# block 1

[src/rtl/tlb_op_unit.sv]
// TLB operation sequencer: runs TLBP/TLBR/TLBWI/TLBWR against the MMU array
// and keeps the CP0 Random register counting down towards Wired.
package tlb_pkg;

   typedef logic [5:0] tlb_index_t;

   typedef struct packed {
      logic [18:0] vpn2;
      logic [7:0]  asid;
      logic        g;
      logic [19:0] pfn0;
      logic [4:0]  flags0;
      logic [19:0] pfn1;
      logic [4:0]  flags1;
   } tlb_entry_t;

   typedef enum logic [1:0] {
      OP_TLBP  = 2'd0,
      OP_TLBR  = 2'd1,
      OP_TLBWI = 2'd2,
      OP_TLBWR = 2'd3
   } tlb_op_e;

endpackage

module tlb_op_unit
   import tlb_pkg::*;
#(
   parameter int TLB_ENTRIES = 16,
   parameter int IDX_W       = $clog2(TLB_ENTRIES)
) (
   input  logic             clk,
   input  logic             reset,
   input  logic             op_valid,
   input  logic [1:0]       op,
   output logic             op_ready,
   output logic             done,
   input  logic [31:0]      cp0_index,
   input  logic [31:0]      cp0_entry_hi,
   input  logic [IDX_W-1:0] cp0_wired,
   input  logic             wired_we,
   input  tlb_entry_t       entry_wdata,
   output tlb_index_t       tlbrw_index,
   output logic             tlbrw_we,
   output tlb_entry_t       tlbrw_wdata,
   input  tlb_entry_t       tlbrw_rdata,
   output logic [31:0]      tlbp_entry_hi,
   input  logic [31:0]      tlbp_index,
   output logic             index_we,
   output logic [31:0]      index_wdata,
   output logic             entry_we,
   output tlb_entry_t       entry_rdata,
   output logic [IDX_W-1:0] random
);

   localparam logic [IDX_W-1:0] LAST_IDX = IDX_W'(TLB_ENTRIES - 1);

   typedef enum logic [1:0] {
      S_IDLE,
      S_EXEC,
      S_WAIT,
      S_RESP
   } state_e;

   state_e           state, state_next;
   tlb_op_e          op_q;
   logic [IDX_W-1:0] index_q;
   logic [IDX_W-1:0] random_q;
   logic [31:0]      entry_hi_q;
   tlb_entry_t       wdata_q;
   logic             accept;
   logic             is_write;

   // Upper Index bits (including the probe-fail flag) have no meaning here.
   logic unused_index_hi;
   assign unused_index_hi = ^cp0_index[31:IDX_W];

   assign accept   = op_valid && (state == S_IDLE);
   assign is_write = (op_q == OP_TLBWI) || (op_q == OP_TLBWR);

   // NOTE: sequential state uses non-blocking (<=) so every register samples
   // pre-edge values regardless of statement order.
   always_ff @(posedge clk) begin
      if (reset) state <= S_IDLE;
      else       state <= state_next;
   end

   // Wired is compared every cycle, so raising Wired above Random wraps at once.
   always_ff @(posedge clk) begin
      if (reset)                 random <= LAST_IDX;
      else if (wired_we)         random <= LAST_IDX;
      else if (random <= cp0_wired) random <= LAST_IDX;
      else                       random <= random - IDX_W'(1);
   end

   always_ff @(posedge clk) begin
      if (reset) begin
         op_q       <= OP_TLBP;
         index_q    <= '0;
         random_q   <= '0;
         entry_hi_q <= '0;
         wdata_q    <= '0;
      end else if (accept) begin
         op_q       <= tlb_op_e'(op);
         index_q    <= cp0_index[IDX_W-1:0];
         random_q   <= random;
         entry_hi_q <= cp0_entry_hi;
         wdata_q    <= entry_wdata;
      end
   end

   // Array read/probe data is valid during WAIT, one cycle after presentation.
   always_ff @(posedge clk) begin
      if (reset) begin
         index_wdata <= '0;
         entry_rdata <= '0;
      end else if (state == S_WAIT) begin
         if (op_q == OP_TLBP) index_wdata <= tlbp_index;
         if (op_q == OP_TLBR) entry_rdata <= tlbrw_rdata;
      end
   end

   always_comb begin
      tlbrw_index = '0;
      tlbrw_index[IDX_W-1:0] = (op_q == OP_TLBWR) ? random_q : index_q;
   end

   assign tlbp_entry_hi = entry_hi_q;
   assign tlbrw_wdata   = wdata_q;

   // NOTE: every output of this block gets a default first, so no path can
   // leave one unassigned and infer a latch.
   always_comb begin
      state_next = state;
      op_ready   = 1'b0;
      done       = 1'b0;
      tlbrw_we   = 1'b0;
      index_we   = 1'b0;
      entry_we   = 1'b0;
      case (state)
         S_IDLE: begin
            op_ready = 1'b1;
            if (op_valid) state_next = S_EXEC;
         end
         S_EXEC: begin
            tlbrw_we   = is_write;
            state_next = is_write ? S_RESP : S_WAIT;
         end
         S_WAIT: state_next = S_RESP;
         S_RESP: begin
            done       = 1'b1;
            index_we   = (op_q == OP_TLBP);
            entry_we   = (op_q == OP_TLBR);
            state_next = S_IDLE;
         end
         default: state_next = S_IDLE;
      endcase
   end

endmodule

[config.mk]
export PLATFORM = sky130hd
export DESIGN_NAME = tlb_op_unit
export DESIGN_NICKNAME = d
export VERILOG_FILES = /design/src/rtl/tlb_op_unit.sv
export SDC_FILE = /design/constraint.sdc
export NUM_CORES = 1
export LEC_CHECK = 0
export CORE_AREA = 2 2 196 198
export DETAILED_ROUTE_END_ITERATION = 10
export DIE_AREA = 0 0 198 200
export PLACE_DENSITY = 0.51
export SYNTH_ARGS = -nofsm -noshare
export SYNTH_HDL_FRONTEND = slang
export SYNTH_SLANG_ARGS = --single-unit
[constraint.sdc]
create_clock -name clk -period 4.6 [get_ports clk]
set_input_delay 0.92 -clock clk [delete_from_list [all_inputs] [get_ports clk]]
set_output_delay 0.92 -clock clk [all_outputs]
set_load 0.005 [all_outputs]
### Drive-strength map, block 1

Scale bar: 50 microns.
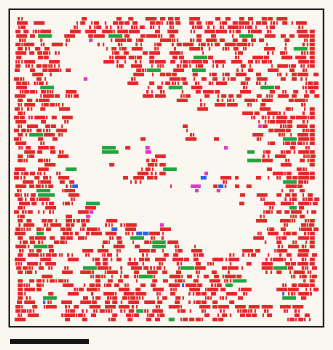
Red stands for _0 and _1 cells, cells 1438, share 96%. Green stands for _6 and larger, cells 38, share 2.5%. Blue stands for _2 cells, cells 9, share 0.60%. Magenta stands for _3 and _4 cells, cells 13, share 0.87%.
final worst slack: 1.48 ns
Signal buffers: 476
fin area: 14300 sq um
P&R area growth vs syn: 70.4%

==> results.yml <==
# synthesis and place-and-route metrics
outcome:
  status: "complete, no violations"
critical_path:
  crit_chain: "nand2_1, mux2_2, clkdlybuf4s50_1"
  cp-startpoint: "op_q[1]"
  cp.arrival_ns: 2.20
  r2r.worst_path.cells: 6
  worstSetupPathType: "reg -> out"
  reg2reg_slack_ns: 2.31
  worst-path-buf-inv: 1
  critical-path-max-stage-delay_ns: 0.56
  endpoint: "tlbrw_index[1]"
  required_ns: 3.68
synth:
  syn_avg_cell_area_sq_um: 7.96
  area_leaders: "dfxtp_1, nand2_1, a21oi_1"
  yosysTopAreaCellShare: 0.563
  synth_flop_count: 236
  compound_area_frac: 0.145
  yosys_area_sq_um: 8400
  synth_area_sq_um: 8400
final_layout:
  final_cell_mix: "clkdlybuf4s50_1, nand2_1, dfxtp_1"
  final_util: 0.383
  finalNonFillerCells: 2009
  n_clock_buffer: 39
  multi_input_comb_cells: 733
  final_net_count: 1754
sta:
  rsz0062_at_grt: "no"
  fmax_mhz: 320
  setup_viol: 0
  min_period_over_period: 0.678
pwr:
  pwr-share-seq: 0.387
  seq-power_uw: 2500
  peakVddDrop_uv: 254
  p_comb_frac: 0.274
  p_per_area_nw_per_um2: 452
place:
  globalplace.congestion: 0.724
  dp_hpwl_mm: 21.8
  placed_area_sq_um: 13400
  portBuffers: 466
grt:
  use_met1: 0.170
  grt_pass1_wl_mm: 46.3
  use_met2: 0.252
  grt_overflow: 0
drt:
  ant_nets: 0
  drt_pass1_iterations: 4
  first_iter_violations: 275
  topRoutingLayerUsed: "met4"
  routedWlPerCell_microns: 15.7
  post_drt_via_cell_ratio: 4.17
floorplanning:
  die_w_microns: 198
  dieHeight_microns: 200
  coreArea_sq_um: 37400
  num_rows: 71
  top_level_ports: 497
min_path:
  holdPathStages: 2
job:
  cap_violations: 0
clock_tree:
  postCtsResizedCells: 0
  cts_inserted_buffers: 28
  cts_buffer_depth: 3

# block 2

### Signal wires on met3, block 2

Scale bar: 20 microns.
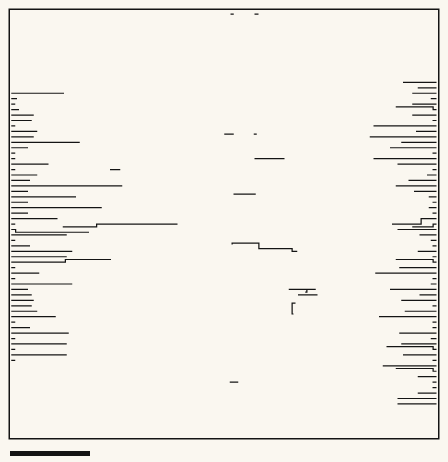
### Drive-strength map, block 2

Scale bar: 20 microns.
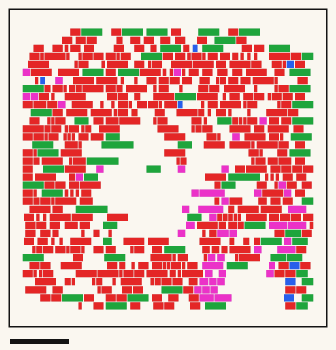
===== src/rtl/imem_arbiter.sv =====
// Single-port instruction memory arbiter between fetch and a loader/debug master, with a burst limiter.
// Optional address checking is enabled by defining IMEM_ARB_CHECK_EN.
module imem_arbiter #(
  parameter int IMEM_DEPTH = 256,
  parameter int MAX_BURST  = 4
) (
  input  logic                          clk,
  input  logic                          rst_n,
  input  logic                          f_req,
  input  logic [31:0]                   f_addr,
  output logic                          f_gnt,
  output logic                          f_rvalid,
  output logic [31:0]                   f_rdata,
  output logic                          f_err,
  input  logic                          l_req,
  input  logic                          l_we,
  input  logic [31:0]                   l_addr,
  input  logic [31:0]                   l_wdata,
  input  logic                          l_lock,
  output logic                          l_gnt,
  output logic                          l_rvalid,
  output logic [31:0]                   l_rdata,
  output logic                          l_err,
  output logic [$clog2(IMEM_DEPTH)-1:0] mem_addr,
  output logic                          mem_we,
  output logic [31:0]                   mem_wdata,
  input  logic [31:0]                   mem_rdata
);

  localparam int AW = $clog2(IMEM_DEPTH);
  localparam logic [3:0] MAX_BURST_C = 4'(MAX_BURST);

  typedef enum logic [1:0] {ST_IDLE, ST_LOAD, ST_FETCH} state_t;

  state_t          state_q, state_d;
  logic [3:0]      bcnt_q, bcnt_d;
  logic            f_gnt_d, l_gnt_d;
  logic [AW-1:0]   mem_addr_d;
  logic            mem_we_d;
  logic            f_bad, l_bad;

  logic            f_rvalid_q, l_rvalid_q;
  logic [31:0]     f_rdata_q, l_rdata_q;
  logic            f_err_q, l_err_q;

`ifdef IMEM_ARB_CHECK_EN
  assign f_bad = (f_addr[1:0] != 2'b00) || ({2'b00, f_addr[31:2]} >= 32'(IMEM_DEPTH));
  assign l_bad = (l_addr[1:0] != 2'b00) || ({2'b00, l_addr[31:2]} >= 32'(IMEM_DEPTH));
`else
  // Byte offset and upper address bits are don't-care: the word address wraps modulo the depth.
  logic unused_addr_bits;
  assign unused_addr_bits = ^{f_addr[31:AW+2], f_addr[1:0], l_addr[31:AW+2], l_addr[1:0]};
  assign f_bad = 1'b0;
  assign l_bad = 1'b0;
`endif

  always_ff @(posedge clk) begin
    if (!rst_n) begin
      state_q <= ST_IDLE;
      bcnt_q  <= 4'd0;
    end else begin
      state_q <= state_d;
      bcnt_q  <= bcnt_d;
    end
  end

  always_comb begin
    state_d    = ST_IDLE;
    bcnt_d     = 4'd0;
    f_gnt_d    = 1'b0;
    l_gnt_d    = 1'b0;
    mem_addr_d = '0;
    mem_we_d   = 1'b0;
    if (rst_n) begin
      if (l_req && (l_lock || !f_req || (bcnt_q < MAX_BURST_C))) begin
        l_gnt_d = 1'b1;
        state_d = ST_LOAD;
        // A loader grant following anything but a loader grant starts a fresh burst.
        if (state_q == ST_LOAD) begin
          bcnt_d = (bcnt_q == 4'hF) ? 4'hF : bcnt_q + 4'd1;
        end else begin
          bcnt_d = 4'd1;
        end
        if (!l_bad) begin
          mem_addr_d = l_addr[AW+1:2];
          mem_we_d   = l_we;
        end
      end else if (f_req && !l_lock) begin
        f_gnt_d = 1'b1;
        state_d = ST_FETCH;
        if (!f_bad) begin
          mem_addr_d = f_addr[AW+1:2];
        end
      end
    end
  end

  always_ff @(posedge clk) begin
    if (!rst_n) begin
      f_rvalid_q <= 1'b0;
      f_rdata_q  <= '0;
      f_err_q    <= 1'b0;
      l_rvalid_q <= 1'b0;
      l_rdata_q  <= '0;
      l_err_q    <= 1'b0;
    end else begin
      f_rvalid_q <= f_gnt_d;
      l_rvalid_q <= l_gnt_d;
      if (f_gnt_d) begin
        f_rdata_q <= f_bad ? 32'd0 : mem_rdata;
        f_err_q   <= f_bad;
      end
      if (l_gnt_d) begin
        l_rdata_q <= l_bad ? 32'd0 : (l_we ? l_wdata : mem_rdata);
        l_err_q   <= l_bad;
      end
    end
  end

  assign f_gnt     = f_gnt_d;
  assign l_gnt     = l_gnt_d;
  assign mem_addr  = mem_addr_d;
  assign mem_we    = mem_we_d;
  assign mem_wdata = l_wdata;

  // Responses are masked while reset is asserted so a response pending at reset never surfaces.
  assign f_rvalid  = f_rvalid_q & rst_n;
  assign l_rvalid  = l_rvalid_q & rst_n;
  assign f_rdata   = f_rdata_q;
  assign l_rdata   = l_rdata_q;
  assign f_err     = f_err_q;
  assign l_err     = l_err_q;

endmodule


===== config.mk =====
export PLATFORM = sky130hd
export DESIGN_NAME = imem_arbiter
export DESIGN_NICKNAME = d
export VERILOG_FILES = /design/src/rtl/imem_arbiter.sv
export SDC_FILE = /design/constraint.sdc
export NUM_CORES = 1
export LEC_CHECK = 0
export CAP_MARGIN = 20
export CORE_MARGIN = 4
export CORE_UTILIZATION = 34
export DETAILED_ROUTE_END_ITERATION = 8
export PLACE_DENSITY = 0.8
export SLEW_MARGIN = 20
export SYNTH_ARGS = -nofsm -noshare
export SYNTH_HDL_FRONTEND = slang
export SYNTH_SLANG_ARGS = --single-unit

===== constraint.sdc =====
create_clock -name clk -period 2.2 [get_ports clk]
set_clock_uncertainty 0.2 [all_clocks]
set_input_delay 0.44 -clock clk [delete_from_list [all_inputs] [get_ports clk]]
set_output_delay 0.44 -clock clk [all_outputs]
set_load 0.05 [all_outputs]

==> results.yml <==
# synthesis and place-and-route metrics
outcome:
  status: "finished with violations"
  violations: "setup timing"
floorplanning:
  dieHeight_microns: 107
synth:
  synthCells: 358
  synth_area_sq_um: 3320
  synth-simple-area-share: 0.0950
  async_flop_share: 0
  mux_share: 0.205
pwr:
  p_int_uw: 2720
  power.group.top: "sequential cells"
  power_uw: 3880
  seq-power_uw: 1400
critical_path:
  r2r_start: "bcnt_q[3]"
  slowest_stage: "dfxtp_4"
final_layout:
  seq-cell-share: 0.244
  final_util: 0.634
  drive_gt1_frac: 0.212
sta:
  fin_ws_ns: -0.0415
  setup_viol: 8
place:
  globalplace.congestion: 0.723
grt:
  busiest_layer: "met2"
About 'Signal wires on met3' of block 2:
118 nets have wire on it. The layer carries 821 microns of wire. The wires run mostly horizontal.
Global Route met3 Usage: 0.0584
drt total wl: 10.9 mm
Vias: 3107

About 'Drive-strength map' of block 2:
Blue stands for _2 cells, cells 7, share 1.3%. Red stands for _0 and _1 cells, cells 424, share 79%. Magenta stands for _3 and _4 cells, cells 46, share 8.6%. Green stands for _6 and larger, cells 61, share 11%.
P&R area growth vs syn: 79.1%
Signal buffers: 218
fin area: 5940 sq um
final worst slack: -0.0415 ns


# block 3

### Placed standard cells, block 3

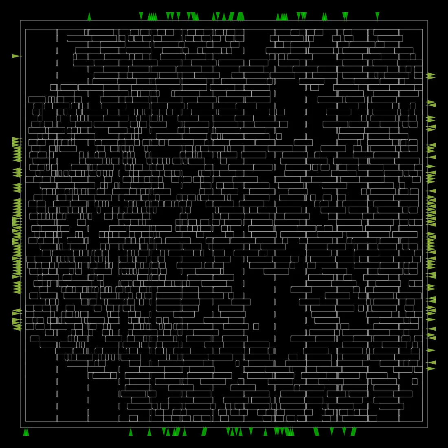
### Routed metal, one colour a layer, block 3

Scale bar: 50 microns.
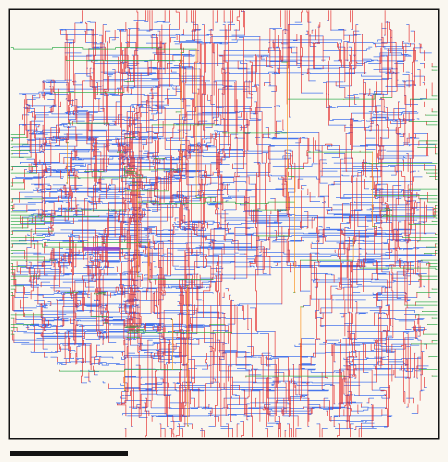
### Signal wires on met3, block 3

Scale bar: 50 microns.
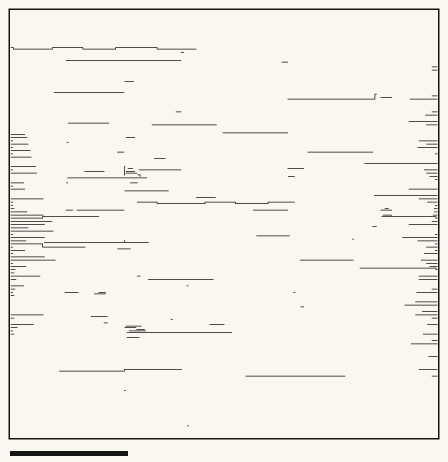
[src/rtl/rv32i_fetch_queue.sv]
// RV32i instruction-fetch front end: one outstanding imem request, DEPTH-entry {instr,pc} FIFO, redirect flush.
// Optional same-cycle response bypass to decode when FETCHQ_BYPASS_EN is defined.
module rv32i_fetch_queue #(
    parameter int              XLEN     = 32,
    parameter int              DEPTH    = 4,
    parameter logic [XLEN-1:0] RESET_PC = '0
) (
    input  logic                       clk_i,
    input  logic                       reset_i,
    output logic                       imem_req_o,
    output logic [XLEN-1:0]            imem_add_o,
    input  logic                       imem_valid_i,
    input  logic [31:0]                imem_data_i,
    input  logic                       redirect_i,
    input  logic [XLEN-1:0]            redirect_pc_i,
    input  logic                       stall_i,
    output logic                       instr_valid_o,
    output logic [31:0]                instr_o,
    output logic [XLEN-1:0]            instr_pc_o,
    output logic [$clog2(DEPTH+1)-1:0] count_o
);
    localparam int              CW   = $clog2(DEPTH + 1);
    localparam int              PW   = $clog2(DEPTH);
    localparam logic [CW-1:0]   FULL = CW'(DEPTH);
    localparam logic [31:0]     NOP  = 32'h0000_0013;

    localparam logic [1:0] S_IDLE  = 2'd0;
    localparam logic [1:0] S_WAIT  = 2'd1;
    localparam logic [1:0] S_FLUSH = 2'd2;

    logic [1:0]      r_state;
    logic [XLEN-1:0] r_fetch_pc;
    logic [XLEN-1:0] r_add;
    logic [31:0]     r_instr [DEPTH];
    logic [XLEN-1:0] r_pc    [DEPTH];
    logic [PW-1:0]   r_wptr;
    logic [PW-1:0]   r_rptr;
    logic [CW-1:0]   r_count;

    logic            w_resp;
    logic            w_empty;
    logic            w_bypass;
    logic            w_pop;
    logic            w_push;
    logic            w_issue;
    logic [XLEN-1:0] w_pc_next;
    logic [XLEN-1:0] w_issue_pc;
    logic [CW-1:0]   w_count_next;

    // A response only counts when it answers a live (non-stale) request and no redirect kills it.
    assign w_resp       = (r_state == S_WAIT) & imem_valid_i & !redirect_i;
    assign w_empty      = (r_count == '0);
`ifdef FETCHQ_BYPASS_EN
    assign w_bypass     = w_resp & w_empty;
`else
    assign w_bypass     = 1'b0;
`endif
    assign w_pop        = !w_empty & !redirect_i & !stall_i;
    assign w_push       = w_resp & !(w_bypass & !stall_i);
    assign w_count_next = r_count + CW'(w_push) - CW'(w_pop);
    assign w_pc_next    = r_fetch_pc + XLEN'(4);

    // Chained issue from WAIT uses post-push/pop occupancy; IDLE only needs a free slot now.
    assign w_issue      = !reset_i & !redirect_i &
                          (((r_state == S_IDLE) & (r_count < FULL)) |
                           (w_resp & (w_count_next < FULL)));
    assign w_issue_pc   = (r_state == S_WAIT) ? w_pc_next : r_fetch_pc;

    assign imem_req_o    = w_issue;
    assign imem_add_o    = w_issue ? w_issue_pc : r_add;
    assign count_o       = r_count;
    assign instr_valid_o = w_bypass | (!w_empty & !redirect_i);
    assign instr_o       = w_bypass ? imem_data_i :
                           (w_empty ? NOP : r_instr[r_rptr]);
    assign instr_pc_o    = w_bypass ? r_fetch_pc :
                           (w_empty ? '0 : r_pc[r_rptr]);

    always_ff @(posedge clk_i) begin
        if (reset_i) begin
            r_state    <= S_IDLE;
            r_fetch_pc <= RESET_PC;
            r_add      <= RESET_PC;
            r_wptr     <= '0;
            r_rptr     <= '0;
            r_count    <= '0;
        end else begin
            if (w_issue) begin
                r_add <= w_issue_pc;
            end
            if (redirect_i) begin
                r_fetch_pc <= redirect_pc_i & ~XLEN'(3);
                r_wptr     <= '0;
                r_rptr     <= '0;
                r_count    <= '0;
            end else begin
                if (w_resp) begin
                    r_fetch_pc <= w_pc_next;
                end
                if (w_push) begin
                    r_wptr <= r_wptr + PW'(1);
                end
                if (w_pop) begin
                    r_rptr <= r_rptr + PW'(1);
                end
                r_count <= w_count_next;
            end
            case (r_state)
                S_IDLE: begin
                    if (w_issue) begin
                        r_state <= S_WAIT;
                    end
                end
                S_WAIT: begin
                    if (imem_valid_i) begin
                        r_state <= w_issue ? S_WAIT : S_IDLE;
                    end else if (redirect_i) begin
                        r_state <= S_FLUSH;
                    end
                end
                // The stale response still has to drain before a new request may go out.
                S_FLUSH: begin
                    if (imem_valid_i) begin
                        r_state <= S_IDLE;
                    end
                end
                default: r_state <= S_IDLE;
            endcase
        end
    end

    always_ff @(posedge clk_i) begin
        if (w_push) begin
            r_instr[r_wptr] <= imem_data_i;
            r_pc[r_wptr]    <= r_fetch_pc;
        end
    end
endmodule
[config.mk]
export PLATFORM = sky130hd
export DESIGN_NAME = rv32i_fetch_queue
export DESIGN_NICKNAME = d
export VERILOG_FILES = /design/src/rtl/rv32i_fetch_queue.sv
export SDC_FILE = /design/constraint.sdc
export NUM_CORES = 1
export LEC_CHECK = 0
export CORE_MARGIN = 2
export CORE_UTILIZATION = 43
export DETAILED_ROUTE_END_ITERATION = 12
export SKIP_CTS_REPAIR_TIMING = 1
export SYNTH_ARGS = -nofsm -noshare
export SYNTH_HDL_FRONTEND = slang
export SYNTH_SLANG_ARGS = --single-unit
[constraint.sdc]
create_clock -name clk_i -period 15.4 [get_ports clk_i]
set_input_delay 4.62 -clock clk_i [delete_from_list [all_inputs] [get_ports clk_i]]
set_output_delay 4.62 -clock clk_i [all_outputs]
set_load 0.005 [all_outputs]
==> results.yml <==
# synthesis and place-and-route metrics
clock_tree:
  root_buffer: "clkbuf_16"
  path_clk_slew_ns: 0.06
  cts_tree: "done"
  cts_buffer_depth: 3
  cts_inserted_buffers: 34
critical_path:
  r2r_end: "r_add[9]"
  endpoint: "imem_add_o[21]"
  endpoint_kind: "output pin"
  cp.arrival_ns: 9.45
  r2r_start: "r_state[0]"
  path_delay_family: "buffers and inverters"
  r2r.worst_path.cells: 12
job:
  tool_warnings: 31
floorplanning:
  dieHeight_microns: 181
  chipArea_sq_um: 32700
  top_level_ports: 170
  fp_util: 0.438
synth:
  ys_cells: 907
  yosysTopAreaCellShare: 0.554
  synth_area_sq_um: 13400
  yosysUniqueCellTypes: 50
  synthCells: 907
  edf_count: 248
  ff_type: "edfxtp_1"
final_layout:
  final_net_count: 1131
  multi_input_comb_cells: 511
  design_area_sq_um: 16500
  largest_class: "registers"
  largest_reg_flops: 128
  nonClockInverterCount: 11
  antennaDiodeCount: 0
  seq-cell-share: 0.541
  clock_area_frac: 0.0658
  reg_top3: "r_instr: 128 flops, r_pc: 120 flops, r_add: 32 flops"
sta:
  timing.final.hold_violations: 0
  min_period_ns: 14.07
  hold_ws_ns: 0.488
  slew_headroom: 0.241
  fmax_mhz: 71.1
  fin_ws_ns: 1.33
  rsz0062_at_grt: "no"
drt:
  drc: 0
  topRoutingLayerUsed: "met5"
  m1WireLength_mm: 13.5
  first_iter_violations: 699
place:
  portBuffers: 165
  dp_hpwl_mm: 17.6
  placed_area_sq_um: 15400
pwr:
  power.switching_uw: 390
  p_comb_frac: 0.058
  power.group.top: "sequential cells"
  pg_clk_uw: 779
  power_uw: 1850
grt:
  antenna_found_initial: 1
outcome:
  status: "complete, no violations"
min_path:
  holdPathStages: 2
Notes on 'Placed standard cells' of block 3 above:
Rows: 64
Core Util, Final: 0.537
Well Taps: 396

Notes on 'Routed metal, one colour a layer' of block 3 above:
Green stands for metal 3, wire length 1600 microns. Orange stands for metal 4, wire length 454 microns. Red stands for metal 2, wire length 13500 microns. Purple stands for metal 5, wire length 13.8 microns. Blue stands for metal 1, wire length 13500 microns.
gr usage total: 0.179
drt total wl: 29.1 mm
Vias: 7877
wire length per cell: 19.7 microns

Notes on 'Signal wires on met3' of block 3 above:
The layer carries 1600 microns of wire. The wires run mostly horizontal.
Global Route met3 Usage: 0.0359


# block 4

### Drive-strength map, block 4

Scale bar: 20 microns.
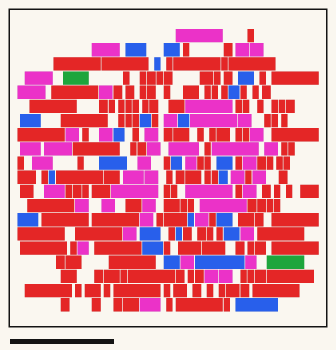
### Signal wires on met3, block 4

Scale bar: 20 microns.
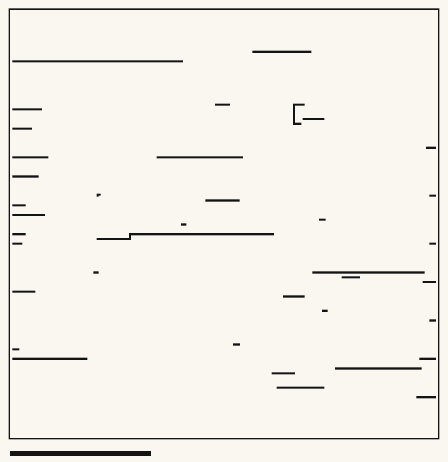
### src/rtl/sequential_multiplier.sv
// sequential_multiplier: iterative radix-2 shift-add multiplier with
// valid/ready handshakes on both sides. Handles unsigned or two's-complement
// operands, chosen per operation. One result every width + 2 cycles.
//
// Optional feature, enabled by defining MULTIPLIER_ACCUMULATE_EN:
//   adds an 'accumulate' input and a 2*width accumulator register. When
//   accumulate is set at accept, the previous result is added to the new
//   product (mod 2^(2*width)). The low half of the accumulator is preloaded
//   into the partial sum, and the high half is added on the final iteration,
//   so latency does not change.
module sequential_multiplier #(
   parameter int width = 8
) (
   input  logic                 clock,
   input  logic                 reset_n,
   input  logic                 input_valid,
   output logic                 input_ready,
   input  logic [width-1:0]     input0,
   input  logic [width-1:0]     input1,
   input  logic                 signed_mode,
`ifdef MULTIPLIER_ACCUMULATE_EN
   input  logic                 accumulate,
`endif
   output logic                 output_valid,
   input  logic                 output_ready,
   output logic [2*width-1:0]   product
);

   localparam int CW = (width > 1) ? $clog2(width) : 1;

   typedef enum logic [1:0] {
      IDLE    = 2'd0,
      COMPUTE = 2'd1,
      DONE    = 2'd2
   } state_t;

   state_t               state_q, state_d;
   logic [CW-1:0]        count_q, count_d;
   logic [width-1:0]     mcand_q, mcand_d;
   // Upper half: running partial sum. Lower half: remaining multiplier bits,
   // which are replaced by finished product bits as the register shifts.
   logic [2*width-1:0]   prod_q, prod_d;
   logic                 signed_q, signed_d;

`ifdef MULTIPLIER_ACCUMULATE_EN
   logic [2*width-1:0]   acc_q, acc_d;
   logic                 accum_q, accum_d;
   logic [width-1:0]     hi_fix;
`endif

   logic                 last_iter;
   logic [width:0]       hi_ext;
   logic [width:0]       mc_ext;
   logic [width:0]       addend;
   logic [width:0]       sum;
   logic [2*width-1:0]   shifted;
   logic [width-1:0]     preload;

   // Datapath: one (width+1)-bit add or subtract, then shift right by one.
   always_comb begin
      last_iter = (count_q == CW'(width - 1));
      // Extension of the partial sum and multiplicand selects the kind of shift:
      // sign bit in signed mode (arithmetic), zero in unsigned mode (the adder
      // carry becomes the top bit, i.e. logical shift of the full sum).
      hi_ext    = {signed_q & prod_q[2*width-1], prod_q[2*width-1:width]};
      mc_ext    = {signed_q & mcand_q[width-1], mcand_q};
      addend    = prod_q[0] ? mc_ext : '0;
      // The multiplier's sign bit carries negative weight in signed mode.
      if (last_iter && signed_q) begin
         sum = hi_ext - addend;
      end else begin
         sum = hi_ext + addend;
      end
      shifted   = {sum, prod_q[width-1:1]};
   end

`ifdef MULTIPLIER_ACCUMULATE_EN
   // Accumulator folding: the low half rides in the initial partial sum (read
   // as signed in signed mode, so its sign bit is returned as a carry into the
   // high half); the high half is added on the last iteration.
   always_comb begin
      preload = '0;
      hi_fix  = '0;
      if (accumulate) begin
         preload = acc_q[width-1:0];
      end
      if (accum_q) begin
         hi_fix = acc_q[2*width-1:width]
                + {{(width-1){1'b0}}, signed_q & acc_q[width-1]};
      end
   end
`else
   // Pure multiply: partial sum starts at zero.
   always_comb begin
      preload = '0;
   end
`endif

   // Next-state, datapath load and handshake outputs.
   always_comb begin
      state_d      = state_q;
      count_d      = count_q;
      mcand_d      = mcand_q;
      prod_d       = prod_q;
      signed_d     = signed_q;
      input_ready  = 1'b0;
      output_valid = 1'b0;
`ifdef MULTIPLIER_ACCUMULATE_EN
      acc_d        = acc_q;
      accum_d      = accum_q;
`endif
      case (state_q)
         IDLE: begin
            input_ready = 1'b1;
            if (input_valid) begin
               mcand_d  = input0;
               prod_d   = {preload, input1};
               signed_d = signed_mode;
               count_d  = '0;
`ifdef MULTIPLIER_ACCUMULATE_EN
               accum_d  = accumulate;
`endif
               state_d  = COMPUTE;
            end
         end
         COMPUTE: begin
            prod_d  = shifted;
            count_d = count_q + CW'(1);
            if (last_iter) begin
`ifdef MULTIPLIER_ACCUMULATE_EN
               prod_d = {shifted[2*width-1:width] + hi_fix, shifted[width-1:0]};
`endif
               count_d = '0;
               state_d = DONE;
            end
         end
         DONE: begin
            output_valid = 1'b1;
            if (output_ready) begin
`ifdef MULTIPLIER_ACCUMULATE_EN
               acc_d   = prod_q;
`endif
               state_d = IDLE;
            end
         end
         default: begin
            state_d = IDLE;
         end
      endcase
   end

   // State registers; reset discards any in-flight operation immediately.
   always_ff @(posedge clock or negedge reset_n) begin
      if (!reset_n) begin
         state_q  <= IDLE;
         count_q  <= '0;
         mcand_q  <= '0;
         prod_q   <= '0;
         signed_q <= 1'b0;
`ifdef MULTIPLIER_ACCUMULATE_EN
         acc_q    <= '0;
         accum_q  <= 1'b0;
`endif
      end else begin
         state_q  <= state_d;
         count_q  <= count_d;
         mcand_q  <= mcand_d;
         prod_q   <= prod_d;
         signed_q <= signed_d;
`ifdef MULTIPLIER_ACCUMULATE_EN
         acc_q    <= acc_d;
         accum_q  <= accum_d;
`endif
      end
   end

   assign product = prod_q;

endmodule

### config.mk
export PLATFORM = sky130hd
export DESIGN_NAME = sequential_multiplier
export DESIGN_NICKNAME = d
export VERILOG_FILES = /design/src/rtl/sequential_multiplier.sv
export SDC_FILE = /design/constraint.sdc
export NUM_CORES = 1
export LEC_CHECK = 0
export ABC_AREA = 1
export CORE_UTILIZATION = 55
export DETAILED_ROUTE_END_ITERATION = 16
export DONT_BUFFER_PORTS = 1
export PLACE_DENSITY = 0.78
export SYNTH_ARGS = -nofsm -noshare
export SYNTH_HDL_FRONTEND = slang
export SYNTH_SLANG_ARGS = --single-unit
### constraint.sdc
create_clock -name clock -period 2.25 [get_ports clock]
set_input_delay 0.225 -clock clock [delete_from_list [all_inputs] [get_ports clock]]
set_output_delay 0.225 -clock clock [all_outputs]
set_load 0.02 [all_outputs]
==> results.yml <==
# synthesis and place-and-route metrics
critical_path:
  slowest_stage: "dfrtp_1"
  r2r.worst_path.cells: 17
  critPathMostFrequentCell: "nand2_1"
  worstSetupPathType: "reg -> reg"
  cp.arrival_ns: 2.51
final_layout:
  final_util: 0.727
  finalNonFillerCells: 292
  antennaDiodeCount: 0
  buffer_area_frac: 0.0863
  nonClockInverterCount: 32
  multi_input_comb_cells: 154
  seq-cell-share: 0.328
drt:
  m1WireLength_mm: 1.80
  wl_met3_microns: 174
sta:
  fin_tns_setup_ns: -0.0161
  hold_ws_ns: 0.0269
  fmax_mhz: 441
  min_period_ns: 2.27
  skew_ns: 0.0140
  setup_viol: 1
  fin_ws_ns: -0.0161
  worst_pin_slew_ns: 0.361
synth:
  area_leaders: "dfrtp_1, nand2_1, ha_1"
  postSynthSeqShare: 0.397
  syn_avg_cell_area_sq_um: 8.57
  yosysTopAreaCellShare: 0.397
  fp_nets: 254
  yosysUniqueCellTypes: 32
  adder_share: 0.0833
  ys_cells: 221
  yosys_area_sq_um: 1890
  synth_flop_count: 30
  ff_type: "dfrtp_1"
job:
  cap_violations: 0
clock_tree:
  cts_inserted_buffers: 5
  htree_levels: 2
  hold_buffers: 3
min_path:
  holdPathEnd: "mcand_q[6]"
grt:
  gr-usage-all-layers: 0.250
  use_met1: 0.314
  use_met2: 0.397
outcome:
  status: "finished with violations"
  violations: "setup timing"
place:
  placed_cells: 274
floorplanning:
  die_w_microns: 60.7
  fp_util: 0.600
  chipArea_sq_um: 3680
Notes on 'Drive-strength map' of block 4 above:
Red stands for _0 and _1 cells, cells 175, share 71%. Green stands for _6 and larger, cells 2, share 0.81%. Magenta stands for _3 and _4 cells, cells 47, share 19%. Blue stands for _2 cells, cells 24, share 9.7%.
P&R area growth vs syn: 21.0%
fin area: 2290 sq um
Signal buffers: 24

Notes on 'Signal wires on met3' of block 4 above:
The layer holds 4.2% of the routed length. The longest straight run is 23.9 microns. The wires run mostly horizontal.
Vias: 1576
Global Route met3 Usage: 0.0618
drt total wl: 4.16 mm


# block 5

<file path="config.mk">
export PLATFORM = sky130hd
export DESIGN_NAME = lsu_bus_bridge
export DESIGN_NICKNAME = d
export VERILOG_FILES = /design/src/rtl/lsu_bus_bridge.sv
export SDC_FILE = /design/constraint.sdc
export NUM_CORES = 1
export LEC_CHECK = 0
export CAP_MARGIN = 30
export CORE_AREA = 2 2 125 127
export DETAILED_ROUTE_END_ITERATION = 12
export DIE_AREA = 0 0 127 129
export PLACE_DENSITY = 0.69
export SYNTH_ARGS = -nofsm -noshare
export SYNTH_HDL_FRONTEND = slang
export SYNTH_SLANG_ARGS = --single-unit
</file>
<file path="constraint.sdc">
create_clock -name clk -period 2.8 [get_ports clk]
set_input_delay 0.56 -clock clk [delete_from_list [all_inputs] [get_ports clk]]
set_output_delay 0.56 -clock clk [all_outputs]
set_load 0.01 [all_outputs]
</file>
<file path="src/rtl/lsu_bus_bridge.sv">
// Bridges the core data-memory port onto a pipelined valid/grant bus with lane steering and load extension.
// Latency: load >= 3 stall cycles (issue, grant, rvalid), store >= 2; DONE releases stall for one cycle.
// Backpressure: core is held via stall while the bus withholds gnt/rvalid, bounded by TIMEOUT cycles.
module lsu_bus_bridge #(
    parameter int unsigned TIMEOUT = 255
) (
    input  logic        clk,
    input  logic        reset,
    input  logic        mem_read,
    input  logic        mem_write,
    input  logic [2:0]  funct,
    input  logic [31:0] addr,
    input  logic [31:0] wr_data,
    output logic [31:0] rd_data,
    output logic        stall,
    output logic        misaligned,
    output logic        bus_err,
    output logic        bus_req,
    output logic        bus_we,
    output logic [31:0] bus_addr,
    output logic [3:0]  bus_be,
    output logic [31:0] bus_wdata,
    input  logic        bus_gnt,
    input  logic        bus_rvalid,
    input  logic [31:0] bus_rdata
);

    typedef enum logic [1:0] {IDLE, REQ, WAIT_R, DONE} state_t;

    state_t      state, state_nxt;
    logic [7:0]  tcnt;
    logic [1:0]  off_q;
    logic [2:0]  fn_q;

    logic        access, size_b, size_h, aligned, issue, expired;
    logic [3:0]  be_nxt;
    logic [31:0] wdata_nxt;
    logic [7:0]  ld_byte;
    logic [15:0] ld_half;
    logic [31:0] ld_fmt;

    assign access  = mem_read | mem_write;
    assign size_b  = (funct == 3'b000) || (funct == 3'b100);
    assign size_h  = (funct == 3'b001) || (funct == 3'b101);
    assign aligned = size_b | (size_h & ~addr[0]) | (~size_b & ~size_h & (addr[1:0] == 2'b00));
    assign issue   = (state == IDLE) && access && aligned;
    assign expired = (tcnt == 8'(TIMEOUT - 1));

    always_comb begin
        state_nxt  = state;
        stall      = 1'b0;
        misaligned = 1'b0;
        case (state)
            IDLE: begin
                if (access) begin
                    if (aligned) begin
                        stall     = 1'b1;
                        state_nxt = REQ;
                    end else begin
                        misaligned = 1'b1;
                    end
                end
            end
            REQ: begin
                stall = 1'b1;
                if (bus_gnt)
                    state_nxt = bus_we ? DONE : WAIT_R;
                else if (expired)
                    state_nxt = DONE;
            end
            WAIT_R: begin
                stall = 1'b1;
                if (bus_rvalid || expired)
                    state_nxt = DONE;
            end
            DONE:    state_nxt = IDLE;
            default: state_nxt = IDLE;
        endcase
    end

    // Store data is replicated across lanes so the slave can pick it up from whichever lanes are enabled.
    always_comb begin
        be_nxt    = 4'hF;
        wdata_nxt = wr_data;
        if (size_b) begin
            be_nxt    = 4'b0001 << addr[1:0];
            wdata_nxt = {4{wr_data[7:0]}};
        end else if (size_h) begin
            be_nxt    = 4'b0011 << {addr[1], 1'b0};
            wdata_nxt = {2{wr_data[15:0]}};
        end
    end

    always_comb begin
        case (off_q)
            2'd0:    ld_byte = bus_rdata[7:0];
            2'd1:    ld_byte = bus_rdata[15:8];
            2'd2:    ld_byte = bus_rdata[23:16];
            default: ld_byte = bus_rdata[31:24];
        endcase
        ld_half = off_q[1] ? bus_rdata[31:16] : bus_rdata[15:0];
        case (fn_q)
            3'b000:  ld_fmt = {{24{ld_byte[7]}}, ld_byte};
            3'b100:  ld_fmt = {24'h0, ld_byte};
            3'b001:  ld_fmt = {{16{ld_half[15]}}, ld_half};
            3'b101:  ld_fmt = {16'h0, ld_half};
            default: ld_fmt = bus_rdata;
        endcase
    end

    always_ff @(posedge clk or negedge reset) begin
        if (!reset) begin
            state     <= IDLE;
            tcnt      <= 8'h0;
            off_q     <= 2'b00;
            fn_q      <= 3'b000;
            rd_data   <= 32'h0;
            bus_err   <= 1'b0;
            bus_req   <= 1'b0;
            bus_we    <= 1'b0;
            bus_addr  <= 32'h0;
            bus_be    <= 4'h0;
            bus_wdata <= 32'h0;
        end else begin
            state   <= state_nxt;
            bus_err <= 1'b0;
            case (state)
                IDLE: begin
                    if (issue) begin
                        bus_req   <= 1'b1;
                        bus_we    <= mem_write;
                        bus_addr  <= {addr[31:2], 2'b00};
                        bus_be    <= be_nxt;
                        bus_wdata <= wdata_nxt;
                        off_q     <= addr[1:0];
                        fn_q      <= funct;
                        tcnt      <= 8'h0;
                    end
                end
                REQ: begin
                    if (bus_gnt) begin
                        bus_req <= 1'b0;
                        tcnt    <= 8'h0;
                    end else if (expired) begin
                        bus_req <= 1'b0;
                        rd_data <= 32'h0;
                        bus_err <= 1'b1;
                    end else begin
                        tcnt <= tcnt + 8'h1;
                    end
                end
                WAIT_R: begin
                    if (bus_rvalid) begin
                        rd_data <= ld_fmt;
                    end else if (expired) begin
                        rd_data <= 32'h0;
                        bus_err <= 1'b1;
                    end else begin
                        tcnt <= tcnt + 8'h1;
                    end
                end
                default: ;
            endcase
        end
    end

endmodule
</file>
### Met4 routing, block 5

Supply wires on this layer in grey.
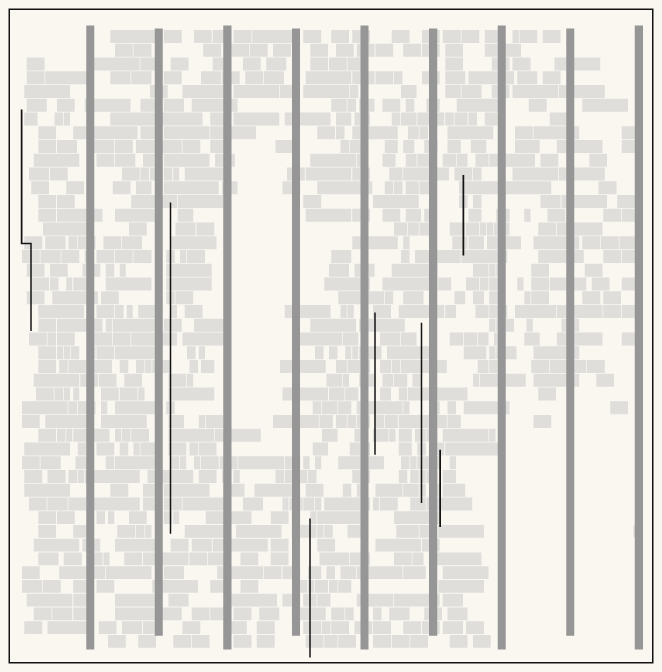
The longest straight run is 65.3 microns. The wires run mostly vertical. The layer carries 232 microns of wire. The layer holds 1.4% of the routed length. 5 nets have wire on it.
drt total wl: 16.4 mm
Vias: 4818

==> results.yml <==
# synthesis and place-and-route metrics
final_layout:
  buffer_area_frac: 0.259
  comb_area_sq_um: 2470
  seq_area_sq_um: 2900
  layout_top_cell: "clkdlybuf4s50_1"
  final_net_count: 815
  design_area_sq_um: 8490
  syn2layout_area_growth_pct: 52.2
  nonClockInverterCount: 11
  seq-cell-share: 0.342
  buffers: 221
  drive_gt1_frac: 0.158
  reg_top3: "bus_wdata: 32 flops, rd_data: 32 flops, bus_addr: 30 flops"
synth:
  area_leaders: "dfrtp_1, mux2_2, mux2i_1"
  top_cells_by_count: "dfrtp_1, mux2_2, nand2_1"
  ff_type: "dfrtp_1"
  async_flop_share: 1.00
  ys_top_logic_family: "AND-OR/OR-AND gates"
  mux_share: 0.139
  yosysTopAreaCellShare: 0.520
  syn_avg_cell_area_sq_um: 11.2
  top_area_cell: "dfrtp_1"
  yosysUniqueCellTypes: 58
  synth-xor-area-share: 0
pwr:
  power.group.top: "combinational cells"
  pwr-share-seq: 0.317
  p_int_uw: 6210
  pg_clk_uw: 2340
  p_comb_frac: 0.430
  leakage_uw: 0.00363
outcome:
  status: "complete, no violations"
place:
  portBuffers: 207
  place_ws_ns: 0.0663
  globalplace.congestion: 0.803
floorplanning:
  chipArea_sq_um: 16400
  fp_util: 0.373
  dieHeight_microns: 129
  top_level_ports: 210
clock_tree:
  cts_buffer_depth: 2
  clock_sinks: 116
  hold_buffers: 0
critical_path:
  cp-startpoint: "state[0]"
  endpoint_kind: "output pin"
  cp.depth: 6
  critical-path-max-stage-delay_ns: 0.54
  r2r.worst_path.cells: 5
  worstSetupPathType: "reg -> out"
  required_ns: 2.24
  cp.arrival_ns: 2.15
  slowest_stage: "clkdlybuf4s50_1"
  r2r_start: "state[0]"
  crit_chain: "inv_2, ha_2, o21a_1, o21ai_4, a21oi_1, clkdlybuf4s50_1"
grt:
  gr-usage-all-layers: 0.200
  grt_max_degree: 95
  grt_pass1_vias: 5030
sta:
  timing.final.hold_violations: 0
  worst_pin_slew_ns: 1.04
  fin_tns_setup_ns: 0
  setup_viol: 0
  rsz0062_at_grt: "no"
  min_period_over_period: 0.967
  fmax_mhz: 369
  slew_viol_final: 0
drt:
  topRoutingLayerUsed: "met4"
job:
  tool_warnings: 31

# block 6

### Routed metal, one colour a layer, block 6

Scale bar: 100 microns.
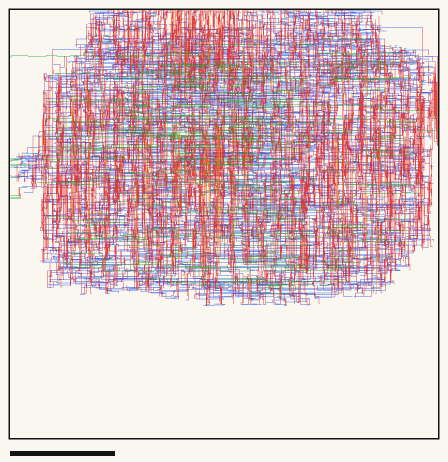
## src/rtl/cache_controller.sv

```systemverilog
// Direct-mapped, write-through, no-write-allocate cache between a CPU request port and a word RAM.
// Optional hit/miss statistics ports are compiled in when CACHE_STATS_EN is defined.
module cache_controller #(
  parameter int unsigned LINES       = 16,
  parameter int unsigned MEM_LATENCY = 1
) (
  input  logic        clk,
  input  logic        rst,
  input  logic        req,
  input  logic        req_write,
  input  logic [31:0] req_address,
  input  logic [31:0] req_data,
  output logic        ready,
  output logic        resp_valid,
  output logic [31:0] resp_data,
  output logic [31:0] mem_address,
  output logic [31:0] mem_data,
  output logic        mem_write,
  input  logic [31:0] mem_out
`ifdef CACHE_STATS_EN
  ,
  output logic [15:0] hit_count,
  output logic [15:0] miss_count
`endif
);

  localparam int unsigned IdxW = $clog2(LINES);
  localparam int unsigned TagW = 32 - IdxW;
  localparam logic [3:0] CntLast = 4'(MEM_LATENCY - 1);

  typedef enum logic [2:0] {
    StIdle,
    StLookup,
    StMemRead,
    StMemWrite,
    StResp
  } state_e;

  state_e            state_q;
  logic [31:0]       addr_q;
  logic [31:0]       data_q;
  logic              write_q;
  logic              phase_q;
  logic [3:0]        cnt_q;
  logic              lk_valid_q;
  logic [TagW-1:0]   lk_tag_q;
  logic [31:0]       lk_data_q;
  logic [LINES-1:0]  line_valid_q;
  logic [TagW-1:0]   line_tag  [LINES];
  logic [31:0]       line_data [LINES];

  logic [IdxW-1:0]   idx;
  logic [TagW-1:0]   tag;
  logic              hit;
  logic              fill_en;
  logic              upd_en;

  always_comb begin
    idx     = addr_q[IdxW-1:0];
    tag     = addr_q[31:IdxW];
    hit     = lk_valid_q && (lk_tag_q == tag);
    fill_en = (state_q == StMemRead) && (cnt_q == CntLast);
    upd_en  = (state_q == StMemWrite) && (cnt_q == CntLast) && hit;
  end

  // Line storage needs no reset: the valid bits alone gate every use.
  always_ff @(posedge clk) begin
    if (fill_en) begin
      line_tag[idx]  <= tag;
      line_data[idx] <= mem_out;
    end else if (upd_en) begin
      line_data[idx] <= data_q;
    end
  end

  always_ff @(posedge clk or posedge rst) begin
    if (rst) begin
      state_q      <= StIdle;
      addr_q       <= '0;
      data_q       <= '0;
      write_q      <= 1'b0;
      phase_q      <= 1'b0;
      cnt_q        <= '0;
      lk_valid_q   <= 1'b0;
      lk_tag_q     <= '0;
      lk_data_q    <= '0;
      line_valid_q <= '0;
      ready        <= 1'b1;
      resp_valid   <= 1'b0;
      resp_data    <= '0;
      mem_address  <= '0;
      mem_data     <= '0;
      mem_write    <= 1'b0;
`ifdef CACHE_STATS_EN
      hit_count    <= '0;
      miss_count   <= '0;
`endif
    end else begin
      resp_valid <= 1'b0;
      unique case (state_q)
        StIdle: begin
          if (req) begin
            addr_q  <= req_address;
            data_q  <= req_data;
            write_q <= req_write;
            phase_q <= 1'b0;
            ready   <= 1'b0;
            state_q <= StLookup;
          end
        end
        StLookup: begin
          // First cycle registers the line read, second cycle compares and dispatches.
          if (!phase_q) begin
            phase_q    <= 1'b1;
            lk_valid_q <= line_valid_q[idx];
            lk_tag_q   <= line_tag[idx];
            lk_data_q  <= line_data[idx];
          end else begin
            cnt_q <= '0;
            if (write_q) begin
              mem_address <= addr_q;
              mem_data    <= data_q;
              mem_write   <= 1'b1;
              state_q     <= StMemWrite;
            end else if (hit) begin
              resp_data  <= lk_data_q;
              resp_valid <= 1'b1;
              state_q    <= StResp;
`ifdef CACHE_STATS_EN
              if (hit_count != 16'hFFFF) hit_count <= hit_count + 16'd1;
`endif
            end else begin
              mem_address <= addr_q;
              state_q     <= StMemRead;
`ifdef CACHE_STATS_EN
              if (miss_count != 16'hFFFF) miss_count <= miss_count + 16'd1;
`endif
            end
          end
        end
        StMemRead: begin
          if (cnt_q == CntLast) begin
            resp_data         <= mem_out;
            resp_valid        <= 1'b1;
            line_valid_q[idx] <= 1'b1;
            state_q           <= StResp;
          end else begin
            cnt_q <= cnt_q + 4'd1;
          end
        end
        StMemWrite: begin
          if (cnt_q == CntLast) begin
            mem_write  <= 1'b0;
            resp_data  <= data_q;
            resp_valid <= 1'b1;
            state_q    <= StResp;
          end else begin
            cnt_q <= cnt_q + 4'd1;
          end
        end
        StResp: begin
          ready   <= 1'b1;
          state_q <= StIdle;
        end
        default: begin
          ready   <= 1'b1;
          state_q <= StIdle;
        end
      endcase
    end
  end

endmodule

```

## config.mk

```make
export PLATFORM = sky130hd
export DESIGN_NAME = cache_controller
export DESIGN_NICKNAME = d
export VERILOG_FILES = /design/src/rtl/cache_controller.sv
export SDC_FILE = /design/constraint.sdc
export NUM_CORES = 1
export LEC_CHECK = 0
export ABC_AREA = 1
export CORE_MARGIN = 1.5
export CORE_UTILIZATION = 29
export DETAILED_ROUTE_END_ITERATION = 7
export GPL_TIMING_DRIVEN = 0
export HOLD_SLACK_MARGIN = 0.08
export PLACE_DENSITY = 0.53
export SETUP_SLACK_MARGIN = 0.15
export SKIP_LAST_GASP = 1
export SLEW_MARGIN = 40
export SYNTH_ARGS = -nofsm -noshare
export SYNTH_HDL_FRONTEND = slang
export SYNTH_SLANG_ARGS = --single-unit
```

## constraint.sdc

```tcl
create_clock -name clk -period 26.2 [get_ports clk]
set_input_delay 7.86 -clock clk [delete_from_list [all_inputs] [get_ports clk]]
set_output_delay 7.86 -clock clk [all_outputs]
set_load 0.05 [all_outputs]
```

==> results.yml <==
# synthesis and place-and-route metrics
clock_tree:
  htree_levels: 3
  postCtsResizedCells: 0
  hold_buffers: 0
grt:
  grt_pass1_vias: 31400
  grt_overflow: 0
  use_met2: 0.303
final_layout:
  buffer_area_frac: 0.0833
  finalNonFillerCells: 6271
  n_fill_cell: 15800
  final_net_count: 4091
job:
  cap_violations: 0
synth:
  ys_cells: 3586
  yosys_area_sq_um: 47300
  syn_avg_cell_area_sq_um: 13.2
  edf_count: 960
drt:
  first_iter_violations: 3398
  topRoutingLayerUsed: "met4"
outcome:
  status: "complete, no violations"
pwr:
  p_comb_frac: 0.354
  p_clk_frac: 0.249
  swShare: 0.405
  power.group.top: "sequential cells"
  power.switching_uw: 2720
  powerComb_uw: 2380
place:
  portBuffers: 198
sta:
  fin_ws_ns: 16.29
  timing.final.hold_violations: 0
  slew_headroom: 0.411
critical_path:
  endpoint_kind: "output pin"
  worstSetupPathType: "reg -> out"
floorplanning:
  fp_util: 0.291
## Picture notes: 'Routed metal, one colour a layer' of block 6
Green stands for metal 3, wire length 12900 microns. Red stands for metal 2, wire length 75.3 mm. Blue stands for metal 1, wire length 67.9 mm. Orange stands for metal 4, wire length 5070 microns.
gr usage total: 0.192
wire length per cell: 25.7 microns
Vias: 32000
drt total wl: 161 mm


# block 7

### Routed metal, one colour a layer, block 7

Scale bar: 100 microns.
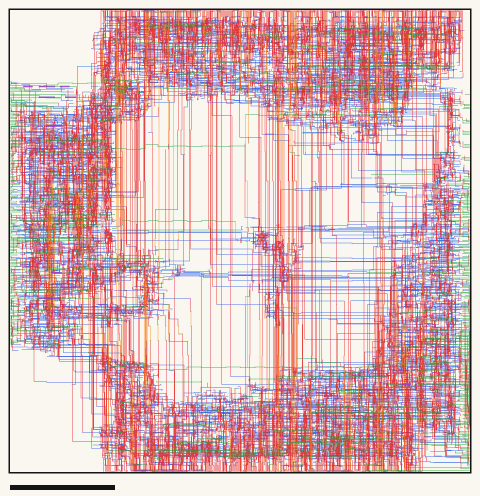
### Signal wires on met3, block 7

Scale bar: 100 microns.
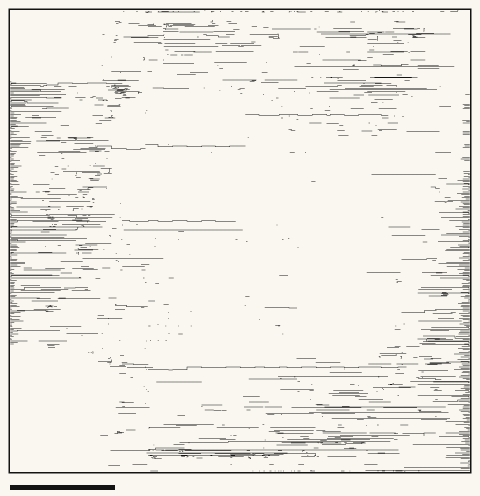
`config.mk`:
```
export PLATFORM = sky130hd
export DESIGN_NAME = modadd_operand_loader_flat
export DESIGN_NICKNAME = d
export VERILOG_FILES = /design/src/rtl/modadd_operand_loader_pkg.sv /design/src/rtl/modadd_operand_loader_if.sv /design/src/rtl/modadd_operand_loader_word_serializer.sv /design/src/rtl/modadd_operand_loader.sv /design/src/flat_wrapper.sv
export SDC_FILE = /design/constraint.sdc
export NUM_CORES = 2
export LEC_CHECK = 0
export ABC_AREA = 1
export CAP_MARGIN = 20
export CORE_AREA = 3 3 433 435
export DETAILED_ROUTE_END_ITERATION = 10
export DIE_AREA = 0 0 436 438
export GPL_TIMING_DRIVEN = 0
export SKIP_CTS_REPAIR_TIMING = 1
export SLEW_MARGIN = 0
export SYNTH_ARGS = -nofsm -noshare
export SYNTH_HDL_FRONTEND = slang
export SYNTH_SLANG_ARGS = --single-unit
```
`constraint.sdc`:
```
create_clock -name i_clk -period 83.8 [get_ports i_clk]
set_input_delay 20.95 -clock i_clk [delete_from_list [all_inputs] [get_ports i_clk]]
set_output_delay 20.95 -clock i_clk [all_outputs]
set_load 0.1 [all_outputs]
```
`src/rtl/modadd_operand_loader_pkg.sv`:
```
// Shared constants and state encoding for the modular-adder operand loader.
package mod_pkg;
    localparam int MOD_OPERAND_W = 256;
    localparam int MOD_WORD_W    = 32;
    localparam int MOD_WORDS     = MOD_OPERAND_W / MOD_WORD_W;

    // Word-count widths for the default geometry (3 operands in, 1 result out)
    localparam int LD_CNT_W = $clog2(3 * MOD_WORDS);
    localparam int LD_IDX_W = (MOD_WORDS > 1) ? $clog2(MOD_WORDS) : 1;

    typedef enum logic [1:0] {
        ST_LOAD,
        ST_START,
        ST_WAIT,
        ST_UNLOAD
    } ld_state_e;
endpackage

```
`src/rtl/modadd_operand_loader_if.sv`:
```
// Word-stream, adder-side and result-stream signals of the operand loader.
interface modadd_operand_loader_if
    import mod_pkg::*;
#(
    parameter int OPERAND_W = MOD_OPERAND_W,
    parameter int WORD_W    = MOD_WORD_W
);
    logic                 i_wr_valid;
    logic                 o_wr_ready;
    logic [WORD_W-1:0]    i_wr_data;
    logic                 o_start;
    logic [OPERAND_W-1:0] o_a;
    logic [OPERAND_W-1:0] o_b;
    logic [OPERAND_W-1:0] o_p;
    logic                 i_done;
    logic [OPERAND_W-1:0] i_result;
    logic                 o_rd_valid;
    logic                 i_rd_ready;
    logic [WORD_W-1:0]    o_rd_data;
    logic                 o_rd_last;
    logic                 o_busy;

    modport slave (
        input  i_wr_valid, i_wr_data, i_done, i_result, i_rd_ready,
        output o_wr_ready, o_start, o_a, o_b, o_p,
               o_rd_valid, o_rd_data, o_rd_last, o_busy
    );

    modport master (
        output i_wr_valid, i_wr_data, i_done, i_result, i_rd_ready,
        input  o_wr_ready, o_start, o_a, o_b, o_p,
               o_rd_valid, o_rd_data, o_rd_last, o_busy
    );
endinterface

```
`src/rtl/modadd_operand_loader_word_serializer.sv`:
```
// Result register plus read index; emits the captured result LSW first under valid/ready.
module word_serializer
    import mod_pkg::*;
#(
    parameter int OPERAND_W = MOD_OPERAND_W,
    parameter int WORD_W    = MOD_WORD_W
) (
    input  logic                 i_clk,
    input  logic                 i_rst,
    input  logic                 i_flush,
    input  logic                 i_capture,
    input  logic [OPERAND_W-1:0] i_result,
    input  logic                 i_valid,
    input  logic                 i_ready,
    output logic [WORD_W-1:0]    o_data,
    output logic                 o_last,
    output logic                 o_last_hs
);
    localparam int WORDS = OPERAND_W / WORD_W;
    localparam int IDX_W = (WORDS > 1) ? $clog2(WORDS) : 1;

    logic [OPERAND_W-1:0] result_q;
    logic [IDX_W-1:0]     idx_q, idx_d;
    logic [WORD_W-1:0]    data_q;
    logic                 last_q;
    logic                 hs;

    assign hs        = i_valid & i_ready;
    assign o_last_hs = hs & (idx_q == IDX_W'(WORDS - 1));
    assign idx_d     = o_last_hs ? '0 : idx_q + 1'b1;

    // Data/last are preloaded with the next word so they are registered yet ready on handshake
    always_ff @(posedge i_clk or posedge i_rst) begin
        if (i_rst) begin
            result_q <= '0;
            idx_q    <= '0;
            data_q   <= '0;
            last_q   <= 1'b0;
        end else if (i_flush) begin
            idx_q  <= '0;
            last_q <= 1'b0;
        end else if (i_capture) begin
            result_q <= i_result;
            idx_q    <= '0;
            data_q   <= i_result[WORD_W-1:0];
            last_q   <= (WORDS == 1);
        end else if (hs) begin
            idx_q  <= idx_d;
            data_q <= result_q[idx_d*WORD_W +: WORD_W];
            last_q <= !o_last_hs && (idx_d == IDX_W'(WORDS - 1));
        end
    end

    assign o_data = data_q;
    assign o_last = last_q;
endmodule

```
`src/rtl/modadd_operand_loader.sv`:
```
// Deserialises A, B, p into operand registers, starts the adder, and streams the result back.
module modadd_operand_loader
    import mod_pkg::*;
#(
    parameter int OPERAND_W = MOD_OPERAND_W,
    parameter int WORD_W    = MOD_WORD_W
) (
    input  logic                    i_clk,
    input  logic                    i_rst,
    input  logic                    i_flush,
    modadd_operand_loader_if.slave  bus
);
    localparam int WORDS = OPERAND_W / WORD_W;
    localparam int TOTAL = 3 * WORDS;
    localparam int CNT_W = $clog2(TOTAL);
    localparam int IDX_W = (WORDS > 1) ? $clog2(WORDS) : 1;

    ld_state_e            state_q;
    logic [CNT_W-1:0]     cnt_q, cnt_d;
    logic [OPERAND_W-1:0] a_q, b_q, p_q;
    logic                 start_q;
    logic [1:0]           sel;
    logic [IDX_W-1:0]     widx;
    logic                 wr_hs;
    logic                 capture;
    logic                 last_hs;

    // Counter splits into operand select (A/B/p) and word slot within the operand
    assign sel     = 2'(cnt_q / CNT_W'(WORDS));
    assign widx    = IDX_W'(cnt_q % CNT_W'(WORDS));
    assign cnt_d   = cnt_q + 1'b1;
    assign wr_hs   = (state_q == ST_LOAD) & bus.i_wr_valid;
    assign capture = (state_q == ST_WAIT) & bus.i_done;

    always_ff @(posedge i_clk or posedge i_rst) begin
        if (i_rst) begin
            state_q <= ST_LOAD;
            cnt_q   <= '0;
            a_q     <= '0;
            b_q     <= '0;
            p_q     <= '0;
            start_q <= 1'b0;
        end else if (i_flush) begin
            state_q <= ST_LOAD;
            cnt_q   <= '0;
            start_q <= 1'b0;
        end else begin
            start_q <= 1'b0;
            case (state_q)
                ST_LOAD: if (wr_hs) begin
                    case (sel)
                        2'd0:    a_q[widx*WORD_W +: WORD_W] <= bus.i_wr_data;
                        2'd1:    b_q[widx*WORD_W +: WORD_W] <= bus.i_wr_data;
                        default: p_q[widx*WORD_W +: WORD_W] <= bus.i_wr_data;
                    endcase
                    if (cnt_q == CNT_W'(TOTAL - 1)) begin
                        cnt_q   <= '0;
                        state_q <= ST_START;
                        start_q <= 1'b1;
                    end else begin
                        cnt_q <= cnt_d;
                    end
                end
                ST_START:  state_q <= ST_WAIT;
                ST_WAIT:   if (bus.i_done) state_q <= ST_UNLOAD;
                ST_UNLOAD: if (last_hs) state_q <= ST_LOAD;
                default:   state_q <= ST_LOAD;
            endcase
        end
    end

    word_serializer #(
        .OPERAND_W (OPERAND_W),
        .WORD_W    (WORD_W)
    ) u_ser (
        .i_clk     (i_clk),
        .i_rst     (i_rst),
        .i_flush   (i_flush),
        .i_capture (capture),
        .i_result  (bus.i_result),
        .i_valid   (bus.o_rd_valid),
        .i_ready   (bus.i_rd_ready),
        .o_data    (bus.o_rd_data),
        .o_last    (bus.o_rd_last),
        .o_last_hs (last_hs)
    );

    assign bus.o_wr_ready = (state_q == ST_LOAD);
    assign bus.o_rd_valid = (state_q == ST_UNLOAD);
    assign bus.o_busy     = (state_q != ST_LOAD);
    assign bus.o_start    = start_q;
    assign bus.o_a        = a_q;
    assign bus.o_b        = b_q;
    assign bus.o_p        = p_q;
endmodule

```
`src/flat_wrapper.sv`:
```
// flat-port wrapper written by rule: the top's interface ports become plain ports
module modadd_operand_loader_flat import mod_pkg::*;
#(
    parameter int OPERAND_W = MOD_OPERAND_W,
    parameter int WORD_W    = MOD_WORD_W
)
  (i_clk, i_rst, i_flush, bus_i_wr_valid, bus_i_wr_data, bus_i_done, bus_i_result, bus_i_rd_ready, bus_o_wr_ready, bus_o_start, bus_o_a, bus_o_b, bus_o_p, bus_o_rd_valid, bus_o_rd_data, bus_o_rd_last, bus_o_busy);
  modadd_operand_loader_if #(.OPERAND_W(OPERAND_W), .WORD_W(WORD_W)) bus_i ();
  input  logic i_clk;
  input  logic i_rst;
  input  logic i_flush;
  input wire logic [$bits(bus_i.i_wr_valid)-1:0] bus_i_wr_valid;
  input wire logic [$bits(bus_i.i_wr_data)-1:0] bus_i_wr_data;
  input wire logic [$bits(bus_i.i_done)-1:0] bus_i_done;
  input wire logic [$bits(bus_i.i_result)-1:0] bus_i_result;
  input wire logic [$bits(bus_i.i_rd_ready)-1:0] bus_i_rd_ready;
  output wire logic [$bits(bus_i.o_wr_ready)-1:0] bus_o_wr_ready;
  output wire logic [$bits(bus_i.o_start)-1:0] bus_o_start;
  output wire logic [$bits(bus_i.o_a)-1:0] bus_o_a;
  output wire logic [$bits(bus_i.o_b)-1:0] bus_o_b;
  output wire logic [$bits(bus_i.o_p)-1:0] bus_o_p;
  output wire logic [$bits(bus_i.o_rd_valid)-1:0] bus_o_rd_valid;
  output wire logic [$bits(bus_i.o_rd_data)-1:0] bus_o_rd_data;
  output wire logic [$bits(bus_i.o_rd_last)-1:0] bus_o_rd_last;
  output wire logic [$bits(bus_i.o_busy)-1:0] bus_o_busy;
  assign bus_i.i_wr_valid = bus_i_wr_valid;
  assign bus_i.i_wr_data = bus_i_wr_data;
  assign bus_i.i_done = bus_i_done;
  assign bus_i.i_result = bus_i_result;
  assign bus_i.i_rd_ready = bus_i_rd_ready;
  assign bus_o_wr_ready = bus_i.o_wr_ready;
  assign bus_o_start = bus_i.o_start;
  assign bus_o_a = bus_i.o_a;
  assign bus_o_b = bus_i.o_b;
  assign bus_o_p = bus_i.o_p;
  assign bus_o_rd_valid = bus_i.o_rd_valid;
  assign bus_o_rd_data = bus_i.o_rd_data;
  assign bus_o_rd_last = bus_i.o_rd_last;
  assign bus_o_busy = bus_i.o_busy;
  modadd_operand_loader #(.OPERAND_W(OPERAND_W), .WORD_W(WORD_W)) u_core (.i_clk(i_clk), .i_rst(i_rst), .i_flush(i_flush), .bus(bus_i));
endmodule
```
==> results.yml <==
# synthesis and place-and-route metrics
outcome:
  status: "complete, no violations"
place:
  placed_area_sq_um: 57200
  portBuffers: 1097
final_layout:
  antennaDiodeCount: 23
  finalNonFillerCells: 8488
  multi_input_comb_cells: 2867
  buffers: 1418
  drive_gt1_frac: 0.0677
  final_net_count: 6200
  largest_class: "registers"
  design_area_sq_um: 61500
  nonClockInverterCount: 419
  clock_area_frac: 0.0688
  final_cell_mix: "nand2_1, clkdlybuf4s50_1, dfrtp_1"
  n_fill_cell: 19200
pwr:
  seq-power_uw: 626
  p_comb_frac: 0.287
  power_uw: 1660
  p_per_area_nw_per_um2: 27.0
  peakVddDrop_uv: 28.0
  pg_clk_uw: 560
  p_clk_frac: 0.337
  swShare: 0.373
  powerComb_uw: 477
drt:
  drc: 0
  first_iter_violations: 3817
  met2WireLength_mm: 113
  m1WireLength_mm: 81.8
clock_tree:
  cts_inserted_buffers: 121
  path_clk_slew_ns: 0.06
  htree_levels: 3
  cts_buffer_depth: 3
  root_buffer: "clkbuf_16"
  cts_tree: "done"
synth:
  top_cells_by_count: "nand2_1, dfrtp_1, o21ai_0"
  yosys_warnings: 0
  ys_cells: 4645
  yosysTopAreaCellShare: 0.629
  mux_share: 0.00318
  synthCells: 4645
  fp_nets: 4950
  synth.most_common_cell: "nand2_1"
critical_path:
  r2r_start: "u_core.u_ser.idx_q[0]"
  critPathMaxFanout: 4
  cp.depth: 3
  cp.arrival_ns: 3.21
  endpoint_kind: "output pin"
  cp-startpoint: "u_core.state_q[1]"
  path_delay_family: "buffers and inverters"
sta:
  worst_pin_slew_ns: 1.21
  setup_viol: 0
  fin_ws_ns: 59.64
  rsz0062_at_grt: "no"
  timing.final.hold_violations: 0
floorplanning:
  num_rows: 157
  coreArea_sq_um: 183000
grt:
  antenna_found_initial: 56
job:
  cap_violations: 0
min_path:
  holdPathEnd: "u_core.bus.o_b[216]"
  min_from: "u_core.bus.o_b[216]"
Notes on 'Routed metal, one colour a layer' of block 7 above:
Blue stands for metal 1, wire length 81.8 mm. Red stands for metal 2, wire length 113 mm. Purple stands for metal 5, wire length 113 microns. Orange stands for metal 4, wire length 12300 microns. Green stands for metal 3, wire length 15600 microns.
Vias: 39800
wire length per cell: 26.2 microns
gr usage total: 0.225

Notes on 'Signal wires on met3' of block 7 above:
The longest straight run is 221 microns. 942 nets have wire on it.
drt total wl: 223 mm
Global Route met3 Usage: 0.0509


# block 8

<file path="src/rtl/fetch_stage.sv">
// IF stage + IF/ID register for the 5-stage RV32I core.
// Ports: clk/rst, StallF/StallD/FlushD, PCSrcE/PCTargetE/ALUResultE in;
// ImemAddrF/ImemRdataF/ImemReadyF imem port; PCF, PCD, PCPlus4D,
// InstrD, ValidD, FetchBusyF out.
module fetch_stage #(
  parameter logic [31:0] RESET_PC  = 32'h0000_0000,
  parameter logic [31:0] NOP_INSTR = 32'h0000_0013
) (
  input  logic        clk,
  input  logic        rst,
  input  logic        StallF,
  input  logic        StallD,
  input  logic        FlushD,
  input  logic [1:0]  PCSrcE,
  input  logic [31:0] PCTargetE,
  input  logic [31:0] ALUResultE,
  output logic [31:0] ImemAddrF,
  input  logic [31:0] ImemRdataF,
  input  logic        ImemReadyF,
  output logic [31:0] PCF,
  output logic [31:0] PCD,
  output logic [31:0] PCPlus4D,
  output logic [31:0] InstrD,
  output logic        ValidD,
  output logic        FetchBusyF
);

  logic [31:0] pc_q, pc_d;
  logic [31:0] pc_plus4;
  logic [31:0] pcd_q, pcd_d;
  logic [31:0] pcp4d_q, pcp4d_d;
  logic [31:0] instrd_q, instrd_d;
  logic        validd_q, validd_d;
  logic        hold_pc;

  assign pc_plus4 = pc_q + 32'd4;
  assign hold_pc  = StallF | ~ImemReadyF;

  // Redirect beats stall and memory wait.
  always_comb begin
    pc_d = pc_q;
    unique case (PCSrcE)
      2'b00:   pc_d = hold_pc ? pc_q : pc_plus4;
      2'b01:   pc_d = PCTargetE;
      2'b10:   pc_d = {ALUResultE[31:1], 1'b0};
      default: pc_d = PCTargetE;
    endcase
  end

  always_comb begin
    pcd_d    = pcd_q;
    pcp4d_d  = pcp4d_q;
    instrd_d = instrd_q;
    validd_d = validd_q;
    if (FlushD || (!StallD && !ImemReadyF)) begin
      pcd_d    = '0;
      pcp4d_d  = '0;
      instrd_d = NOP_INSTR;
      validd_d = 1'b0;
    end else if (!StallD) begin
      pcd_d    = pc_q;
      pcp4d_d  = pc_plus4;
      instrd_d = ImemRdataF;
      validd_d = 1'b1;
    end
  end

  always_ff @(posedge clk) begin
    if (rst) begin
      pc_q     <= RESET_PC;
      pcd_q    <= '0;
      pcp4d_q  <= '0;
      instrd_q <= NOP_INSTR;
      validd_q <= 1'b0;
    end else begin
      pc_q     <= pc_d;
      pcd_q    <= pcd_d;
      pcp4d_q  <= pcp4d_d;
      instrd_q <= instrd_d;
      validd_q <= validd_d;
    end
  end

  assign PCF        = pc_q;
  assign ImemAddrF  = pc_q;
  assign PCD        = pcd_q;
  assign PCPlus4D   = pcp4d_q;
  assign InstrD     = instrd_q;
  assign ValidD     = validd_q;
  assign FetchBusyF = ~ImemReadyF;

endmodule

</file>
<file path="config.mk">
export PLATFORM = sky130hd
export DESIGN_NAME = fetch_stage
export DESIGN_NICKNAME = d
export VERILOG_FILES = /design/src/rtl/fetch_stage.sv
export SDC_FILE = /design/constraint.sdc
export NUM_CORES = 1
export LEC_CHECK = 0
export CELL_PAD_IN_SITES_DETAIL_PLACEMENT = 1
export CELL_PAD_IN_SITES_GLOBAL_PLACEMENT = 2
export CORE_MARGIN = 2
export CORE_UTILIZATION = 26
export CTS_BUF_LIST = sky130_fd_sc_hd__clkbuf_4 sky130_fd_sc_hd__clkbuf_8
export DETAILED_ROUTE_END_ITERATION = 12
export HOLD_SLACK_MARGIN = 0.05
export PLACE_DENSITY_LB_ADDON = 0.3
export SLEW_MARGIN = 40
export SYNTH_ARGS = -nofsm -noshare
export SYNTH_HDL_FRONTEND = slang
export SYNTH_SLANG_ARGS = --single-unit
</file>
<file path="constraint.sdc">
create_clock -name clk -period 6.5 [get_ports clk]
set_clock_uncertainty 0.1 [all_clocks]
set_input_delay 1.3 -clock clk [delete_from_list [all_inputs] [get_ports clk]]
set_output_delay 1.3 -clock clk [all_outputs]
set_load 0.02 [all_outputs]
</file>
### Placed standard cells, block 8

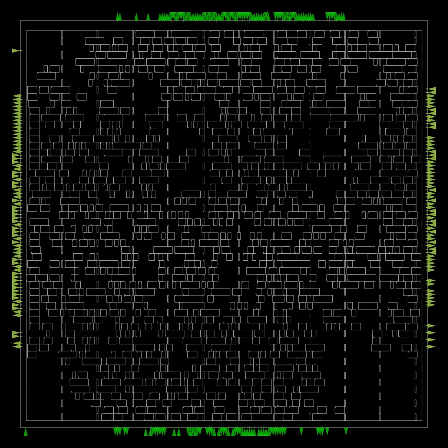
Core Util, Final: 0.398
flop share of the area: 0.271
Core Box Area: 23500 sq um
final std cells w/o fill: 1262
Rows: 56

==> results.yml <==
# synthesis and place-and-route metrics
grt:
  grt_overflow: 0
  grt_max_degree: 71
  use_met2: 0.316
  grt_pass1_vias: 6234
  grt_pass1_wl_mm: 37.4
final_layout:
  syn2layout_area_growth_pct: 50.0
  n_clock_buffer: 19
  buffer_area_frac: 0.292
  final_net_count: 1035
  sh_comb_area: 0.337
  largest_class: "multi-input combinational cells"
  antennaDiodeCount: 0
  design.seq.count: 127
  drive_gt1_frac: 0.0689
  final_cell_mix: "clkdlybuf4s50_1, dfxtp_1, nor2_1"
synth:
  synth.most_common_cell: "dfxtp_1"
  synth_area_sq_um: 6250
  area_leaders: "dfxtp_1, mux2i_1, nor2_1"
  edf_count: 0
  ys_top_logic_family: "simple AND/OR/NAND/NOR gates"
  postSynthSeqShare: 0.407
  top_area_cell: "dfxtp_1"
  fp_nets: 836
  yosys_warnings: 0
  ff_type: "dfxtp_1"
  compound_area_frac: 0.158
  top_cells_by_count: "dfxtp_1, nor2_1, mux2i_1"
  synth-xor-area-share: 0.0420
  async_flop_share: 0
sta:
  slew_headroom: 0.499
  min_period_ns: 4.05
  timing.final.hold_violations: 0
  worst_pin_slew_ns: 0.750
  min_period_over_period: 0.623
job:
  tool_warnings: 27
  cap_violations: 0
place:
  place_ws_ns: 2.44
  dp_hpwl_mm: 16.9
  placed_cells: 1230
  portBuffers: 264
critical_path:
  worstSetupPathType: "in -> out"
  endpoint_kind: "output pin"
  critPathMaxFanout: 5
  critPathMostFrequentCell: "clkdlybuf4s50_1"
  cp.depth: 3
outcome:
  status: "complete, no violations"
drt:
  drt_pass1_iterations: 5
  wl_met3_mm: 1.31
  topRoutingLayerUsed: "met5"
pwr:
  power.switching_uw: 566
  swShare: 0.275
  pg_clk_uw: 862
  p_clk_frac: 0.419
  powerComb_uw: 349
  peakVddDrop_uv: 113
  pwr-share-seq: 0.411
  seq-power_uw: 846
  p_int_uw: 1490
  power_uw: 2060
floorplanning:
  die_w_microns: 159
  chipArea_sq_um: 25300
  top_level_ports: 266
  fp_util: 0.265
min_path:
  min_from: "ValidD"
  holdPathStages: 1
  holdPathEnd: "ValidD"
clock_tree:
  cts_buffer_depth: 2
  hold_buffers: 0
### Met4 routing, block 8

Supply wires on this layer in grey.
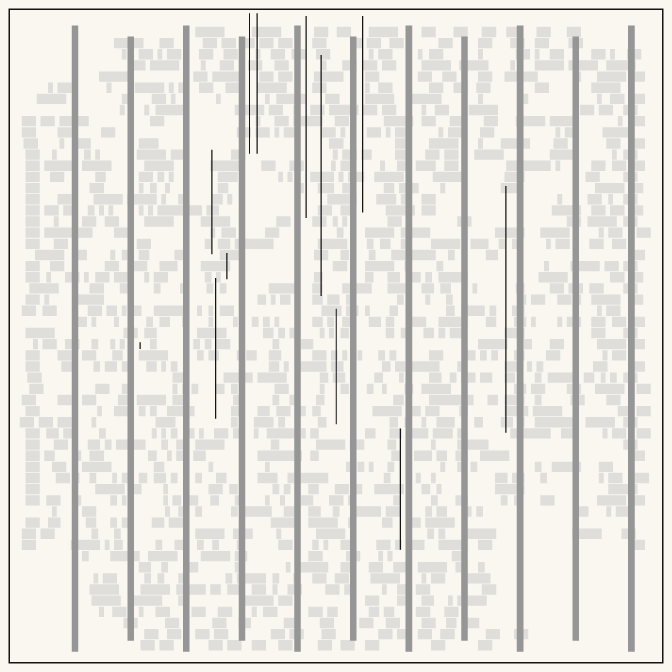
The longest straight run is 59.8 microns. The layer holds 1.7% of the routed length. 8 nets have wire on it.
Vias: 6084
drt total wl: 23.9 mm


# block 9

<file path="config.mk">
export PLATFORM = sky130hd
export DESIGN_NAME = muldiv_unit
export DESIGN_NICKNAME = d
export VERILOG_FILES = /design/src/rtl/muldiv_pkg.sv /design/src/rtl/muldiv_step.sv /design/src/rtl/muldiv_unit.sv
export SDC_FILE = /design/constraint.sdc
export NUM_CORES = 1
export LEC_CHECK = 0
export CAP_MARGIN = 20
export CORE_MARGIN = 2
export CORE_UTILIZATION = 60
export CTS_CLUSTER_SIZE = 30
export DETAILED_ROUTE_END_ITERATION = 7
export MAX_ROUTING_LAYER = met4
export PLACE_DENSITY_LB_ADDON = 0.05
export SETUP_SLACK_MARGIN = 0.2
export SYNTH_ARGS = -nofsm -noshare
export SYNTH_HDL_FRONTEND = slang
export SYNTH_HIERARCHICAL = 1
export SYNTH_SLANG_ARGS = --single-unit
</file>
<file path="constraint.sdc">
create_clock -name clk -period 4 [get_ports clk]
set_input_delay 0.4 -clock clk [delete_from_list [all_inputs] [get_ports clk]]
set_output_delay 0.4 -clock clk [all_outputs]
set_load 0.05 [all_outputs]
</file>
<file path="src/rtl/muldiv_pkg.sv">
// Shared encodings for the iterative multiply/divide unit: opcodes, FSM states
// and HI/LO write-enable codes.
package muldiv_pkg;

    typedef enum logic [1:0] {
        OP_MULT  = 2'd0,
        OP_MULTU = 2'd1,
        OP_DIV   = 2'd2,
        OP_DIVU  = 2'd3
    } op_e;

    typedef enum logic [1:0] {
        S_IDLE = 2'd0,
        S_RUN  = 2'd1,
        S_FIX  = 2'd2,
        S_DONE = 2'd3
    } state_e;

    localparam logic [1:0] WB_NONE = 2'b00;
    localparam logic [1:0] WB_LO   = 2'b01;
    localparam logic [1:0] WB_HI   = 2'b10;
    localparam logic [1:0] WB_BOTH = 2'b11;

    localparam int ITERS = 32;

    function automatic logic [31:0] mag(input logic [31:0] v, input logic neg);
        return neg ? (~v + 32'd1) : v;
    endfunction

endpackage

</file>
<file path="src/rtl/muldiv_step.sv">
// One iteration of the shared datapath: shift-add multiply (multiplier in lo,
// consumed LSB first) or restoring divide (dividend in lo, quotient shifted in).
module muldiv_step
    import muldiv_pkg::*;
(
    input  logic        is_div,
    input  logic [31:0] hi,
    input  logic [31:0] lo,
    input  logic [31:0] b,
    output logic [31:0] hi_next,
    output logic [31:0] lo_next
);

    logic [32:0] sum;
    logic [32:0] shifted;
    logic        q_bit;

    always_comb begin
        sum     = {1'b0, hi} + {1'b0, b};
        shifted = {hi, lo[31]};
        q_bit   = 1'b0;
        hi_next = hi;
        lo_next = lo;
        if (is_div) begin
            // Remainder stays below the divisor, so the difference always fits in 32 bits.
            q_bit   = (shifted >= {1'b0, b});
            hi_next = q_bit ? (shifted[31:0] - b) : shifted[31:0];
            lo_next = {lo[30:0], q_bit};
        end else if (lo[0]) begin
            hi_next = sum[32:1];
            lo_next = {sum[0], lo[31:1]};
        end else begin
            hi_next = {1'b0, hi[31:1]};
            lo_next = {hi[0], lo[31:1]};
        end
    end

endmodule

</file>
<file path="src/rtl/muldiv_unit.sv">
// Iterative 32-bit MULT/MULTU/DIV/DIVU unit: 32 RUN cycles on magnitudes,
// one FIX cycle for sign correction, one DONE cycle that writes HI/LO.
module muldiv_unit
    import muldiv_pkg::*;
(
    input  logic        clk,
    input  logic        rst_n,
    input  logic        start,
    input  logic [1:0]  op,
    input  logic [31:0] src_a,
    input  logic [31:0] src_b,
    input  logic        flush,
    output logic        busy,
    output logic        done,
    output logic [1:0]  write_hilo,
    output logic [63:0] hilo
);

    state_e      state, state_nxt;
    logic [4:0]  cnt;
    logic        is_div, neg_res, neg_rem, div_zero;
    logic [31:0] hi_q, lo_q, b_q, hi_step, lo_step;
    logic        accept, is_signed, sa, sb;
    logic [63:0] prod, result;
    logic [31:0] quo, rem;

    assign is_signed = (op == OP_MULT) || (op == OP_DIV);
    assign sa        = is_signed & src_a[31];
    assign sb        = is_signed & src_b[31];
    assign accept    = start && !flush && (state == S_IDLE || state == S_DONE);

    muldiv_step u_step (
        .is_div  (is_div),
        .hi      (hi_q),
        .lo      (lo_q),
        .b       (b_q),
        .hi_next (hi_step),
        .lo_next (lo_step)
    );

    always_comb begin
        state_nxt  = state;
        busy       = 1'b0;
        done       = 1'b0;
        write_hilo = WB_NONE;
        case (state)
            S_IDLE: if (accept) state_nxt = S_RUN;
            S_RUN: begin
                busy = 1'b1;
                if (cnt == 5'(ITERS - 1)) state_nxt = S_FIX;
            end
            S_FIX: begin
                busy      = 1'b1;
                state_nxt = S_DONE;
            end
            S_DONE: begin
                done       = 1'b1;
                write_hilo = WB_BOTH;
                state_nxt  = accept ? S_RUN : S_IDLE;
            end
            default: state_nxt = S_IDLE;
        endcase
        if (flush) state_nxt = S_IDLE;
    end

    // Sign fix-up; divide-by-zero bypasses quotient negation and reports all ones.
    always_comb begin
        prod = {hi_q, lo_q};
        quo  = neg_res ? (~lo_q + 32'd1) : lo_q;
        rem  = neg_rem ? (~hi_q + 32'd1) : hi_q;
        if (is_div) result = {rem, div_zero ? 32'hFFFF_FFFF : quo};
        else        result = neg_res ? (~prod + 64'd1) : prod;
    end

    always_ff @(posedge clk or negedge rst_n) begin
        if (!rst_n) state <= S_IDLE;
        else        state <= state_nxt;
    end

    always_ff @(posedge clk or negedge rst_n) begin
        if (!rst_n) begin
            cnt      <= '0;
            hi_q     <= '0;
            lo_q     <= '0;
            b_q      <= '0;
            is_div   <= 1'b0;
            neg_res  <= 1'b0;
            neg_rem  <= 1'b0;
            div_zero <= 1'b0;
            hilo     <= '0;
        end else begin
            if (accept) begin
                cnt      <= '0;
                hi_q     <= '0;
                lo_q     <= mag(src_a, sa);
                b_q      <= mag(src_b, sb);
                is_div   <= op[1];
                neg_res  <= sa ^ sb;
                neg_rem  <= sa;
                div_zero <= op[1] && (src_b == 32'd0);
            end else if (state == S_RUN) begin
                hi_q <= hi_step;
                lo_q <= lo_step;
                cnt  <= cnt + 5'd1;
            end
            if (state == S_FIX && !flush) hilo <= result;
        end
    end

endmodule

</file>
### Signal wires on met3, block 9

Scale bar: 50 microns.
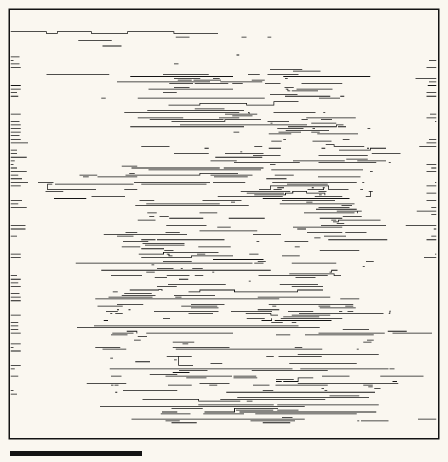
The longest straight run is 91.8 microns. The wires run mostly horizontal. The layer holds 11% of the routed length. The layer carries 5340 microns of wire.
Global Route met3 Usage: 0.101
drt total wl: 48.5 mm

### Placed standard cells, block 9

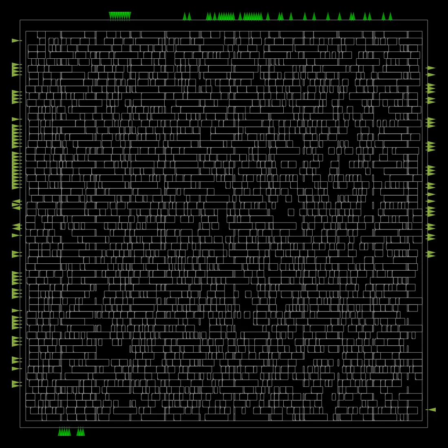
Rows: 57
flop share of the area: 0.245
Core Util, Final: 0.713

==> results.yml <==
# synthesis and place-and-route metrics
place:
  portBuffers: 137
  globalplace.congestion: 1.04
job:
  cap_violations: 0
synth:
  ys_cells: 1873
  compound_area_frac: 0.224
  synthCells: 1873
  ff_type: "dfrtp_1"
  edf_count: 0
  adder_share: 0.0651
  synth_flop_count: 171
  synth-simple-area-share: 0.204
sta:
  fmax_mhz: 286
  timing.final.hold_violations: 29
  hold_ws_ns: -0.0232
clock_tree:
  postCtsResizedCells: 0
  cts_inserted_buffers: 17
  hold_buffers: 0
  path_clk_slew_ns: 0.08
final_layout:
  layout_top_cell: "nand2_1"
  seq_area_sq_um: 4280
  multi_input_comb_cells: 1537
  nonClockInverterCount: 66
  final_net_count: 2132
drt:
  topRoutingLayerUsed: "met4"
  first_iter_violations: 1846
  m1WireLength_mm: 21.1
critical_path:
  reg2reg_slack_ns: 0.50
  cp.depth: 13
  startpoint_type: "register"
  critical-path-max-stage-delay_ns: 0.45
  required_ns: 4.30
  path_delay_family: "AND-OR/OR-AND gates"
  worstSetupPathType: "reg -> reg"
  endpoint: "hi_q[27]"
  r2r_start: "hi_q[0]"
  r2r_end: "hi_q[27]"
pwr:
  p_int_uw: 8100
  pwr-share-seq: 0.206
  power_uw: 17500
  leakage_uw: 0.00734
  peakVddDrop_uv: 759
grt:
  use_met2: 0.534
outcome:
  status: "finished with violations"
  violations: "hold timing"
floorplanning:
  chipArea_sq_um: 26300

# block 10

===== config.mk =====
export PLATFORM = sky130hd
export DESIGN_NAME = array_key_scan_flat
export DESIGN_NICKNAME = d
export VERILOG_FILES = /design/src/rtl/array_key_scan_if.sv /design/src/rtl/array_key_scan.sv /design/src/flat_wrapper.sv
export SDC_FILE = /design/constraint.sdc
export NUM_CORES = 1
export LEC_CHECK = 0
export CAP_MARGIN = 15
export CORE_MARGIN = 1
export CORE_UTILIZATION = 40
export DETAILED_ROUTE_END_ITERATION = 12
export GPL_TIMING_DRIVEN = 0
export PLACE_DENSITY = 0.66
export SETUP_SLACK_MARGIN = 0.15
export SYNTH_ARGS = -nofsm -noshare
export SYNTH_HDL_FRONTEND = slang
export SYNTH_SLANG_ARGS = --single-unit

===== constraint.sdc =====
create_clock -name clk -period 2.4 [get_ports clk]
set_input_delay 0.48 -clock clk [delete_from_list [all_inputs] [get_ports clk]]
set_output_delay 0.48 -clock clk [all_outputs]
set_load 0.02 [all_outputs]

===== src/rtl/array_key_scan_if.sv =====
// Keypad / key-code interface for the 4x4 matrix scanner.
// The scanner (master) drives the column lines and the key_num/key_vld
// strobe. It reads the row lines. The slave side is the keypad itself
// together with the downstream hex-to-decimal converter.
interface array_key_scan_if;
  logic [3:0] key_row;
  logic [3:0] key_col;
  logic [3:0] key_num;
  logic       key_vld;

  modport master (
    input  key_row,
    output key_col,
    output key_num,
    output key_vld
  );

  modport slave (
    output key_row,
    input  key_col,
    input  key_num,
    input  key_vld
  );
endinterface


===== src/rtl/array_key_scan.sv =====
// 4x4 active-low matrix keypad scanner.
// It synchronises the row lines, debounces press and release, and scans the
// columns in order 0..3. It emits key_num = {row, col} together with a
// one-cycle key_vld strobe. Priority: first column with a low row, then
// lowest row.
// Optional auto-repeat is enabled by defining the macro KEY_REPEAT_EN.
// With that macro, a held key is rescanned every REPEAT_CYC cycles while it
// stays down.
module array_key_scan #(
  parameter int DEBOUNCE_CYC = 1000000,
  parameter int SCAN_SETTLE  = 4,
  parameter int REPEAT_CYC   = 25000000
) (
  input  logic             clk,
  input  logic             rst_n,
  array_key_scan_if.master kp
);

  localparam int CNT_MAX = (DEBOUNCE_CYC > SCAN_SETTLE) ? DEBOUNCE_CYC : SCAN_SETTLE;
  localparam int CNT_W   = $clog2(CNT_MAX);
  localparam logic [CNT_W-1:0] DEB_LAST = CNT_W'(DEBOUNCE_CYC - 1);
  localparam logic [CNT_W-1:0] SET_LAST = CNT_W'(SCAN_SETTLE - 1);

`ifdef KEY_REPEAT_EN
  localparam int RPT_W = $clog2(REPEAT_CYC);
  localparam logic [RPT_W-1:0] RPT_LAST = RPT_W'(REPEAT_CYC - 1);
`else
  // REPEAT_CYC has no effect without auto-repeat.
  // This reference only keeps the parameter list identical in both builds.
  if (REPEAT_CYC < 1) begin : g_repeat_unused
  end
`endif

  typedef enum logic [2:0] {
    IDLE,
    PRESS_DB,
    SCAN,
    EMIT,
    RELEASE
  } state_t;

  state_t           state_q, state_d;
  logic [CNT_W-1:0] cnt_q, cnt_d;
  logic [1:0]       col_q, col_d;
  logic [1:0]       row_q, row_d;
  logic [3:0]       key_col_q, key_col_d;
  logic [3:0]       key_num_q, key_num_d;
  logic             key_vld_q, key_vld_d;
  logic [3:0]       sync1_q, rows_q;
  logic             any_low;
  logic [1:0]       low_row;
`ifdef KEY_REPEAT_EN
  logic [RPT_W-1:0] rpt_q, rpt_d;
`endif

  assign any_low = (rows_q != 4'b1111);

  // Two-flop synchroniser for the asynchronous row lines. It idles high,
  // which matches the state of released keys.
  always_ff @(posedge clk or negedge rst_n) begin
    if (!rst_n) begin
      sync1_q <= 4'b1111;
      rows_q  <= 4'b1111;
    end else begin
      sync1_q <= kp.key_row;
      rows_q  <= sync1_q;
    end
  end

  // Lowest-numbered row currently pulled low wins within a column
  always_comb begin
    low_row = 2'd3;
    casez (rows_q)
      4'b???0: low_row = 2'd0;
      4'b??01: low_row = 2'd1;
      4'b?011: low_row = 2'd2;
      default: low_row = 2'd3;
    endcase
  end

  // Next-state logic for the scan FSM, its counters and its registered outputs
  always_comb begin
    state_d   = state_q;
    cnt_d     = cnt_q;
    col_d     = col_q;
    row_d     = row_q;
    key_col_d = 4'b0000;
    key_num_d = key_num_q;
    key_vld_d = 1'b0;
`ifdef KEY_REPEAT_EN
    rpt_d     = rpt_q;
`endif
    case (state_q)
      IDLE: begin
        if (any_low) begin
          cnt_d   = '0;
          state_d = PRESS_DB;
        end
      end
      PRESS_DB: begin
        if (!any_low) begin
          cnt_d   = '0;
          state_d = IDLE;
        end else if (cnt_q == DEB_LAST) begin
          cnt_d   = '0;
          col_d   = 2'd0;
          state_d = SCAN;
        end else begin
          cnt_d = cnt_q + 1'b1;
        end
      end
      SCAN: begin
        if (cnt_q == SET_LAST) begin
          cnt_d = '0;
          if (any_low) begin
            row_d   = low_row;
            state_d = EMIT;
          end else if (col_q == 2'd3) begin
            state_d = IDLE;
          end else begin
            col_d = col_q + 2'd1;
          end
        end else begin
          cnt_d = cnt_q + 1'b1;
        end
      end
      EMIT: begin
        key_num_d = {row_q, col_q};
        key_vld_d = 1'b1;
        cnt_d     = '0;
`ifdef KEY_REPEAT_EN
        rpt_d     = '0;
`endif
        state_d   = RELEASE;
      end
      RELEASE: begin
        if (any_low) begin
          cnt_d = '0;
`ifdef KEY_REPEAT_EN
          if (rpt_q == RPT_LAST) begin
            rpt_d   = '0;
            col_d   = 2'd0;
            state_d = SCAN;
          end else begin
            rpt_d = rpt_q + 1'b1;
          end
`endif
        end else begin
`ifdef KEY_REPEAT_EN
          rpt_d = '0;
`endif
          if (cnt_q == DEB_LAST) begin
            cnt_d   = '0;
            state_d = IDLE;
          end else begin
            cnt_d = cnt_q + 1'b1;
          end
        end
      end
      default: begin
        cnt_d   = '0;
        state_d = IDLE;
      end
    endcase
    if (state_d == SCAN) begin
      key_col_d = ~(4'b0001 << col_d);
    end
  end

  // State and output registers; reset clears everything immediately
  always_ff @(posedge clk or negedge rst_n) begin
    if (!rst_n) begin
      state_q   <= IDLE;
      cnt_q     <= '0;
      col_q     <= 2'd0;
      row_q     <= 2'd0;
      key_col_q <= 4'b0000;
      key_num_q <= 4'd0;
      key_vld_q <= 1'b0;
`ifdef KEY_REPEAT_EN
      rpt_q     <= '0;
`endif
    end else begin
      state_q   <= state_d;
      cnt_q     <= cnt_d;
      col_q     <= col_d;
      row_q     <= row_d;
      key_col_q <= key_col_d;
      key_num_q <= key_num_d;
      key_vld_q <= key_vld_d;
`ifdef KEY_REPEAT_EN
      rpt_q     <= rpt_d;
`endif
    end
  end

  assign kp.key_col = key_col_q;
  assign kp.key_num = key_num_q;
  assign kp.key_vld = key_vld_q;

endmodule


===== src/flat_wrapper.sv =====
// flat-port wrapper written by rule: the top's interface ports become plain ports
module array_key_scan_flat 
#(
  parameter int DEBOUNCE_CYC = 1000000,
  parameter int SCAN_SETTLE  = 4,
  parameter int REPEAT_CYC   = 25000000
)
  (clk, rst_n, kp_key_row, kp_key_col, kp_key_num, kp_key_vld);
  array_key_scan_if kp_i ();
  input  logic clk;
  input  logic rst_n;
  input wire logic [$bits(kp_i.key_row)-1:0] kp_key_row;
  output wire logic [$bits(kp_i.key_col)-1:0] kp_key_col;
  output wire logic [$bits(kp_i.key_num)-1:0] kp_key_num;
  output wire logic [$bits(kp_i.key_vld)-1:0] kp_key_vld;
  assign kp_i.key_row = kp_key_row;
  assign kp_key_col = kp_i.key_col;
  assign kp_key_num = kp_i.key_num;
  assign kp_key_vld = kp_i.key_vld;
  array_key_scan #(.DEBOUNCE_CYC(DEBOUNCE_CYC), .SCAN_SETTLE(SCAN_SETTLE), .REPEAT_CYC(REPEAT_CYC)) u_core (.clk(clk), .rst_n(rst_n), .kp(kp_i));
endmodule

### I/O pins on the die edge, block 10

Scale bar: 20 microns. Pins as bars across the die edge, other pins in grey.
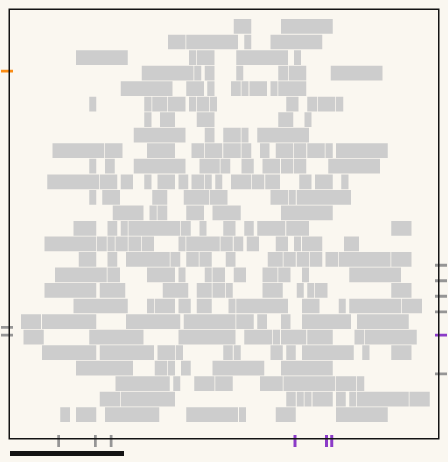
Purple stands for `kp_key_num`, pins 4, direction output, edge 3 south, 1 east. Orange stands for `clk`, pins 1, direction input, edge west.
die outline height: 75.0 microns
die width: 75.0 microns
IO Port Bufs: 14

==> results.yml <==
# synthesis and place-and-route metrics
outcome:
  status: "complete, no violations"
final_layout:
  final_util: 0.500
  final_cell_mix: "dfrtp_1, nor2_1, nand2_1"
  n_clock_buffer: 6
  seq-cell-share: 0.436
  sh_comb_area: 0.401
  buffer_area_frac: 0.0803
  seq_area_sq_um: 1110
  n_fill_cell: 476
sta:
  fin_ws_ns: 0.242
  fin_tns_setup_ns: 0
  skew_ns: 0.00849
  min_period_ns: 2.16
critical_path:
  cp-startpoint: "u_core.cnt_q[0]"
  reg2reg_slack_ns: 0.24
  startpoint_type: "register"
  worst-path-buf-inv: 0
  required_ns: 2.59
  endpoint_kind: "register"
  r2r_start: "u_core.cnt_q[0]"
synth:
  area_leaders: "dfrtp_1, dfstp_2, nor2_1"
  top_cells_by_count: "dfrtp_1, nor2_1, nand2_1"
  synthCells: 208
  compound_area_frac: 0.0817
  yosysTopAreaCellShare: 0.423
  yosysUniqueCellTypes: 48
drt:
  drc: 0
  met2WireLength_mm: 2.14
  first_iter_violations: 97
pwr:
  powerComb_uw: 183
  power.switching_uw: 412
  power.group.top: "sequential cells"
  p_clk_frac: 0.325
  pg_clk_uw: 492
clock_tree:
  postCtsResizedCells: 2
  cts_tree: "done"
  root_buffer: "clkbuf_8"
  cts_inserted_buffers: 5
  clkLatencyLatePin_ns: 0.30
grt:
  use_met1: 0.226
  busiest_layer: "met2"
  grt_overflow: 0
  antenna_found_initial: 0
  grt_pass1_vias: 1533
floorplanning:
  top_level_ports: 15

# block 11

### Signal wires on met3, block 11

Scale bar: 50 microns.
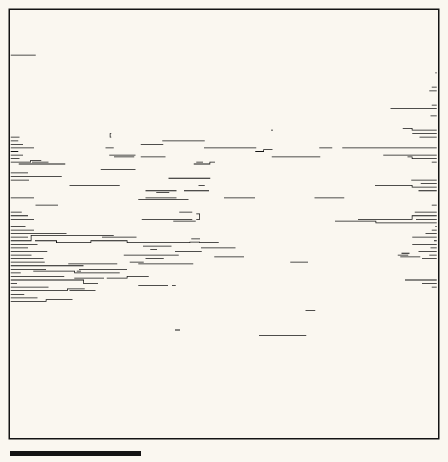
### Placed standard cells, block 11

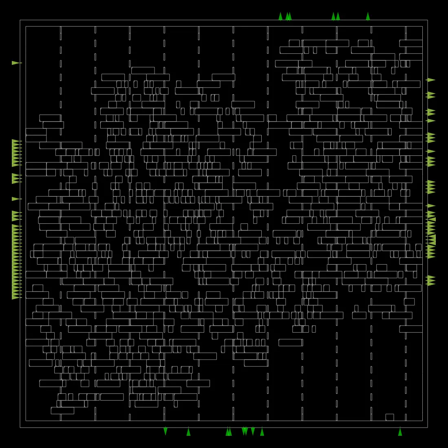
$ cat src/rtl/spi_master_multi.sv
// Multi-mode SPI master: 3/4-wire, CPOL/CPHA, runtime SCK divider, up to NCS chip selects.
// Latency: SETUP + 2*(nbits+1) SCK half-periods + HOLD + GAP; miso_valid pulses as ready rises.
// Backpressure: request is taken only while ready=1; requests while busy are dropped, never queued.
module spi_master_multi #(
    parameter int DATA_W    = 32,
    parameter int NCS       = 4,
    parameter int DIV_W     = 16,
    parameter int DIV_COEF  = 1,
    parameter int TURN_BITS = 8,
    localparam int NB_W     = $clog2(DATA_W),
    localparam int CS_W     = (NCS > 1) ? $clog2(NCS) : 1
) (
    input  logic              clk_in,
    input  logic              reset,
    input  logic              request,
    input  logic [NB_W-1:0]   nbits,
    input  logic [DATA_W-1:0] mosi_data,
    input  logic [CS_W-1:0]   cs_sel,
    input  logic              cpol,
    input  logic              cpha,
    input  logic              spi3w,
    output logic              ready,
    output logic [DATA_W-1:0] miso_data,
    output logic              miso_valid,
    output logic [NCS-1:0]    spi_csn,
    output logic              spi_sck,
    output logic              spi_mosi,
    output logic              spi_mosi_oe,
    input  logic              spi_miso,
    input  logic              spi_mosi_i
);
    typedef enum logic [2:0] {IDLE, SETUP, SHIFT, HOLD, GAP} state_t;

    localparam logic [NB_W-1:0] TOP_BIT = NB_W'(DATA_W - 1);
    localparam logic [NB_W+1:0] TURN_V  = (NB_W + 2)'(TURN_BITS);

    state_t            state, state_nx;
    logic [DIV_W-1:0]  div_q, cnt_q;
    logic [NB_W-1:0]   nbits_q;
    logic [NB_W:0]     h_q, h_nx;
    logic [NB_W+1:0]   sh_done;
    logic [DATA_W-1:0] tx_q, rx_q;
    logic [CS_W-1:0]   cs_q;
    logic              cpol_q, cpha_q, w3_q, rd3_q;
    logic              tick, accept, start, last_half, edge_go, samp, shift, rx_bit;

    assign tick      = (cnt_q == div_q);
    assign accept    = request && (state == IDLE);
    assign start     = accept && (nbits != '0);
    assign last_half = (h_q == {nbits_q, 1'b1});
    // h_q counts SCK half-periods inside SHIFT; even halves are the active (leading) phase.
    assign edge_go   = tick && ((state == SETUP) || ((state == SHIFT) && !last_half));
    assign h_nx      = (state == SETUP) ? '0 : h_q + 1'b1;
    assign samp      = edge_go && (!h_nx[0] ^ cpha_q);
    assign shift     = edge_go && !samp && (h_nx != '0);
    assign sh_done   = cpha_q ? {2'b00, h_q[NB_W:1]} : (({1'b0, h_q} + 1'b1) >> 1);
    // In 3-wire mode our own driven bits are not data from the slave; they read back as 0.
    assign rx_bit    = w3_q ? (spi_mosi_i & ~spi_mosi_oe) : spi_miso;

    always_ff @(posedge clk_in or posedge reset) begin
        if (reset) begin
            state <= IDLE;
        end else begin
            state <= state_nx;
        end
    end

    always_comb begin
        state_nx = state;
        case (state)
            IDLE:    if (start) state_nx = SETUP;
            SETUP:   if (tick) state_nx = SHIFT;
            SHIFT:   if (tick && last_half) state_nx = HOLD;
            HOLD:    if (tick) state_nx = GAP;
            GAP:     if (tick) state_nx = IDLE;
            default: state_nx = IDLE;
        endcase
    end

    always_ff @(posedge clk_in or posedge reset) begin
        if (reset) begin
            div_q      <= DIV_W'(DIV_COEF);
            cnt_q      <= '0;
            nbits_q    <= '0;
            h_q        <= '0;
            tx_q       <= '0;
            rx_q       <= '0;
            cs_q       <= '0;
            cpol_q     <= 1'b0;
            cpha_q     <= 1'b0;
            w3_q       <= 1'b0;
            rd3_q      <= 1'b0;
            miso_data  <= '0;
            miso_valid <= 1'b0;
        end else begin
            miso_valid <= 1'b0;
            if (accept && (nbits == '0)) begin
                div_q <= mosi_data[DIV_W-1:0];
            end
            if (start) begin
                nbits_q <= nbits;
                tx_q    <= mosi_data << (TOP_BIT - nbits);
                rx_q    <= '0;
                cs_q    <= cs_sel;
                cpol_q  <= cpol;
                cpha_q  <= cpha;
                w3_q    <= spi3w;
                rd3_q   <= spi3w && mosi_data[nbits] && ({2'b00, nbits} >= TURN_V);
                cnt_q   <= '0;
                h_q     <= '0;
            end else if (state != IDLE) begin
                cnt_q <= tick ? '0 : cnt_q + 1'b1;
            end
            if (edge_go) begin
                h_q <= h_nx;
            end
            if (samp) begin
                rx_q <= {rx_q[DATA_W-2:0], rx_bit};
            end
            if (shift) begin
                tx_q <= tx_q << 1;
            end
            if ((state == GAP) && tick) begin
                miso_valid <= 1'b1;
                miso_data  <= rx_q;
            end
        end
    end

    always_comb begin
        ready       = (state == IDLE);
        spi_sck     = (state == SHIFT) ? (cpol_q ^ ~h_q[0]) : cpol_q;
        spi_mosi    = ((state == SETUP) || (state == SHIFT)) ? tx_q[DATA_W-1] : 1'b0;
        spi_mosi_oe = !(rd3_q && (((state == SHIFT) && (sh_done >= TURN_V)) || (state == HOLD)));
        spi_csn     = '1;
        for (int i = 0; i < NCS; i++) begin
            if (((state == SETUP) || (state == SHIFT) || (state == HOLD)) && (cs_q == CS_W'(i))) begin
                spi_csn[i] = 1'b0;
            end
        end
    end
endmodule

$ cat config.mk
export PLATFORM = sky130hd
export DESIGN_NAME = spi_master_multi
export DESIGN_NICKNAME = d
export VERILOG_FILES = /design/src/rtl/spi_master_multi.sv
export SDC_FILE = /design/constraint.sdc
export NUM_CORES = 1
export LEC_CHECK = 0
export CORE_MARGIN = 2
export CORE_UTILIZATION = 35
export CTS_CLUSTER_DIAMETER = 50
export CTS_CLUSTER_SIZE = 10
export DETAILED_ROUTE_END_ITERATION = 10
export DONT_BUFFER_PORTS = 1
export GPL_TIMING_DRIVEN = 1
export MAX_ROUTING_LAYER = met4
export PLACE_DENSITY_LB_ADDON = 0.2
export SETUP_SLACK_MARGIN = 0.15
export SLEW_MARGIN = 20
export SYNTH_ARGS = -nofsm -noshare
export SYNTH_HDL_FRONTEND = slang
export SYNTH_SLANG_ARGS = --single-unit
$ cat constraint.sdc
create_clock -name clk_in -period 13.04 [get_ports clk_in]
set_clock_uncertainty 0.2 [all_clocks]
set_input_delay 1.304 -clock clk_in [delete_from_list [all_inputs] [get_ports clk_in]]
set_output_delay 1.304 -clock clk_in [all_outputs]
set_load 0.02 [all_outputs]
==> results.yml <==
# synthesis and place-and-route metrics
min_path:
  holdPathStages: 2
  min_from: "tx_q[16]"
drt:
  drt_pass1_iterations: 5
  drc: 0
  first_iter_violations: 449
  met2WireLength_mm: 10.0
critical_path:
  critical-path-max-stage-delay_ns: 0.62
  endpoint_kind: "output pin"
  cp.depth: 5
  worst-path-buf-inv: 0
grt:
  grt_overflow: 0
  use_met1: 0.240
clock_tree:
  root_buffer: "clkbuf_16"
sta:
  fin_ws_ns: 9.31
final_layout:
  sh_comb_area: 0.489
  finalNonFillerCells: 1167
  drive_gt1_frac: 0.185
  seq-cell-share: 0.390
  largest_class: "multi-input combinational cells"
synth:
  yosysTopAreaCellShare: 0.418
  postSynthSeqShare: 0.421
  top_area_cell: "dfrtp_1"
  synth.most_common_cell: "dfrtp_1"
  async_flop_share: 1.00
outcome:
  status: "complete, no violations"
floorplanning:
  num_rows: 58
  die_w_microns: 163
place:
  placed_area_sq_um: 8970
Notes on 'Signal wires on met3' of block 11 above:
The layer carries 1410 microns of wire. The wires run mostly horizontal.
Global Route met3 Usage: 0.0419
drt total wl: 22.0 mm
Vias: 6313

Notes on 'Placed standard cells' of block 11 above:
Layout fillers: 2462
flip-flops: 149


# block 12

### Signal wires on met3, block 12

Scale bar: 100 microns.
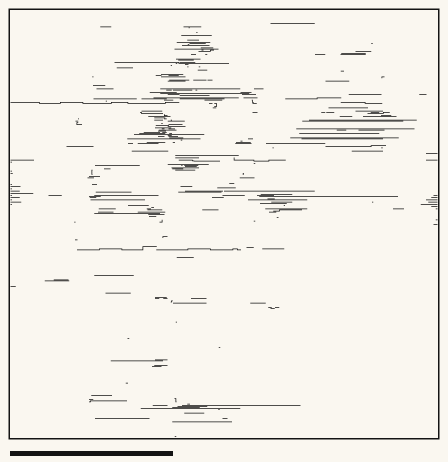
--- src/rtl/agc_pkg.sv ---
// ---------------------------------------------------------------------------
// agc_pkg
//   Definitions shared between the AGC loop and its power monitor.
//   - ST_ACQ / ST_LOCKED : lock-state encodings (1-bit, legacy compatible)
//   - AGC_REF_W          : width of the AGC reference level input
//   - WIN_CNT_W          : width of the consecutive-window hit/miss counters
//   - ref_power()        : target power from the upper reference bits
// ---------------------------------------------------------------------------
package agc_pkg;

  localparam logic [0:0] ST_ACQ    = 1'b0;
  localparam logic [0:0] ST_LOCKED = 1'b1;

  localparam int AGC_REF_W = 16;
  localparam int WIN_CNT_W = 4;

  // The AGC compares against the square of reference[15:1]; the caller
  // passes those bits so the LSB never enters the power domain.
  function automatic logic [2*(AGC_REF_W-1)-1:0] ref_power(
    input logic [AGC_REF_W-2:0] ref_half
  );
    logic [2*(AGC_REF_W-1)-1:0] ref_ext;
    ref_ext = {{(AGC_REF_W-1){1'b0}}, ref_half};
    return ref_ext * ref_ext;
  endfunction

endpackage

--- src/rtl/agc_win_accum.sv ---
// ---------------------------------------------------------------------------
// agc_win_accum
//   Squares each valid sample (stage 1, registered) and accumulates the
//   squares over a window of 2**WIN_LOG2 valid samples (stage 2). At the
//   window's last sample it raises done_o for one cycle together with the
//   window mean (pwr_o), the sticky saturation result (sat_o) and, when
//   AGC_PWR_PEAK_EN is defined, the peak magnitude (peak_o). These outputs
//   are combinational from the stage-2 registers; the caller registers them.
// Ports
//   clk, rst     clock, synchronous active-high reset
//   in_valid_i   sample qualifier
//   x_i          signed sample
//   done_o       window complete (valid for one cycle)
//   pwr_o        (sum of squares) >> WIN_LOG2, truncated
//   sat_o        window contained the max or min code
//   peak_o       max |x_i| of the window, -2**(DATA_W-1) clamped
//                (present only with AGC_PWR_PEAK_EN)
// ---------------------------------------------------------------------------
module agc_win_accum #(
  parameter int DATA_W   = 16,
  parameter int WIN_LOG2 = 8
) (
  input  logic                     clk,
  input  logic                     rst,
  input  logic                     in_valid_i,
  input  logic signed [DATA_W-1:0] x_i,
  output logic                     done_o,
  output logic [2*DATA_W-1:0]      pwr_o,
  output logic                     sat_o
`ifdef AGC_PWR_PEAK_EN
  ,
  output logic [DATA_W-1:0]        peak_o
`endif
);

  localparam int SQ_W  = 2 * DATA_W;
  localparam int ACC_W = SQ_W + WIN_LOG2;
  localparam logic [DATA_W-1:0] CODE_MAX = {1'b0, {(DATA_W-1){1'b1}}};
  localparam logic [DATA_W-1:0] CODE_MIN = {1'b1, {(DATA_W-1){1'b0}}};

  // ---------------- stage 1: square ----------------
  logic [SQ_W-1:0] x_ext;
  logic [SQ_W-1:0] sq_d, sq_q;
  logic            sat1_d, sat1_q;
  logic            vld1_q;

  // The square of the sign-extended value taken modulo 2**SQ_W is the exact
  // square, since the largest result (2**(2*DATA_W-2)) fits in SQ_W bits.
  assign x_ext  = {{DATA_W{x_i[DATA_W-1]}}, x_i};
  assign sq_d   = x_ext * x_ext;
  assign sat1_d = ($unsigned(x_i) == CODE_MAX) || ($unsigned(x_i) == CODE_MIN);

  always_ff @(posedge clk) begin
    if (rst) begin
      vld1_q <= 1'b0;
      sq_q   <= '0;
      sat1_q <= 1'b0;
    end else begin
      vld1_q <= in_valid_i;
      if (in_valid_i) begin
        sq_q   <= sq_d;
        sat1_q <= sat1_d;
      end
    end
  end

  // ---------------- stage 2: accumulate ----------------
  logic [WIN_LOG2-1:0] cnt_q, cnt_d;
  logic [ACC_W-1:0]    acc_q, acc_d, acc_sum;
  logic                sat_acc_q, sat_acc_d;

  assign acc_sum = acc_q + ACC_W'(sq_q);
  assign done_o  = vld1_q && (cnt_q == '1);
  assign pwr_o   = acc_sum[ACC_W-1:WIN_LOG2];
  assign sat_o   = sat_acc_q | sat1_q;

`ifdef AGC_PWR_PEAK_EN
  logic [DATA_W-1:0] mag_d, mag1_q;
  logic [DATA_W-1:0] peak_acc_q, peak_acc_d;

  // The most negative code has no positive twin; clamp it to the max code.
  assign mag_d  = !x_i[DATA_W-1]                  ? $unsigned(x_i) :
                  ($unsigned(x_i) == CODE_MIN)    ? CODE_MAX :
                                                    $unsigned(-x_i);
  assign peak_o = (mag1_q > peak_acc_q) ? mag1_q : peak_acc_q;

  always_ff @(posedge clk) begin
    if (rst) begin
      mag1_q <= '0;
    end else if (in_valid_i) begin
      mag1_q <= mag_d;
    end
  end
`endif

  // Gaps in vld1_q simply hold the window state, so they never affect the result.
  always_comb begin
    acc_d     = acc_q;
    cnt_d     = cnt_q;
    sat_acc_d = sat_acc_q;
`ifdef AGC_PWR_PEAK_EN
    peak_acc_d = peak_acc_q;
`endif
    if (vld1_q) begin
      if (done_o) begin
        // Window published this cycle; the next sample starts a fresh window.
        acc_d     = '0;
        cnt_d     = '0;
        sat_acc_d = 1'b0;
`ifdef AGC_PWR_PEAK_EN
        peak_acc_d = '0;
`endif
      end else begin
        acc_d     = acc_sum;
        cnt_d     = cnt_q + WIN_LOG2'(1);
        sat_acc_d = sat_o;
`ifdef AGC_PWR_PEAK_EN
        peak_acc_d = peak_o;
`endif
      end
    end
  end

  always_ff @(posedge clk) begin
    if (rst) begin
      acc_q     <= '0;
      cnt_q     <= '0;
      sat_acc_q <= 1'b0;
`ifdef AGC_PWR_PEAK_EN
      peak_acc_q <= '0;
`endif
    end else begin
      acc_q     <= acc_d;
      cnt_q     <= cnt_d;
      sat_acc_q <= sat_acc_d;
`ifdef AGC_PWR_PEAK_EN
      peak_acc_q <= peak_acc_d;
`endif
    end
  end

endmodule

--- src/rtl/agc_power_monitor.sv ---
// ---------------------------------------------------------------------------
// agc_power_monitor
//   Windowed mean-square power detector behind the AGC loop. Each completed
//   window of 2**WIN_LOG2 valid samples publishes its mean-square power and
//   saturation flag, compares the power against the AGC target
//   (reference[15:1]^2) and advances a lock state machine.
// Ports
//   clk        clock
//   rst        synchronous reset, active-high
//   in_valid   x_in qualifier
//   x_in       signed sample (AGC y_out)
//   reference  AGC target level
//   pwr_out    mean-square of the last completed window
//   pwr_valid  one-cycle pulse when pwr_out/locked/sat_flag update
//   locked     lock state machine is in LOCKED
//   sat_flag   last window contained the max or min code
//   peak_out   max |x_in| of the last window (only with AGC_PWR_PEAK_EN)
// Configuration
//   AGC_PWR_PEAK_EN : adds peak_out and the peak tracking logic.
// ---------------------------------------------------------------------------
module agc_power_monitor
  import agc_pkg::*;
#(
  parameter int DATA_W      = 16,
  parameter int WIN_LOG2    = 8,
  parameter int TOL_SHIFT   = 4,
  parameter int LOCK_WINS   = 3,
  parameter int UNLOCK_WINS = 2
) (
  input  logic                     clk,
  input  logic                     rst,
  input  logic                     in_valid,
  input  logic signed [DATA_W-1:0] x_in,
  input  logic [AGC_REF_W-1:0]     reference,
  output logic [2*DATA_W-1:0]      pwr_out,
  output logic                     pwr_valid,
  output logic                     locked,
  output logic                     sat_flag
`ifdef AGC_PWR_PEAK_EN
  ,
  output logic [DATA_W-1:0]        peak_out
`endif
);

  localparam int PWR_W     = 2 * DATA_W;
  localparam int REF_PWR_W = 2 * (AGC_REF_W - 1);
  localparam int CMP_W     = (PWR_W > REF_PWR_W) ? PWR_W : REF_PWR_W;
  localparam logic [WIN_CNT_W-1:0] LOCK_N   = WIN_CNT_W'(LOCK_WINS);
  localparam logic [WIN_CNT_W-1:0] UNLOCK_N = WIN_CNT_W'(UNLOCK_WINS);

  // ---------------- window accumulator ----------------
  logic             win_done;
  logic [PWR_W-1:0] win_pwr;
  logic             win_sat;
`ifdef AGC_PWR_PEAK_EN
  logic [DATA_W-1:0] win_peak;
`endif

  agc_win_accum #(
    .DATA_W   (DATA_W),
    .WIN_LOG2 (WIN_LOG2)
  ) u_win_accum (
    .clk        (clk),
    .rst        (rst),
    .in_valid_i (in_valid),
    .x_i        (x_in),
    .done_o     (win_done),
    .pwr_o      (win_pwr),
    .sat_o      (win_sat)
`ifdef AGC_PWR_PEAK_EN
    ,
    .peak_o     (win_peak)
`endif
  );

  // ---------------- tolerance compare ----------------
  logic [REF_PWR_W-1:0] ref_pwr;
  logic [CMP_W-1:0]     pwr_ext, ref_ext, err, tol;
  logic                 hit;

  assign ref_pwr = ref_power(reference[AGC_REF_W-1:1]);
  assign pwr_ext = CMP_W'(win_pwr);
  assign ref_ext = CMP_W'(ref_pwr);
  assign err     = (pwr_ext >= ref_ext) ? (pwr_ext - ref_ext) : (ref_ext - pwr_ext);
  assign tol     = ref_ext >> TOL_SHIFT;
  // With ref_pwr == 0 the tolerance is 0, so only a silent window hits.
  assign hit     = (err <= tol);

  // ---------------- lock state machine ----------------
  logic [0:0]           state_q, state_d;
  logic [WIN_CNT_W-1:0] hit_q, hit_d;
  logic [WIN_CNT_W-1:0] miss_q, miss_d;
  logic [AGC_REF_W-1:0] ref_q;
  logic                 ref_seen_q;
  logic                 ref_changed;

  // The first window after reset has no earlier reference to differ from.
  assign ref_changed = ref_seen_q && (reference != ref_q);

  always_comb begin
    state_d = state_q;
    hit_d   = hit_q;
    miss_d  = miss_q;
    if (win_done) begin
      if (ref_changed) begin
        // A new target invalidates any lock evidence gathered so far.
        state_d = ST_ACQ;
        hit_d   = '0;
        miss_d  = '0;
      end else begin
        case (state_q)
          ST_LOCKED: begin
            if (hit) begin
              miss_d = '0;
            end else if (miss_q + WIN_CNT_W'(1) == UNLOCK_N) begin
              state_d = ST_ACQ;
              hit_d   = '0;
              miss_d  = '0;
            end else begin
              miss_d = miss_q + WIN_CNT_W'(1);
            end
          end
          default: begin
            if (!hit) begin
              hit_d = '0;
            end else if (hit_q + WIN_CNT_W'(1) == LOCK_N) begin
              state_d = ST_LOCKED;
              hit_d   = '0;
              miss_d  = '0;
            end else begin
              hit_d = hit_q + WIN_CNT_W'(1);
            end
          end
        endcase
      end
    end
  end

  // ---------------- output registers ----------------
  logic [PWR_W-1:0] pwr_q;
  logic             pwr_valid_q;
  logic             sat_q;
`ifdef AGC_PWR_PEAK_EN
  logic [DATA_W-1:0] peak_q;
`endif

  always_ff @(posedge clk) begin
    if (rst) begin
      pwr_q       <= '0;
      pwr_valid_q <= 1'b0;
      sat_q       <= 1'b0;
      state_q     <= ST_ACQ;
      hit_q       <= '0;
      miss_q      <= '0;
      ref_q       <= '0;
      ref_seen_q  <= 1'b0;
`ifdef AGC_PWR_PEAK_EN
      peak_q      <= '0;
`endif
    end else begin
      pwr_valid_q <= win_done;
      state_q     <= state_d;
      hit_q       <= hit_d;
      miss_q      <= miss_d;
      if (win_done) begin
        pwr_q      <= win_pwr;
        sat_q      <= win_sat;
        ref_q      <= reference;
        ref_seen_q <= 1'b1;
`ifdef AGC_PWR_PEAK_EN
        peak_q     <= win_peak;
`endif
      end
    end
  end

  assign pwr_out   = pwr_q;
  assign pwr_valid = pwr_valid_q;
  assign locked    = (state_q == ST_LOCKED);
  assign sat_flag  = sat_q;
`ifdef AGC_PWR_PEAK_EN
  assign peak_out  = peak_q;
`endif

endmodule

--- config.mk ---
export PLATFORM = sky130hd
export DESIGN_NAME = agc_power_monitor
export DESIGN_NICKNAME = d
export VERILOG_FILES = /design/src/rtl/agc_pkg.sv /design/src/rtl/agc_win_accum.sv /design/src/rtl/agc_power_monitor.sv
export SDC_FILE = /design/constraint.sdc
export NUM_CORES = 1
export LEC_CHECK = 0
export CORE_MARGIN = 2
export CORE_UTILIZATION = 40
export CTS_CLUSTER_DIAMETER = 30
export DETAILED_ROUTE_END_ITERATION = 10
export PLACE_DENSITY = 0.62
export SKIP_CTS_REPAIR_TIMING = 1
export SYNTH_ARGS = -nofsm -noshare
export SYNTH_HDL_FRONTEND = slang
export SYNTH_HIERARCHICAL = 1
export SYNTH_SLANG_ARGS = --single-unit
--- constraint.sdc ---
create_clock -name clk -period 19.8 [get_ports clk]
set_input_delay 3.96 -clock clk [delete_from_list [all_inputs] [get_ports clk]]
set_output_delay 3.96 -clock clk [all_outputs]
set_load 0.05 [all_outputs]
==> results.yml <==
# synthesis and place-and-route metrics
grt:
  gr-usage-all-layers: 0.202
  antenna_found_initial: 1
min_path:
  min_from: "u_win_accum/acc_q[26]"
place:
  dp_hpwl_mm: 54.7
  placed_cells: 3997
  portBuffers: 69
sta:
  worst_pin_slew_ns: 1.03
drt:
  m1WireLength_mm: 32.0
  first_iter_violations: 1517
outcome:
  status: "complete, no violations"
floorplanning:
  tap_cells: 864
  top_level_ports: 70
  dieHeight_microns: 262
  num_rows: 94
final_layout:
  n_clock_buffer: 17
  final_net_count: 3865
  largest_reg_flops: 40
  seq_area_sq_um: 2840
synth:
  synth_flop_count: 142
  edf_count: 0
  fp_nets: 3887
  yosys_warnings: 6
clock_tree:
  clkLatencyLatePin_ns: 0.47
Notes on 'Signal wires on met3' of block 12 above:
The wires run mostly horizontal. The layer carries 3490 microns of wire. The longest straight run is 84.6 microns. 211 nets have wire on it.
drt total wl: 67.5 mm
Vias: 21200
Global Route met3 Usage: 0.0311


# block 13

### Placed standard cells, block 13

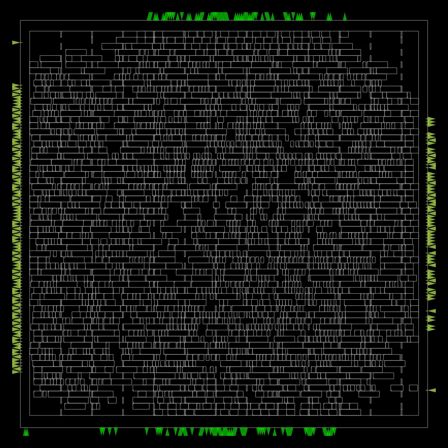
### Met4 routing, block 13

Supply wires on this layer in grey.
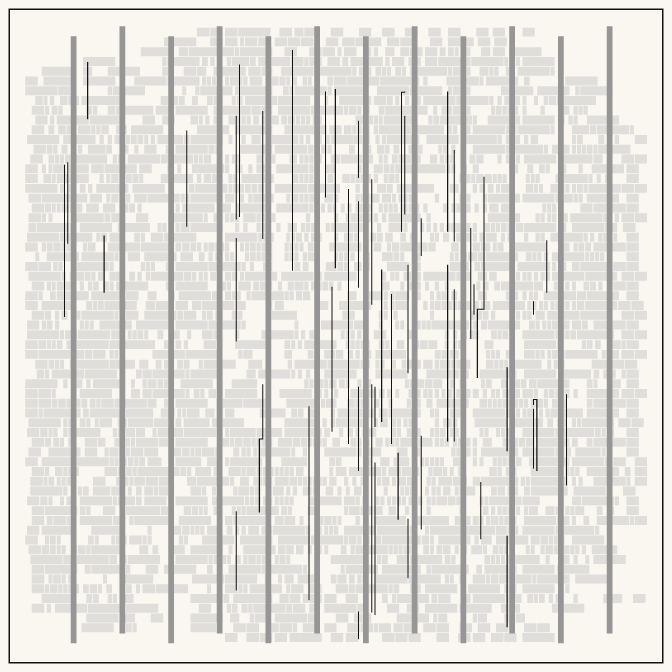
### Drive-strength map, block 13

Scale bar: 50 microns.
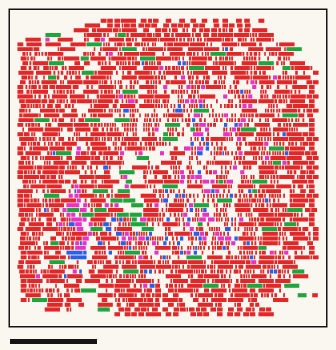
File: src/rtl/fetch_stage.sv
// Instruction fetch front end: one outstanding imem request, a skid buffer for decode stalls,
// and branch redirect with flush. The FSM state is exported on state_dbg.
module fetch_stage #(
   parameter logic [63:0] RESET_PC   = 64'h0,
   parameter int unsigned INSN_BYTES = 4
) (
   input  logic        clk,
   input  logic        rst_n,
   output logic        imem_req,
   output logic [63:0] imem_addr,
   input  logic        imem_ready,
   input  logic        imem_rvalid,
   input  logic [31:0] imem_rdata,
   input  logic        de_stall,
   input  logic        br_taken,
   input  logic [63:0] br_target,
   output logic [63:0] de_npc,
   output logic [31:0] de_ir,
   output logic        de_v,
   output logic [2:0]  state_dbg
);

   // Handshake: a request is accepted on any rising edge where imem_req && imem_ready;
   // exactly one imem_rvalid follows each accept, at the earliest one cycle later.
   typedef enum logic [2:0] {
      S_IDLE = 3'd0,
      S_REQ  = 3'd1,
      S_WAIT = 3'd2,
      S_HOLD = 3'd3,
      S_DROP = 3'd4
   } state_t;

   localparam logic [63:0] STEP = 64'(INSN_BYTES);

   state_t      state, state_n;
   logic [63:0] pc, pc_n;
   logic [63:0] infl, infl_n;
   logic [31:0] buf_ir, buf_ir_n;
   logic [63:0] buf_pc, buf_pc_n;
   logic [63:0] de_npc_n;
   logic [31:0] de_ir_n;
   logic        de_v_n;
   logic        accept;
   logic        de_free;

   assign imem_req  = (state == S_REQ);
   assign imem_addr = pc;
   assign state_dbg = state;
   assign accept    = imem_req && imem_ready;
   assign de_free   = !de_v || !de_stall;

   always_ff @(posedge clk or negedge rst_n) begin
      if (!rst_n) begin
         state  <= S_IDLE;
         pc     <= RESET_PC;
         infl   <= 64'h0;
         buf_ir <= 32'h0;
         buf_pc <= 64'h0;
         de_npc <= 64'h0;
         de_ir  <= 32'h0;
         de_v   <= 1'b0;
      end else begin
         state  <= state_n;
         pc     <= pc_n;
         infl   <= infl_n;
         buf_ir <= buf_ir_n;
         buf_pc <= buf_pc_n;
         de_npc <= de_npc_n;
         de_ir  <= de_ir_n;
         de_v   <= de_v_n;
      end
   end

   always_comb begin
      state_n  = state;
      pc_n     = pc;
      infl_n   = infl;
      buf_ir_n = buf_ir;
      buf_pc_n = buf_pc;
      de_npc_n = de_npc;
      de_ir_n  = de_ir;
      de_v_n   = de_v;

      if (br_taken) begin
         // Redirect wins over everything, including a stalled decode latch.
         pc_n     = br_target & ~64'h3;
         de_v_n   = 1'b0;
         de_ir_n  = 32'h0;
         buf_ir_n = 32'h0;
         buf_pc_n = 64'h0;
         unique case (state)
            S_REQ:   state_n = accept ? S_DROP : S_REQ;
            S_WAIT:  state_n = imem_rvalid ? S_REQ : S_DROP;
            S_DROP:  state_n = S_DROP;
            default: state_n = S_REQ;
         endcase
      end else begin
         if (de_v && !de_stall) begin
            de_v_n = 1'b0;
         end
         unique case (state)
            S_IDLE: state_n = S_REQ;
            S_REQ: begin
               if (accept) begin
                  infl_n  = pc;
                  state_n = S_WAIT;
               end
            end
            S_WAIT: begin
               if (imem_rvalid) begin
                  if (de_free) begin
                     de_ir_n  = imem_rdata;
                     de_npc_n = infl;
                     de_v_n   = 1'b1;
                     pc_n     = infl + STEP;
                     state_n  = S_REQ;
                  end else begin
                     buf_ir_n = imem_rdata;
                     buf_pc_n = infl;
                     state_n  = S_HOLD;
                  end
               end
            end
            S_HOLD: begin
               if (!de_stall) begin
                  de_ir_n  = buf_ir;
                  de_npc_n = buf_pc;
                  de_v_n   = 1'b1;
                  pc_n     = buf_pc + STEP;
                  state_n  = S_REQ;
               end
            end
            S_DROP: begin
               // The response to the abandoned request is swallowed here.
               if (imem_rvalid) begin
                  state_n = S_REQ;
               end
            end
            default: state_n = S_IDLE;
         endcase
      end
   end

endmodule
File: config.mk
export PLATFORM = sky130hd
export DESIGN_NAME = fetch_stage
export DESIGN_NICKNAME = d
export VERILOG_FILES = /design/src/rtl/fetch_stage.sv
export SDC_FILE = /design/constraint.sdc
export NUM_CORES = 1
export LEC_CHECK = 0
export ABC_AREA = 1
export CORE_MARGIN = 4
export CORE_UTILIZATION = 54
export CTS_CLUSTER_DIAMETER = 50
export DETAILED_ROUTE_END_ITERATION = 6
export PLACE_DENSITY = 0.81
export SLEW_MARGIN = 20
export SYNTH_ARGS = -nofsm -noshare
export SYNTH_HDL_FRONTEND = slang
export SYNTH_SLANG_ARGS = --single-unit
File: constraint.sdc
create_clock -name clk -period 2.7 [get_ports clk]
set_input_delay 0.54 -clock clk [delete_from_list [all_inputs] [get_ports clk]]
set_output_delay 0.54 -clock clk [all_outputs]
set_load 0.005 [all_outputs]
==> results.yml <==
# synthesis and place-and-route metrics
pwr:
  powerComb_uw: 9960
  swShare: 0.399
  p_int_uw: 13300
  p_comb_frac: 0.448
  power.group.top: "combinational cells"
drt:
  first_iter_violations: 1636
  m1WireLength_mm: 20.6
  topRoutingLayerUsed: "met4"
  drc: 0
final_layout:
  antennaDiodeCount: 1
  n_fill_cell: 2318
  buffer_area_frac: 0.168
  nonClockInverterCount: 261
  final_net_count: 2506
  layout_top_cell: "nand2_1"
  design.seq.count: 324
  final_cell_mix: "nand2_1, dfrtp_1, clkdlybuf4s50_1"
sta:
  fin_tns_setup_ns: 0
  slew_headroom: 0.488
  fin_ws_ns: 0.143
  slew_viol_final: 0
  fmax_mhz: 391
grt:
  gr-usage-all-layers: 0.311
  grtUsageMet3: 0.0873
  grt_overflow: 0
min_path:
  hold_path_class: "reg -> reg"
  min_from: "de_npc[18]"
synth:
  edf_count: 0
  ff_type: "dfrtp_1"
  fp_nets: 2209
  ys_top_logic_family: "simple AND/OR/NAND/NOR gates"
  synthCells: 2106
  top_area_cell: "dfrtp_1"
  top_cells_by_count: "nand2_1, dfrtp_1, inv_1"
  compound_area_frac: 0.140
  yosysTopAreaCellShare: 0.498
  synth.most_common_cell: "nand2_1"
  yosys_warnings: 0
  synth-xor-area-share: 0.00700
  mux_share: 0.000615
clock_tree:
  clock_sinks: 324
  htree_levels: 2
  root_buffer: "clkbuf_16"
  path_clk_slew_ns: 0.06
  clkLatencyLatePin_ns: 0.53
floorplanning:
  fp_util: 0.548
  dieHeight_microns: 182
  chipArea_sq_um: 33000
  top_level_ports: 267
place:
  place_ws_ns: -0.0352
  globalplace.congestion: 0.957
job:
  cap_violations: 0
critical_path:
  r2r.worst_path.cells: 15
  cp-startpoint: "state_dbg[2]"
  path_delay_family: "simple AND/OR/NAND/NOR gates"
  critPathMaxFanout: 34
  cp.depth: 15
outcome:
  status: "complete, no violations"
## Picture notes: 'Placed standard cells' of block 13
Rows: 63
Well Taps: 390
Core Util, Final: 0.711
final std cells w/o fill: 2824
Core Box Area: 29700 sq um

## Picture notes: 'Met4 routing' of block 13
The layer holds 2.8% of the routed length. The longest straight run is 70.7 microns. The wires run mostly vertical.
drt total wl: 52.3 mm
Vias: 15700

## Picture notes: 'Drive-strength map' of block 13
Magenta stands for _3 and _4 cells, cells 111, share 4.6%. Green stands for _6 and larger, cells 70, share 2.9%. Red stands for _0 and _1 cells, cells 2174, share 89%. Blue stands for _2 cells, cells 78, share 3.2%.
Signal buffers: 359
fin area: 21100 sq um



==> screenshots <==
Signal wires on met3.
(a)
Scale bar: 50 microns.
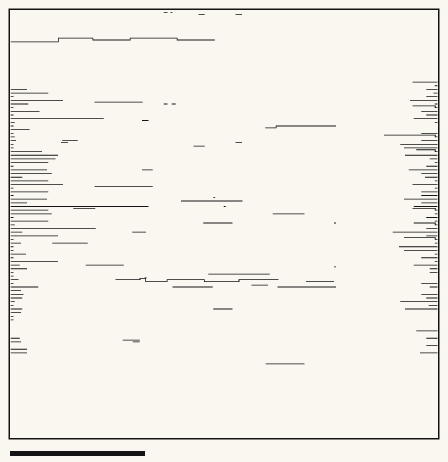
(b)
Scale bar: 50 microns.
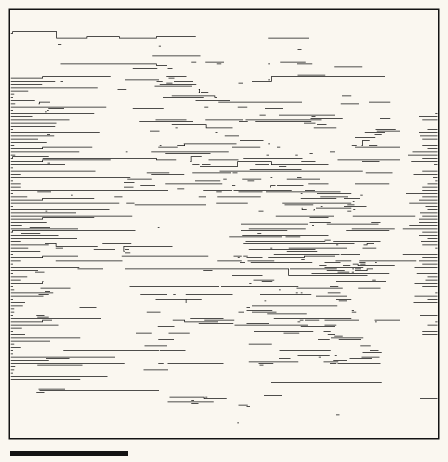
(c)
Scale bar: 100 microns.
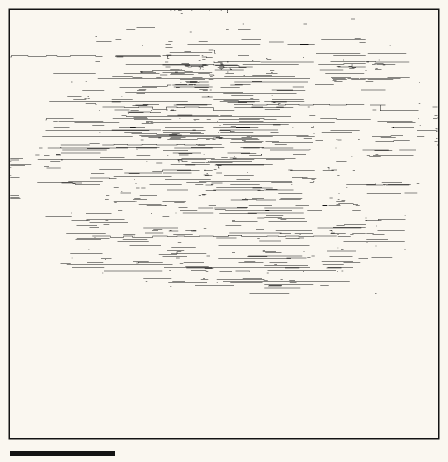
(d)
Scale bar: 50 microns.
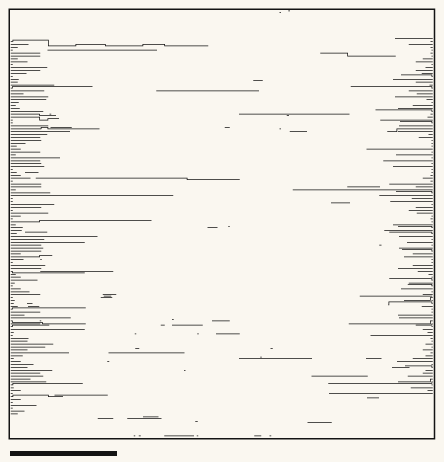
(e)
Scale bar: 50 microns.
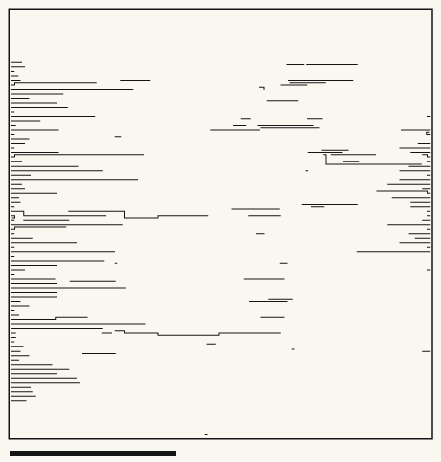
(f)
Scale bar: 20 microns.
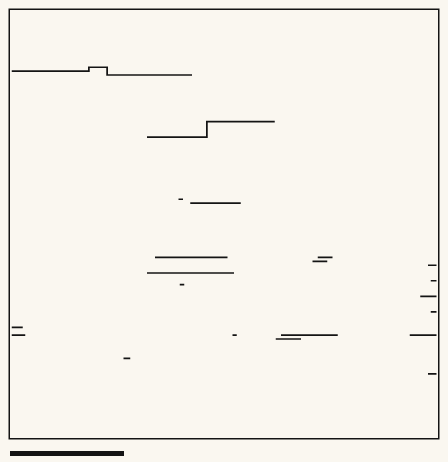
Block 6 is (c).
Block 10 is (f).
Block 1 is (d).
Block 13 is (b).
Block 8 is (a).
Block 5 is (e).
Of these, largest die: (c)


==> notes/layouts.md <==
Pictures saved along the way, in no particular order.

Routed metal, one colour a layer.
Plate I
Scale bar: 100 microns.
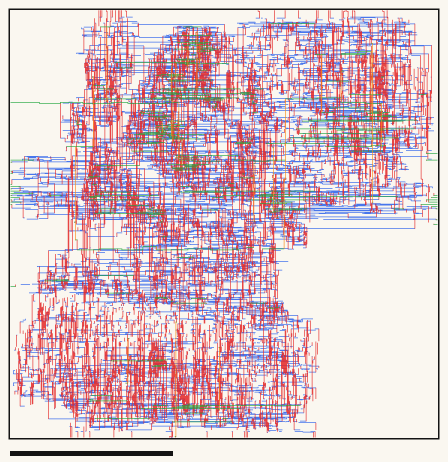
Plate II
Scale bar: 20 microns.
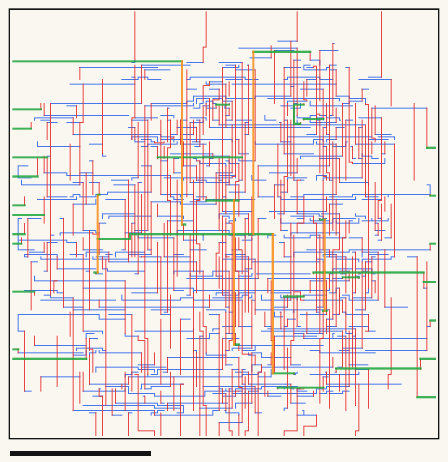
Plate III
Scale bar: 20 microns.
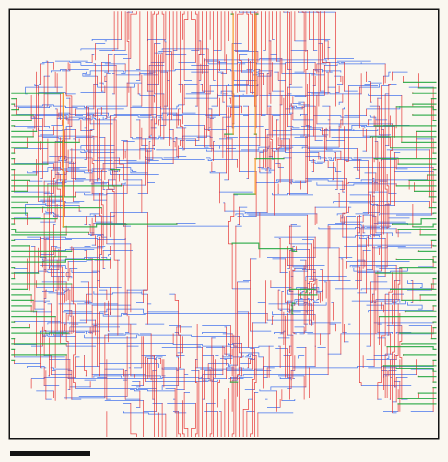
Plate IV
Scale bar: 50 microns.
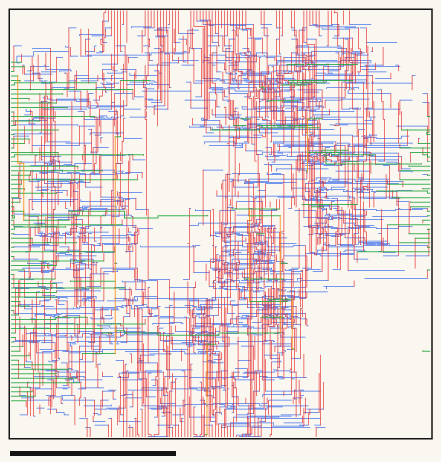
Plate V
Scale bar: 50 microns.
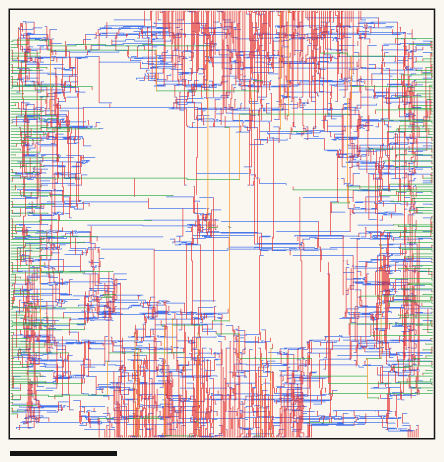
Of these, most wire: Plate I
Of these, largest die: Plate I
Plate V -> block 1
Plate I -> block 12
Plate IV -> block 5
Plate III -> block 2
Plate II -> block 4

Key to Plate III:
Blue stands for metal 1, wire length 4180 microns. Red stands for metal 2, wire length 5790 microns. Orange stands for metal 4, wire length 102 microns. Green stands for metal 3, wire length 821 microns.

Power and IR drop assume default switching activity.
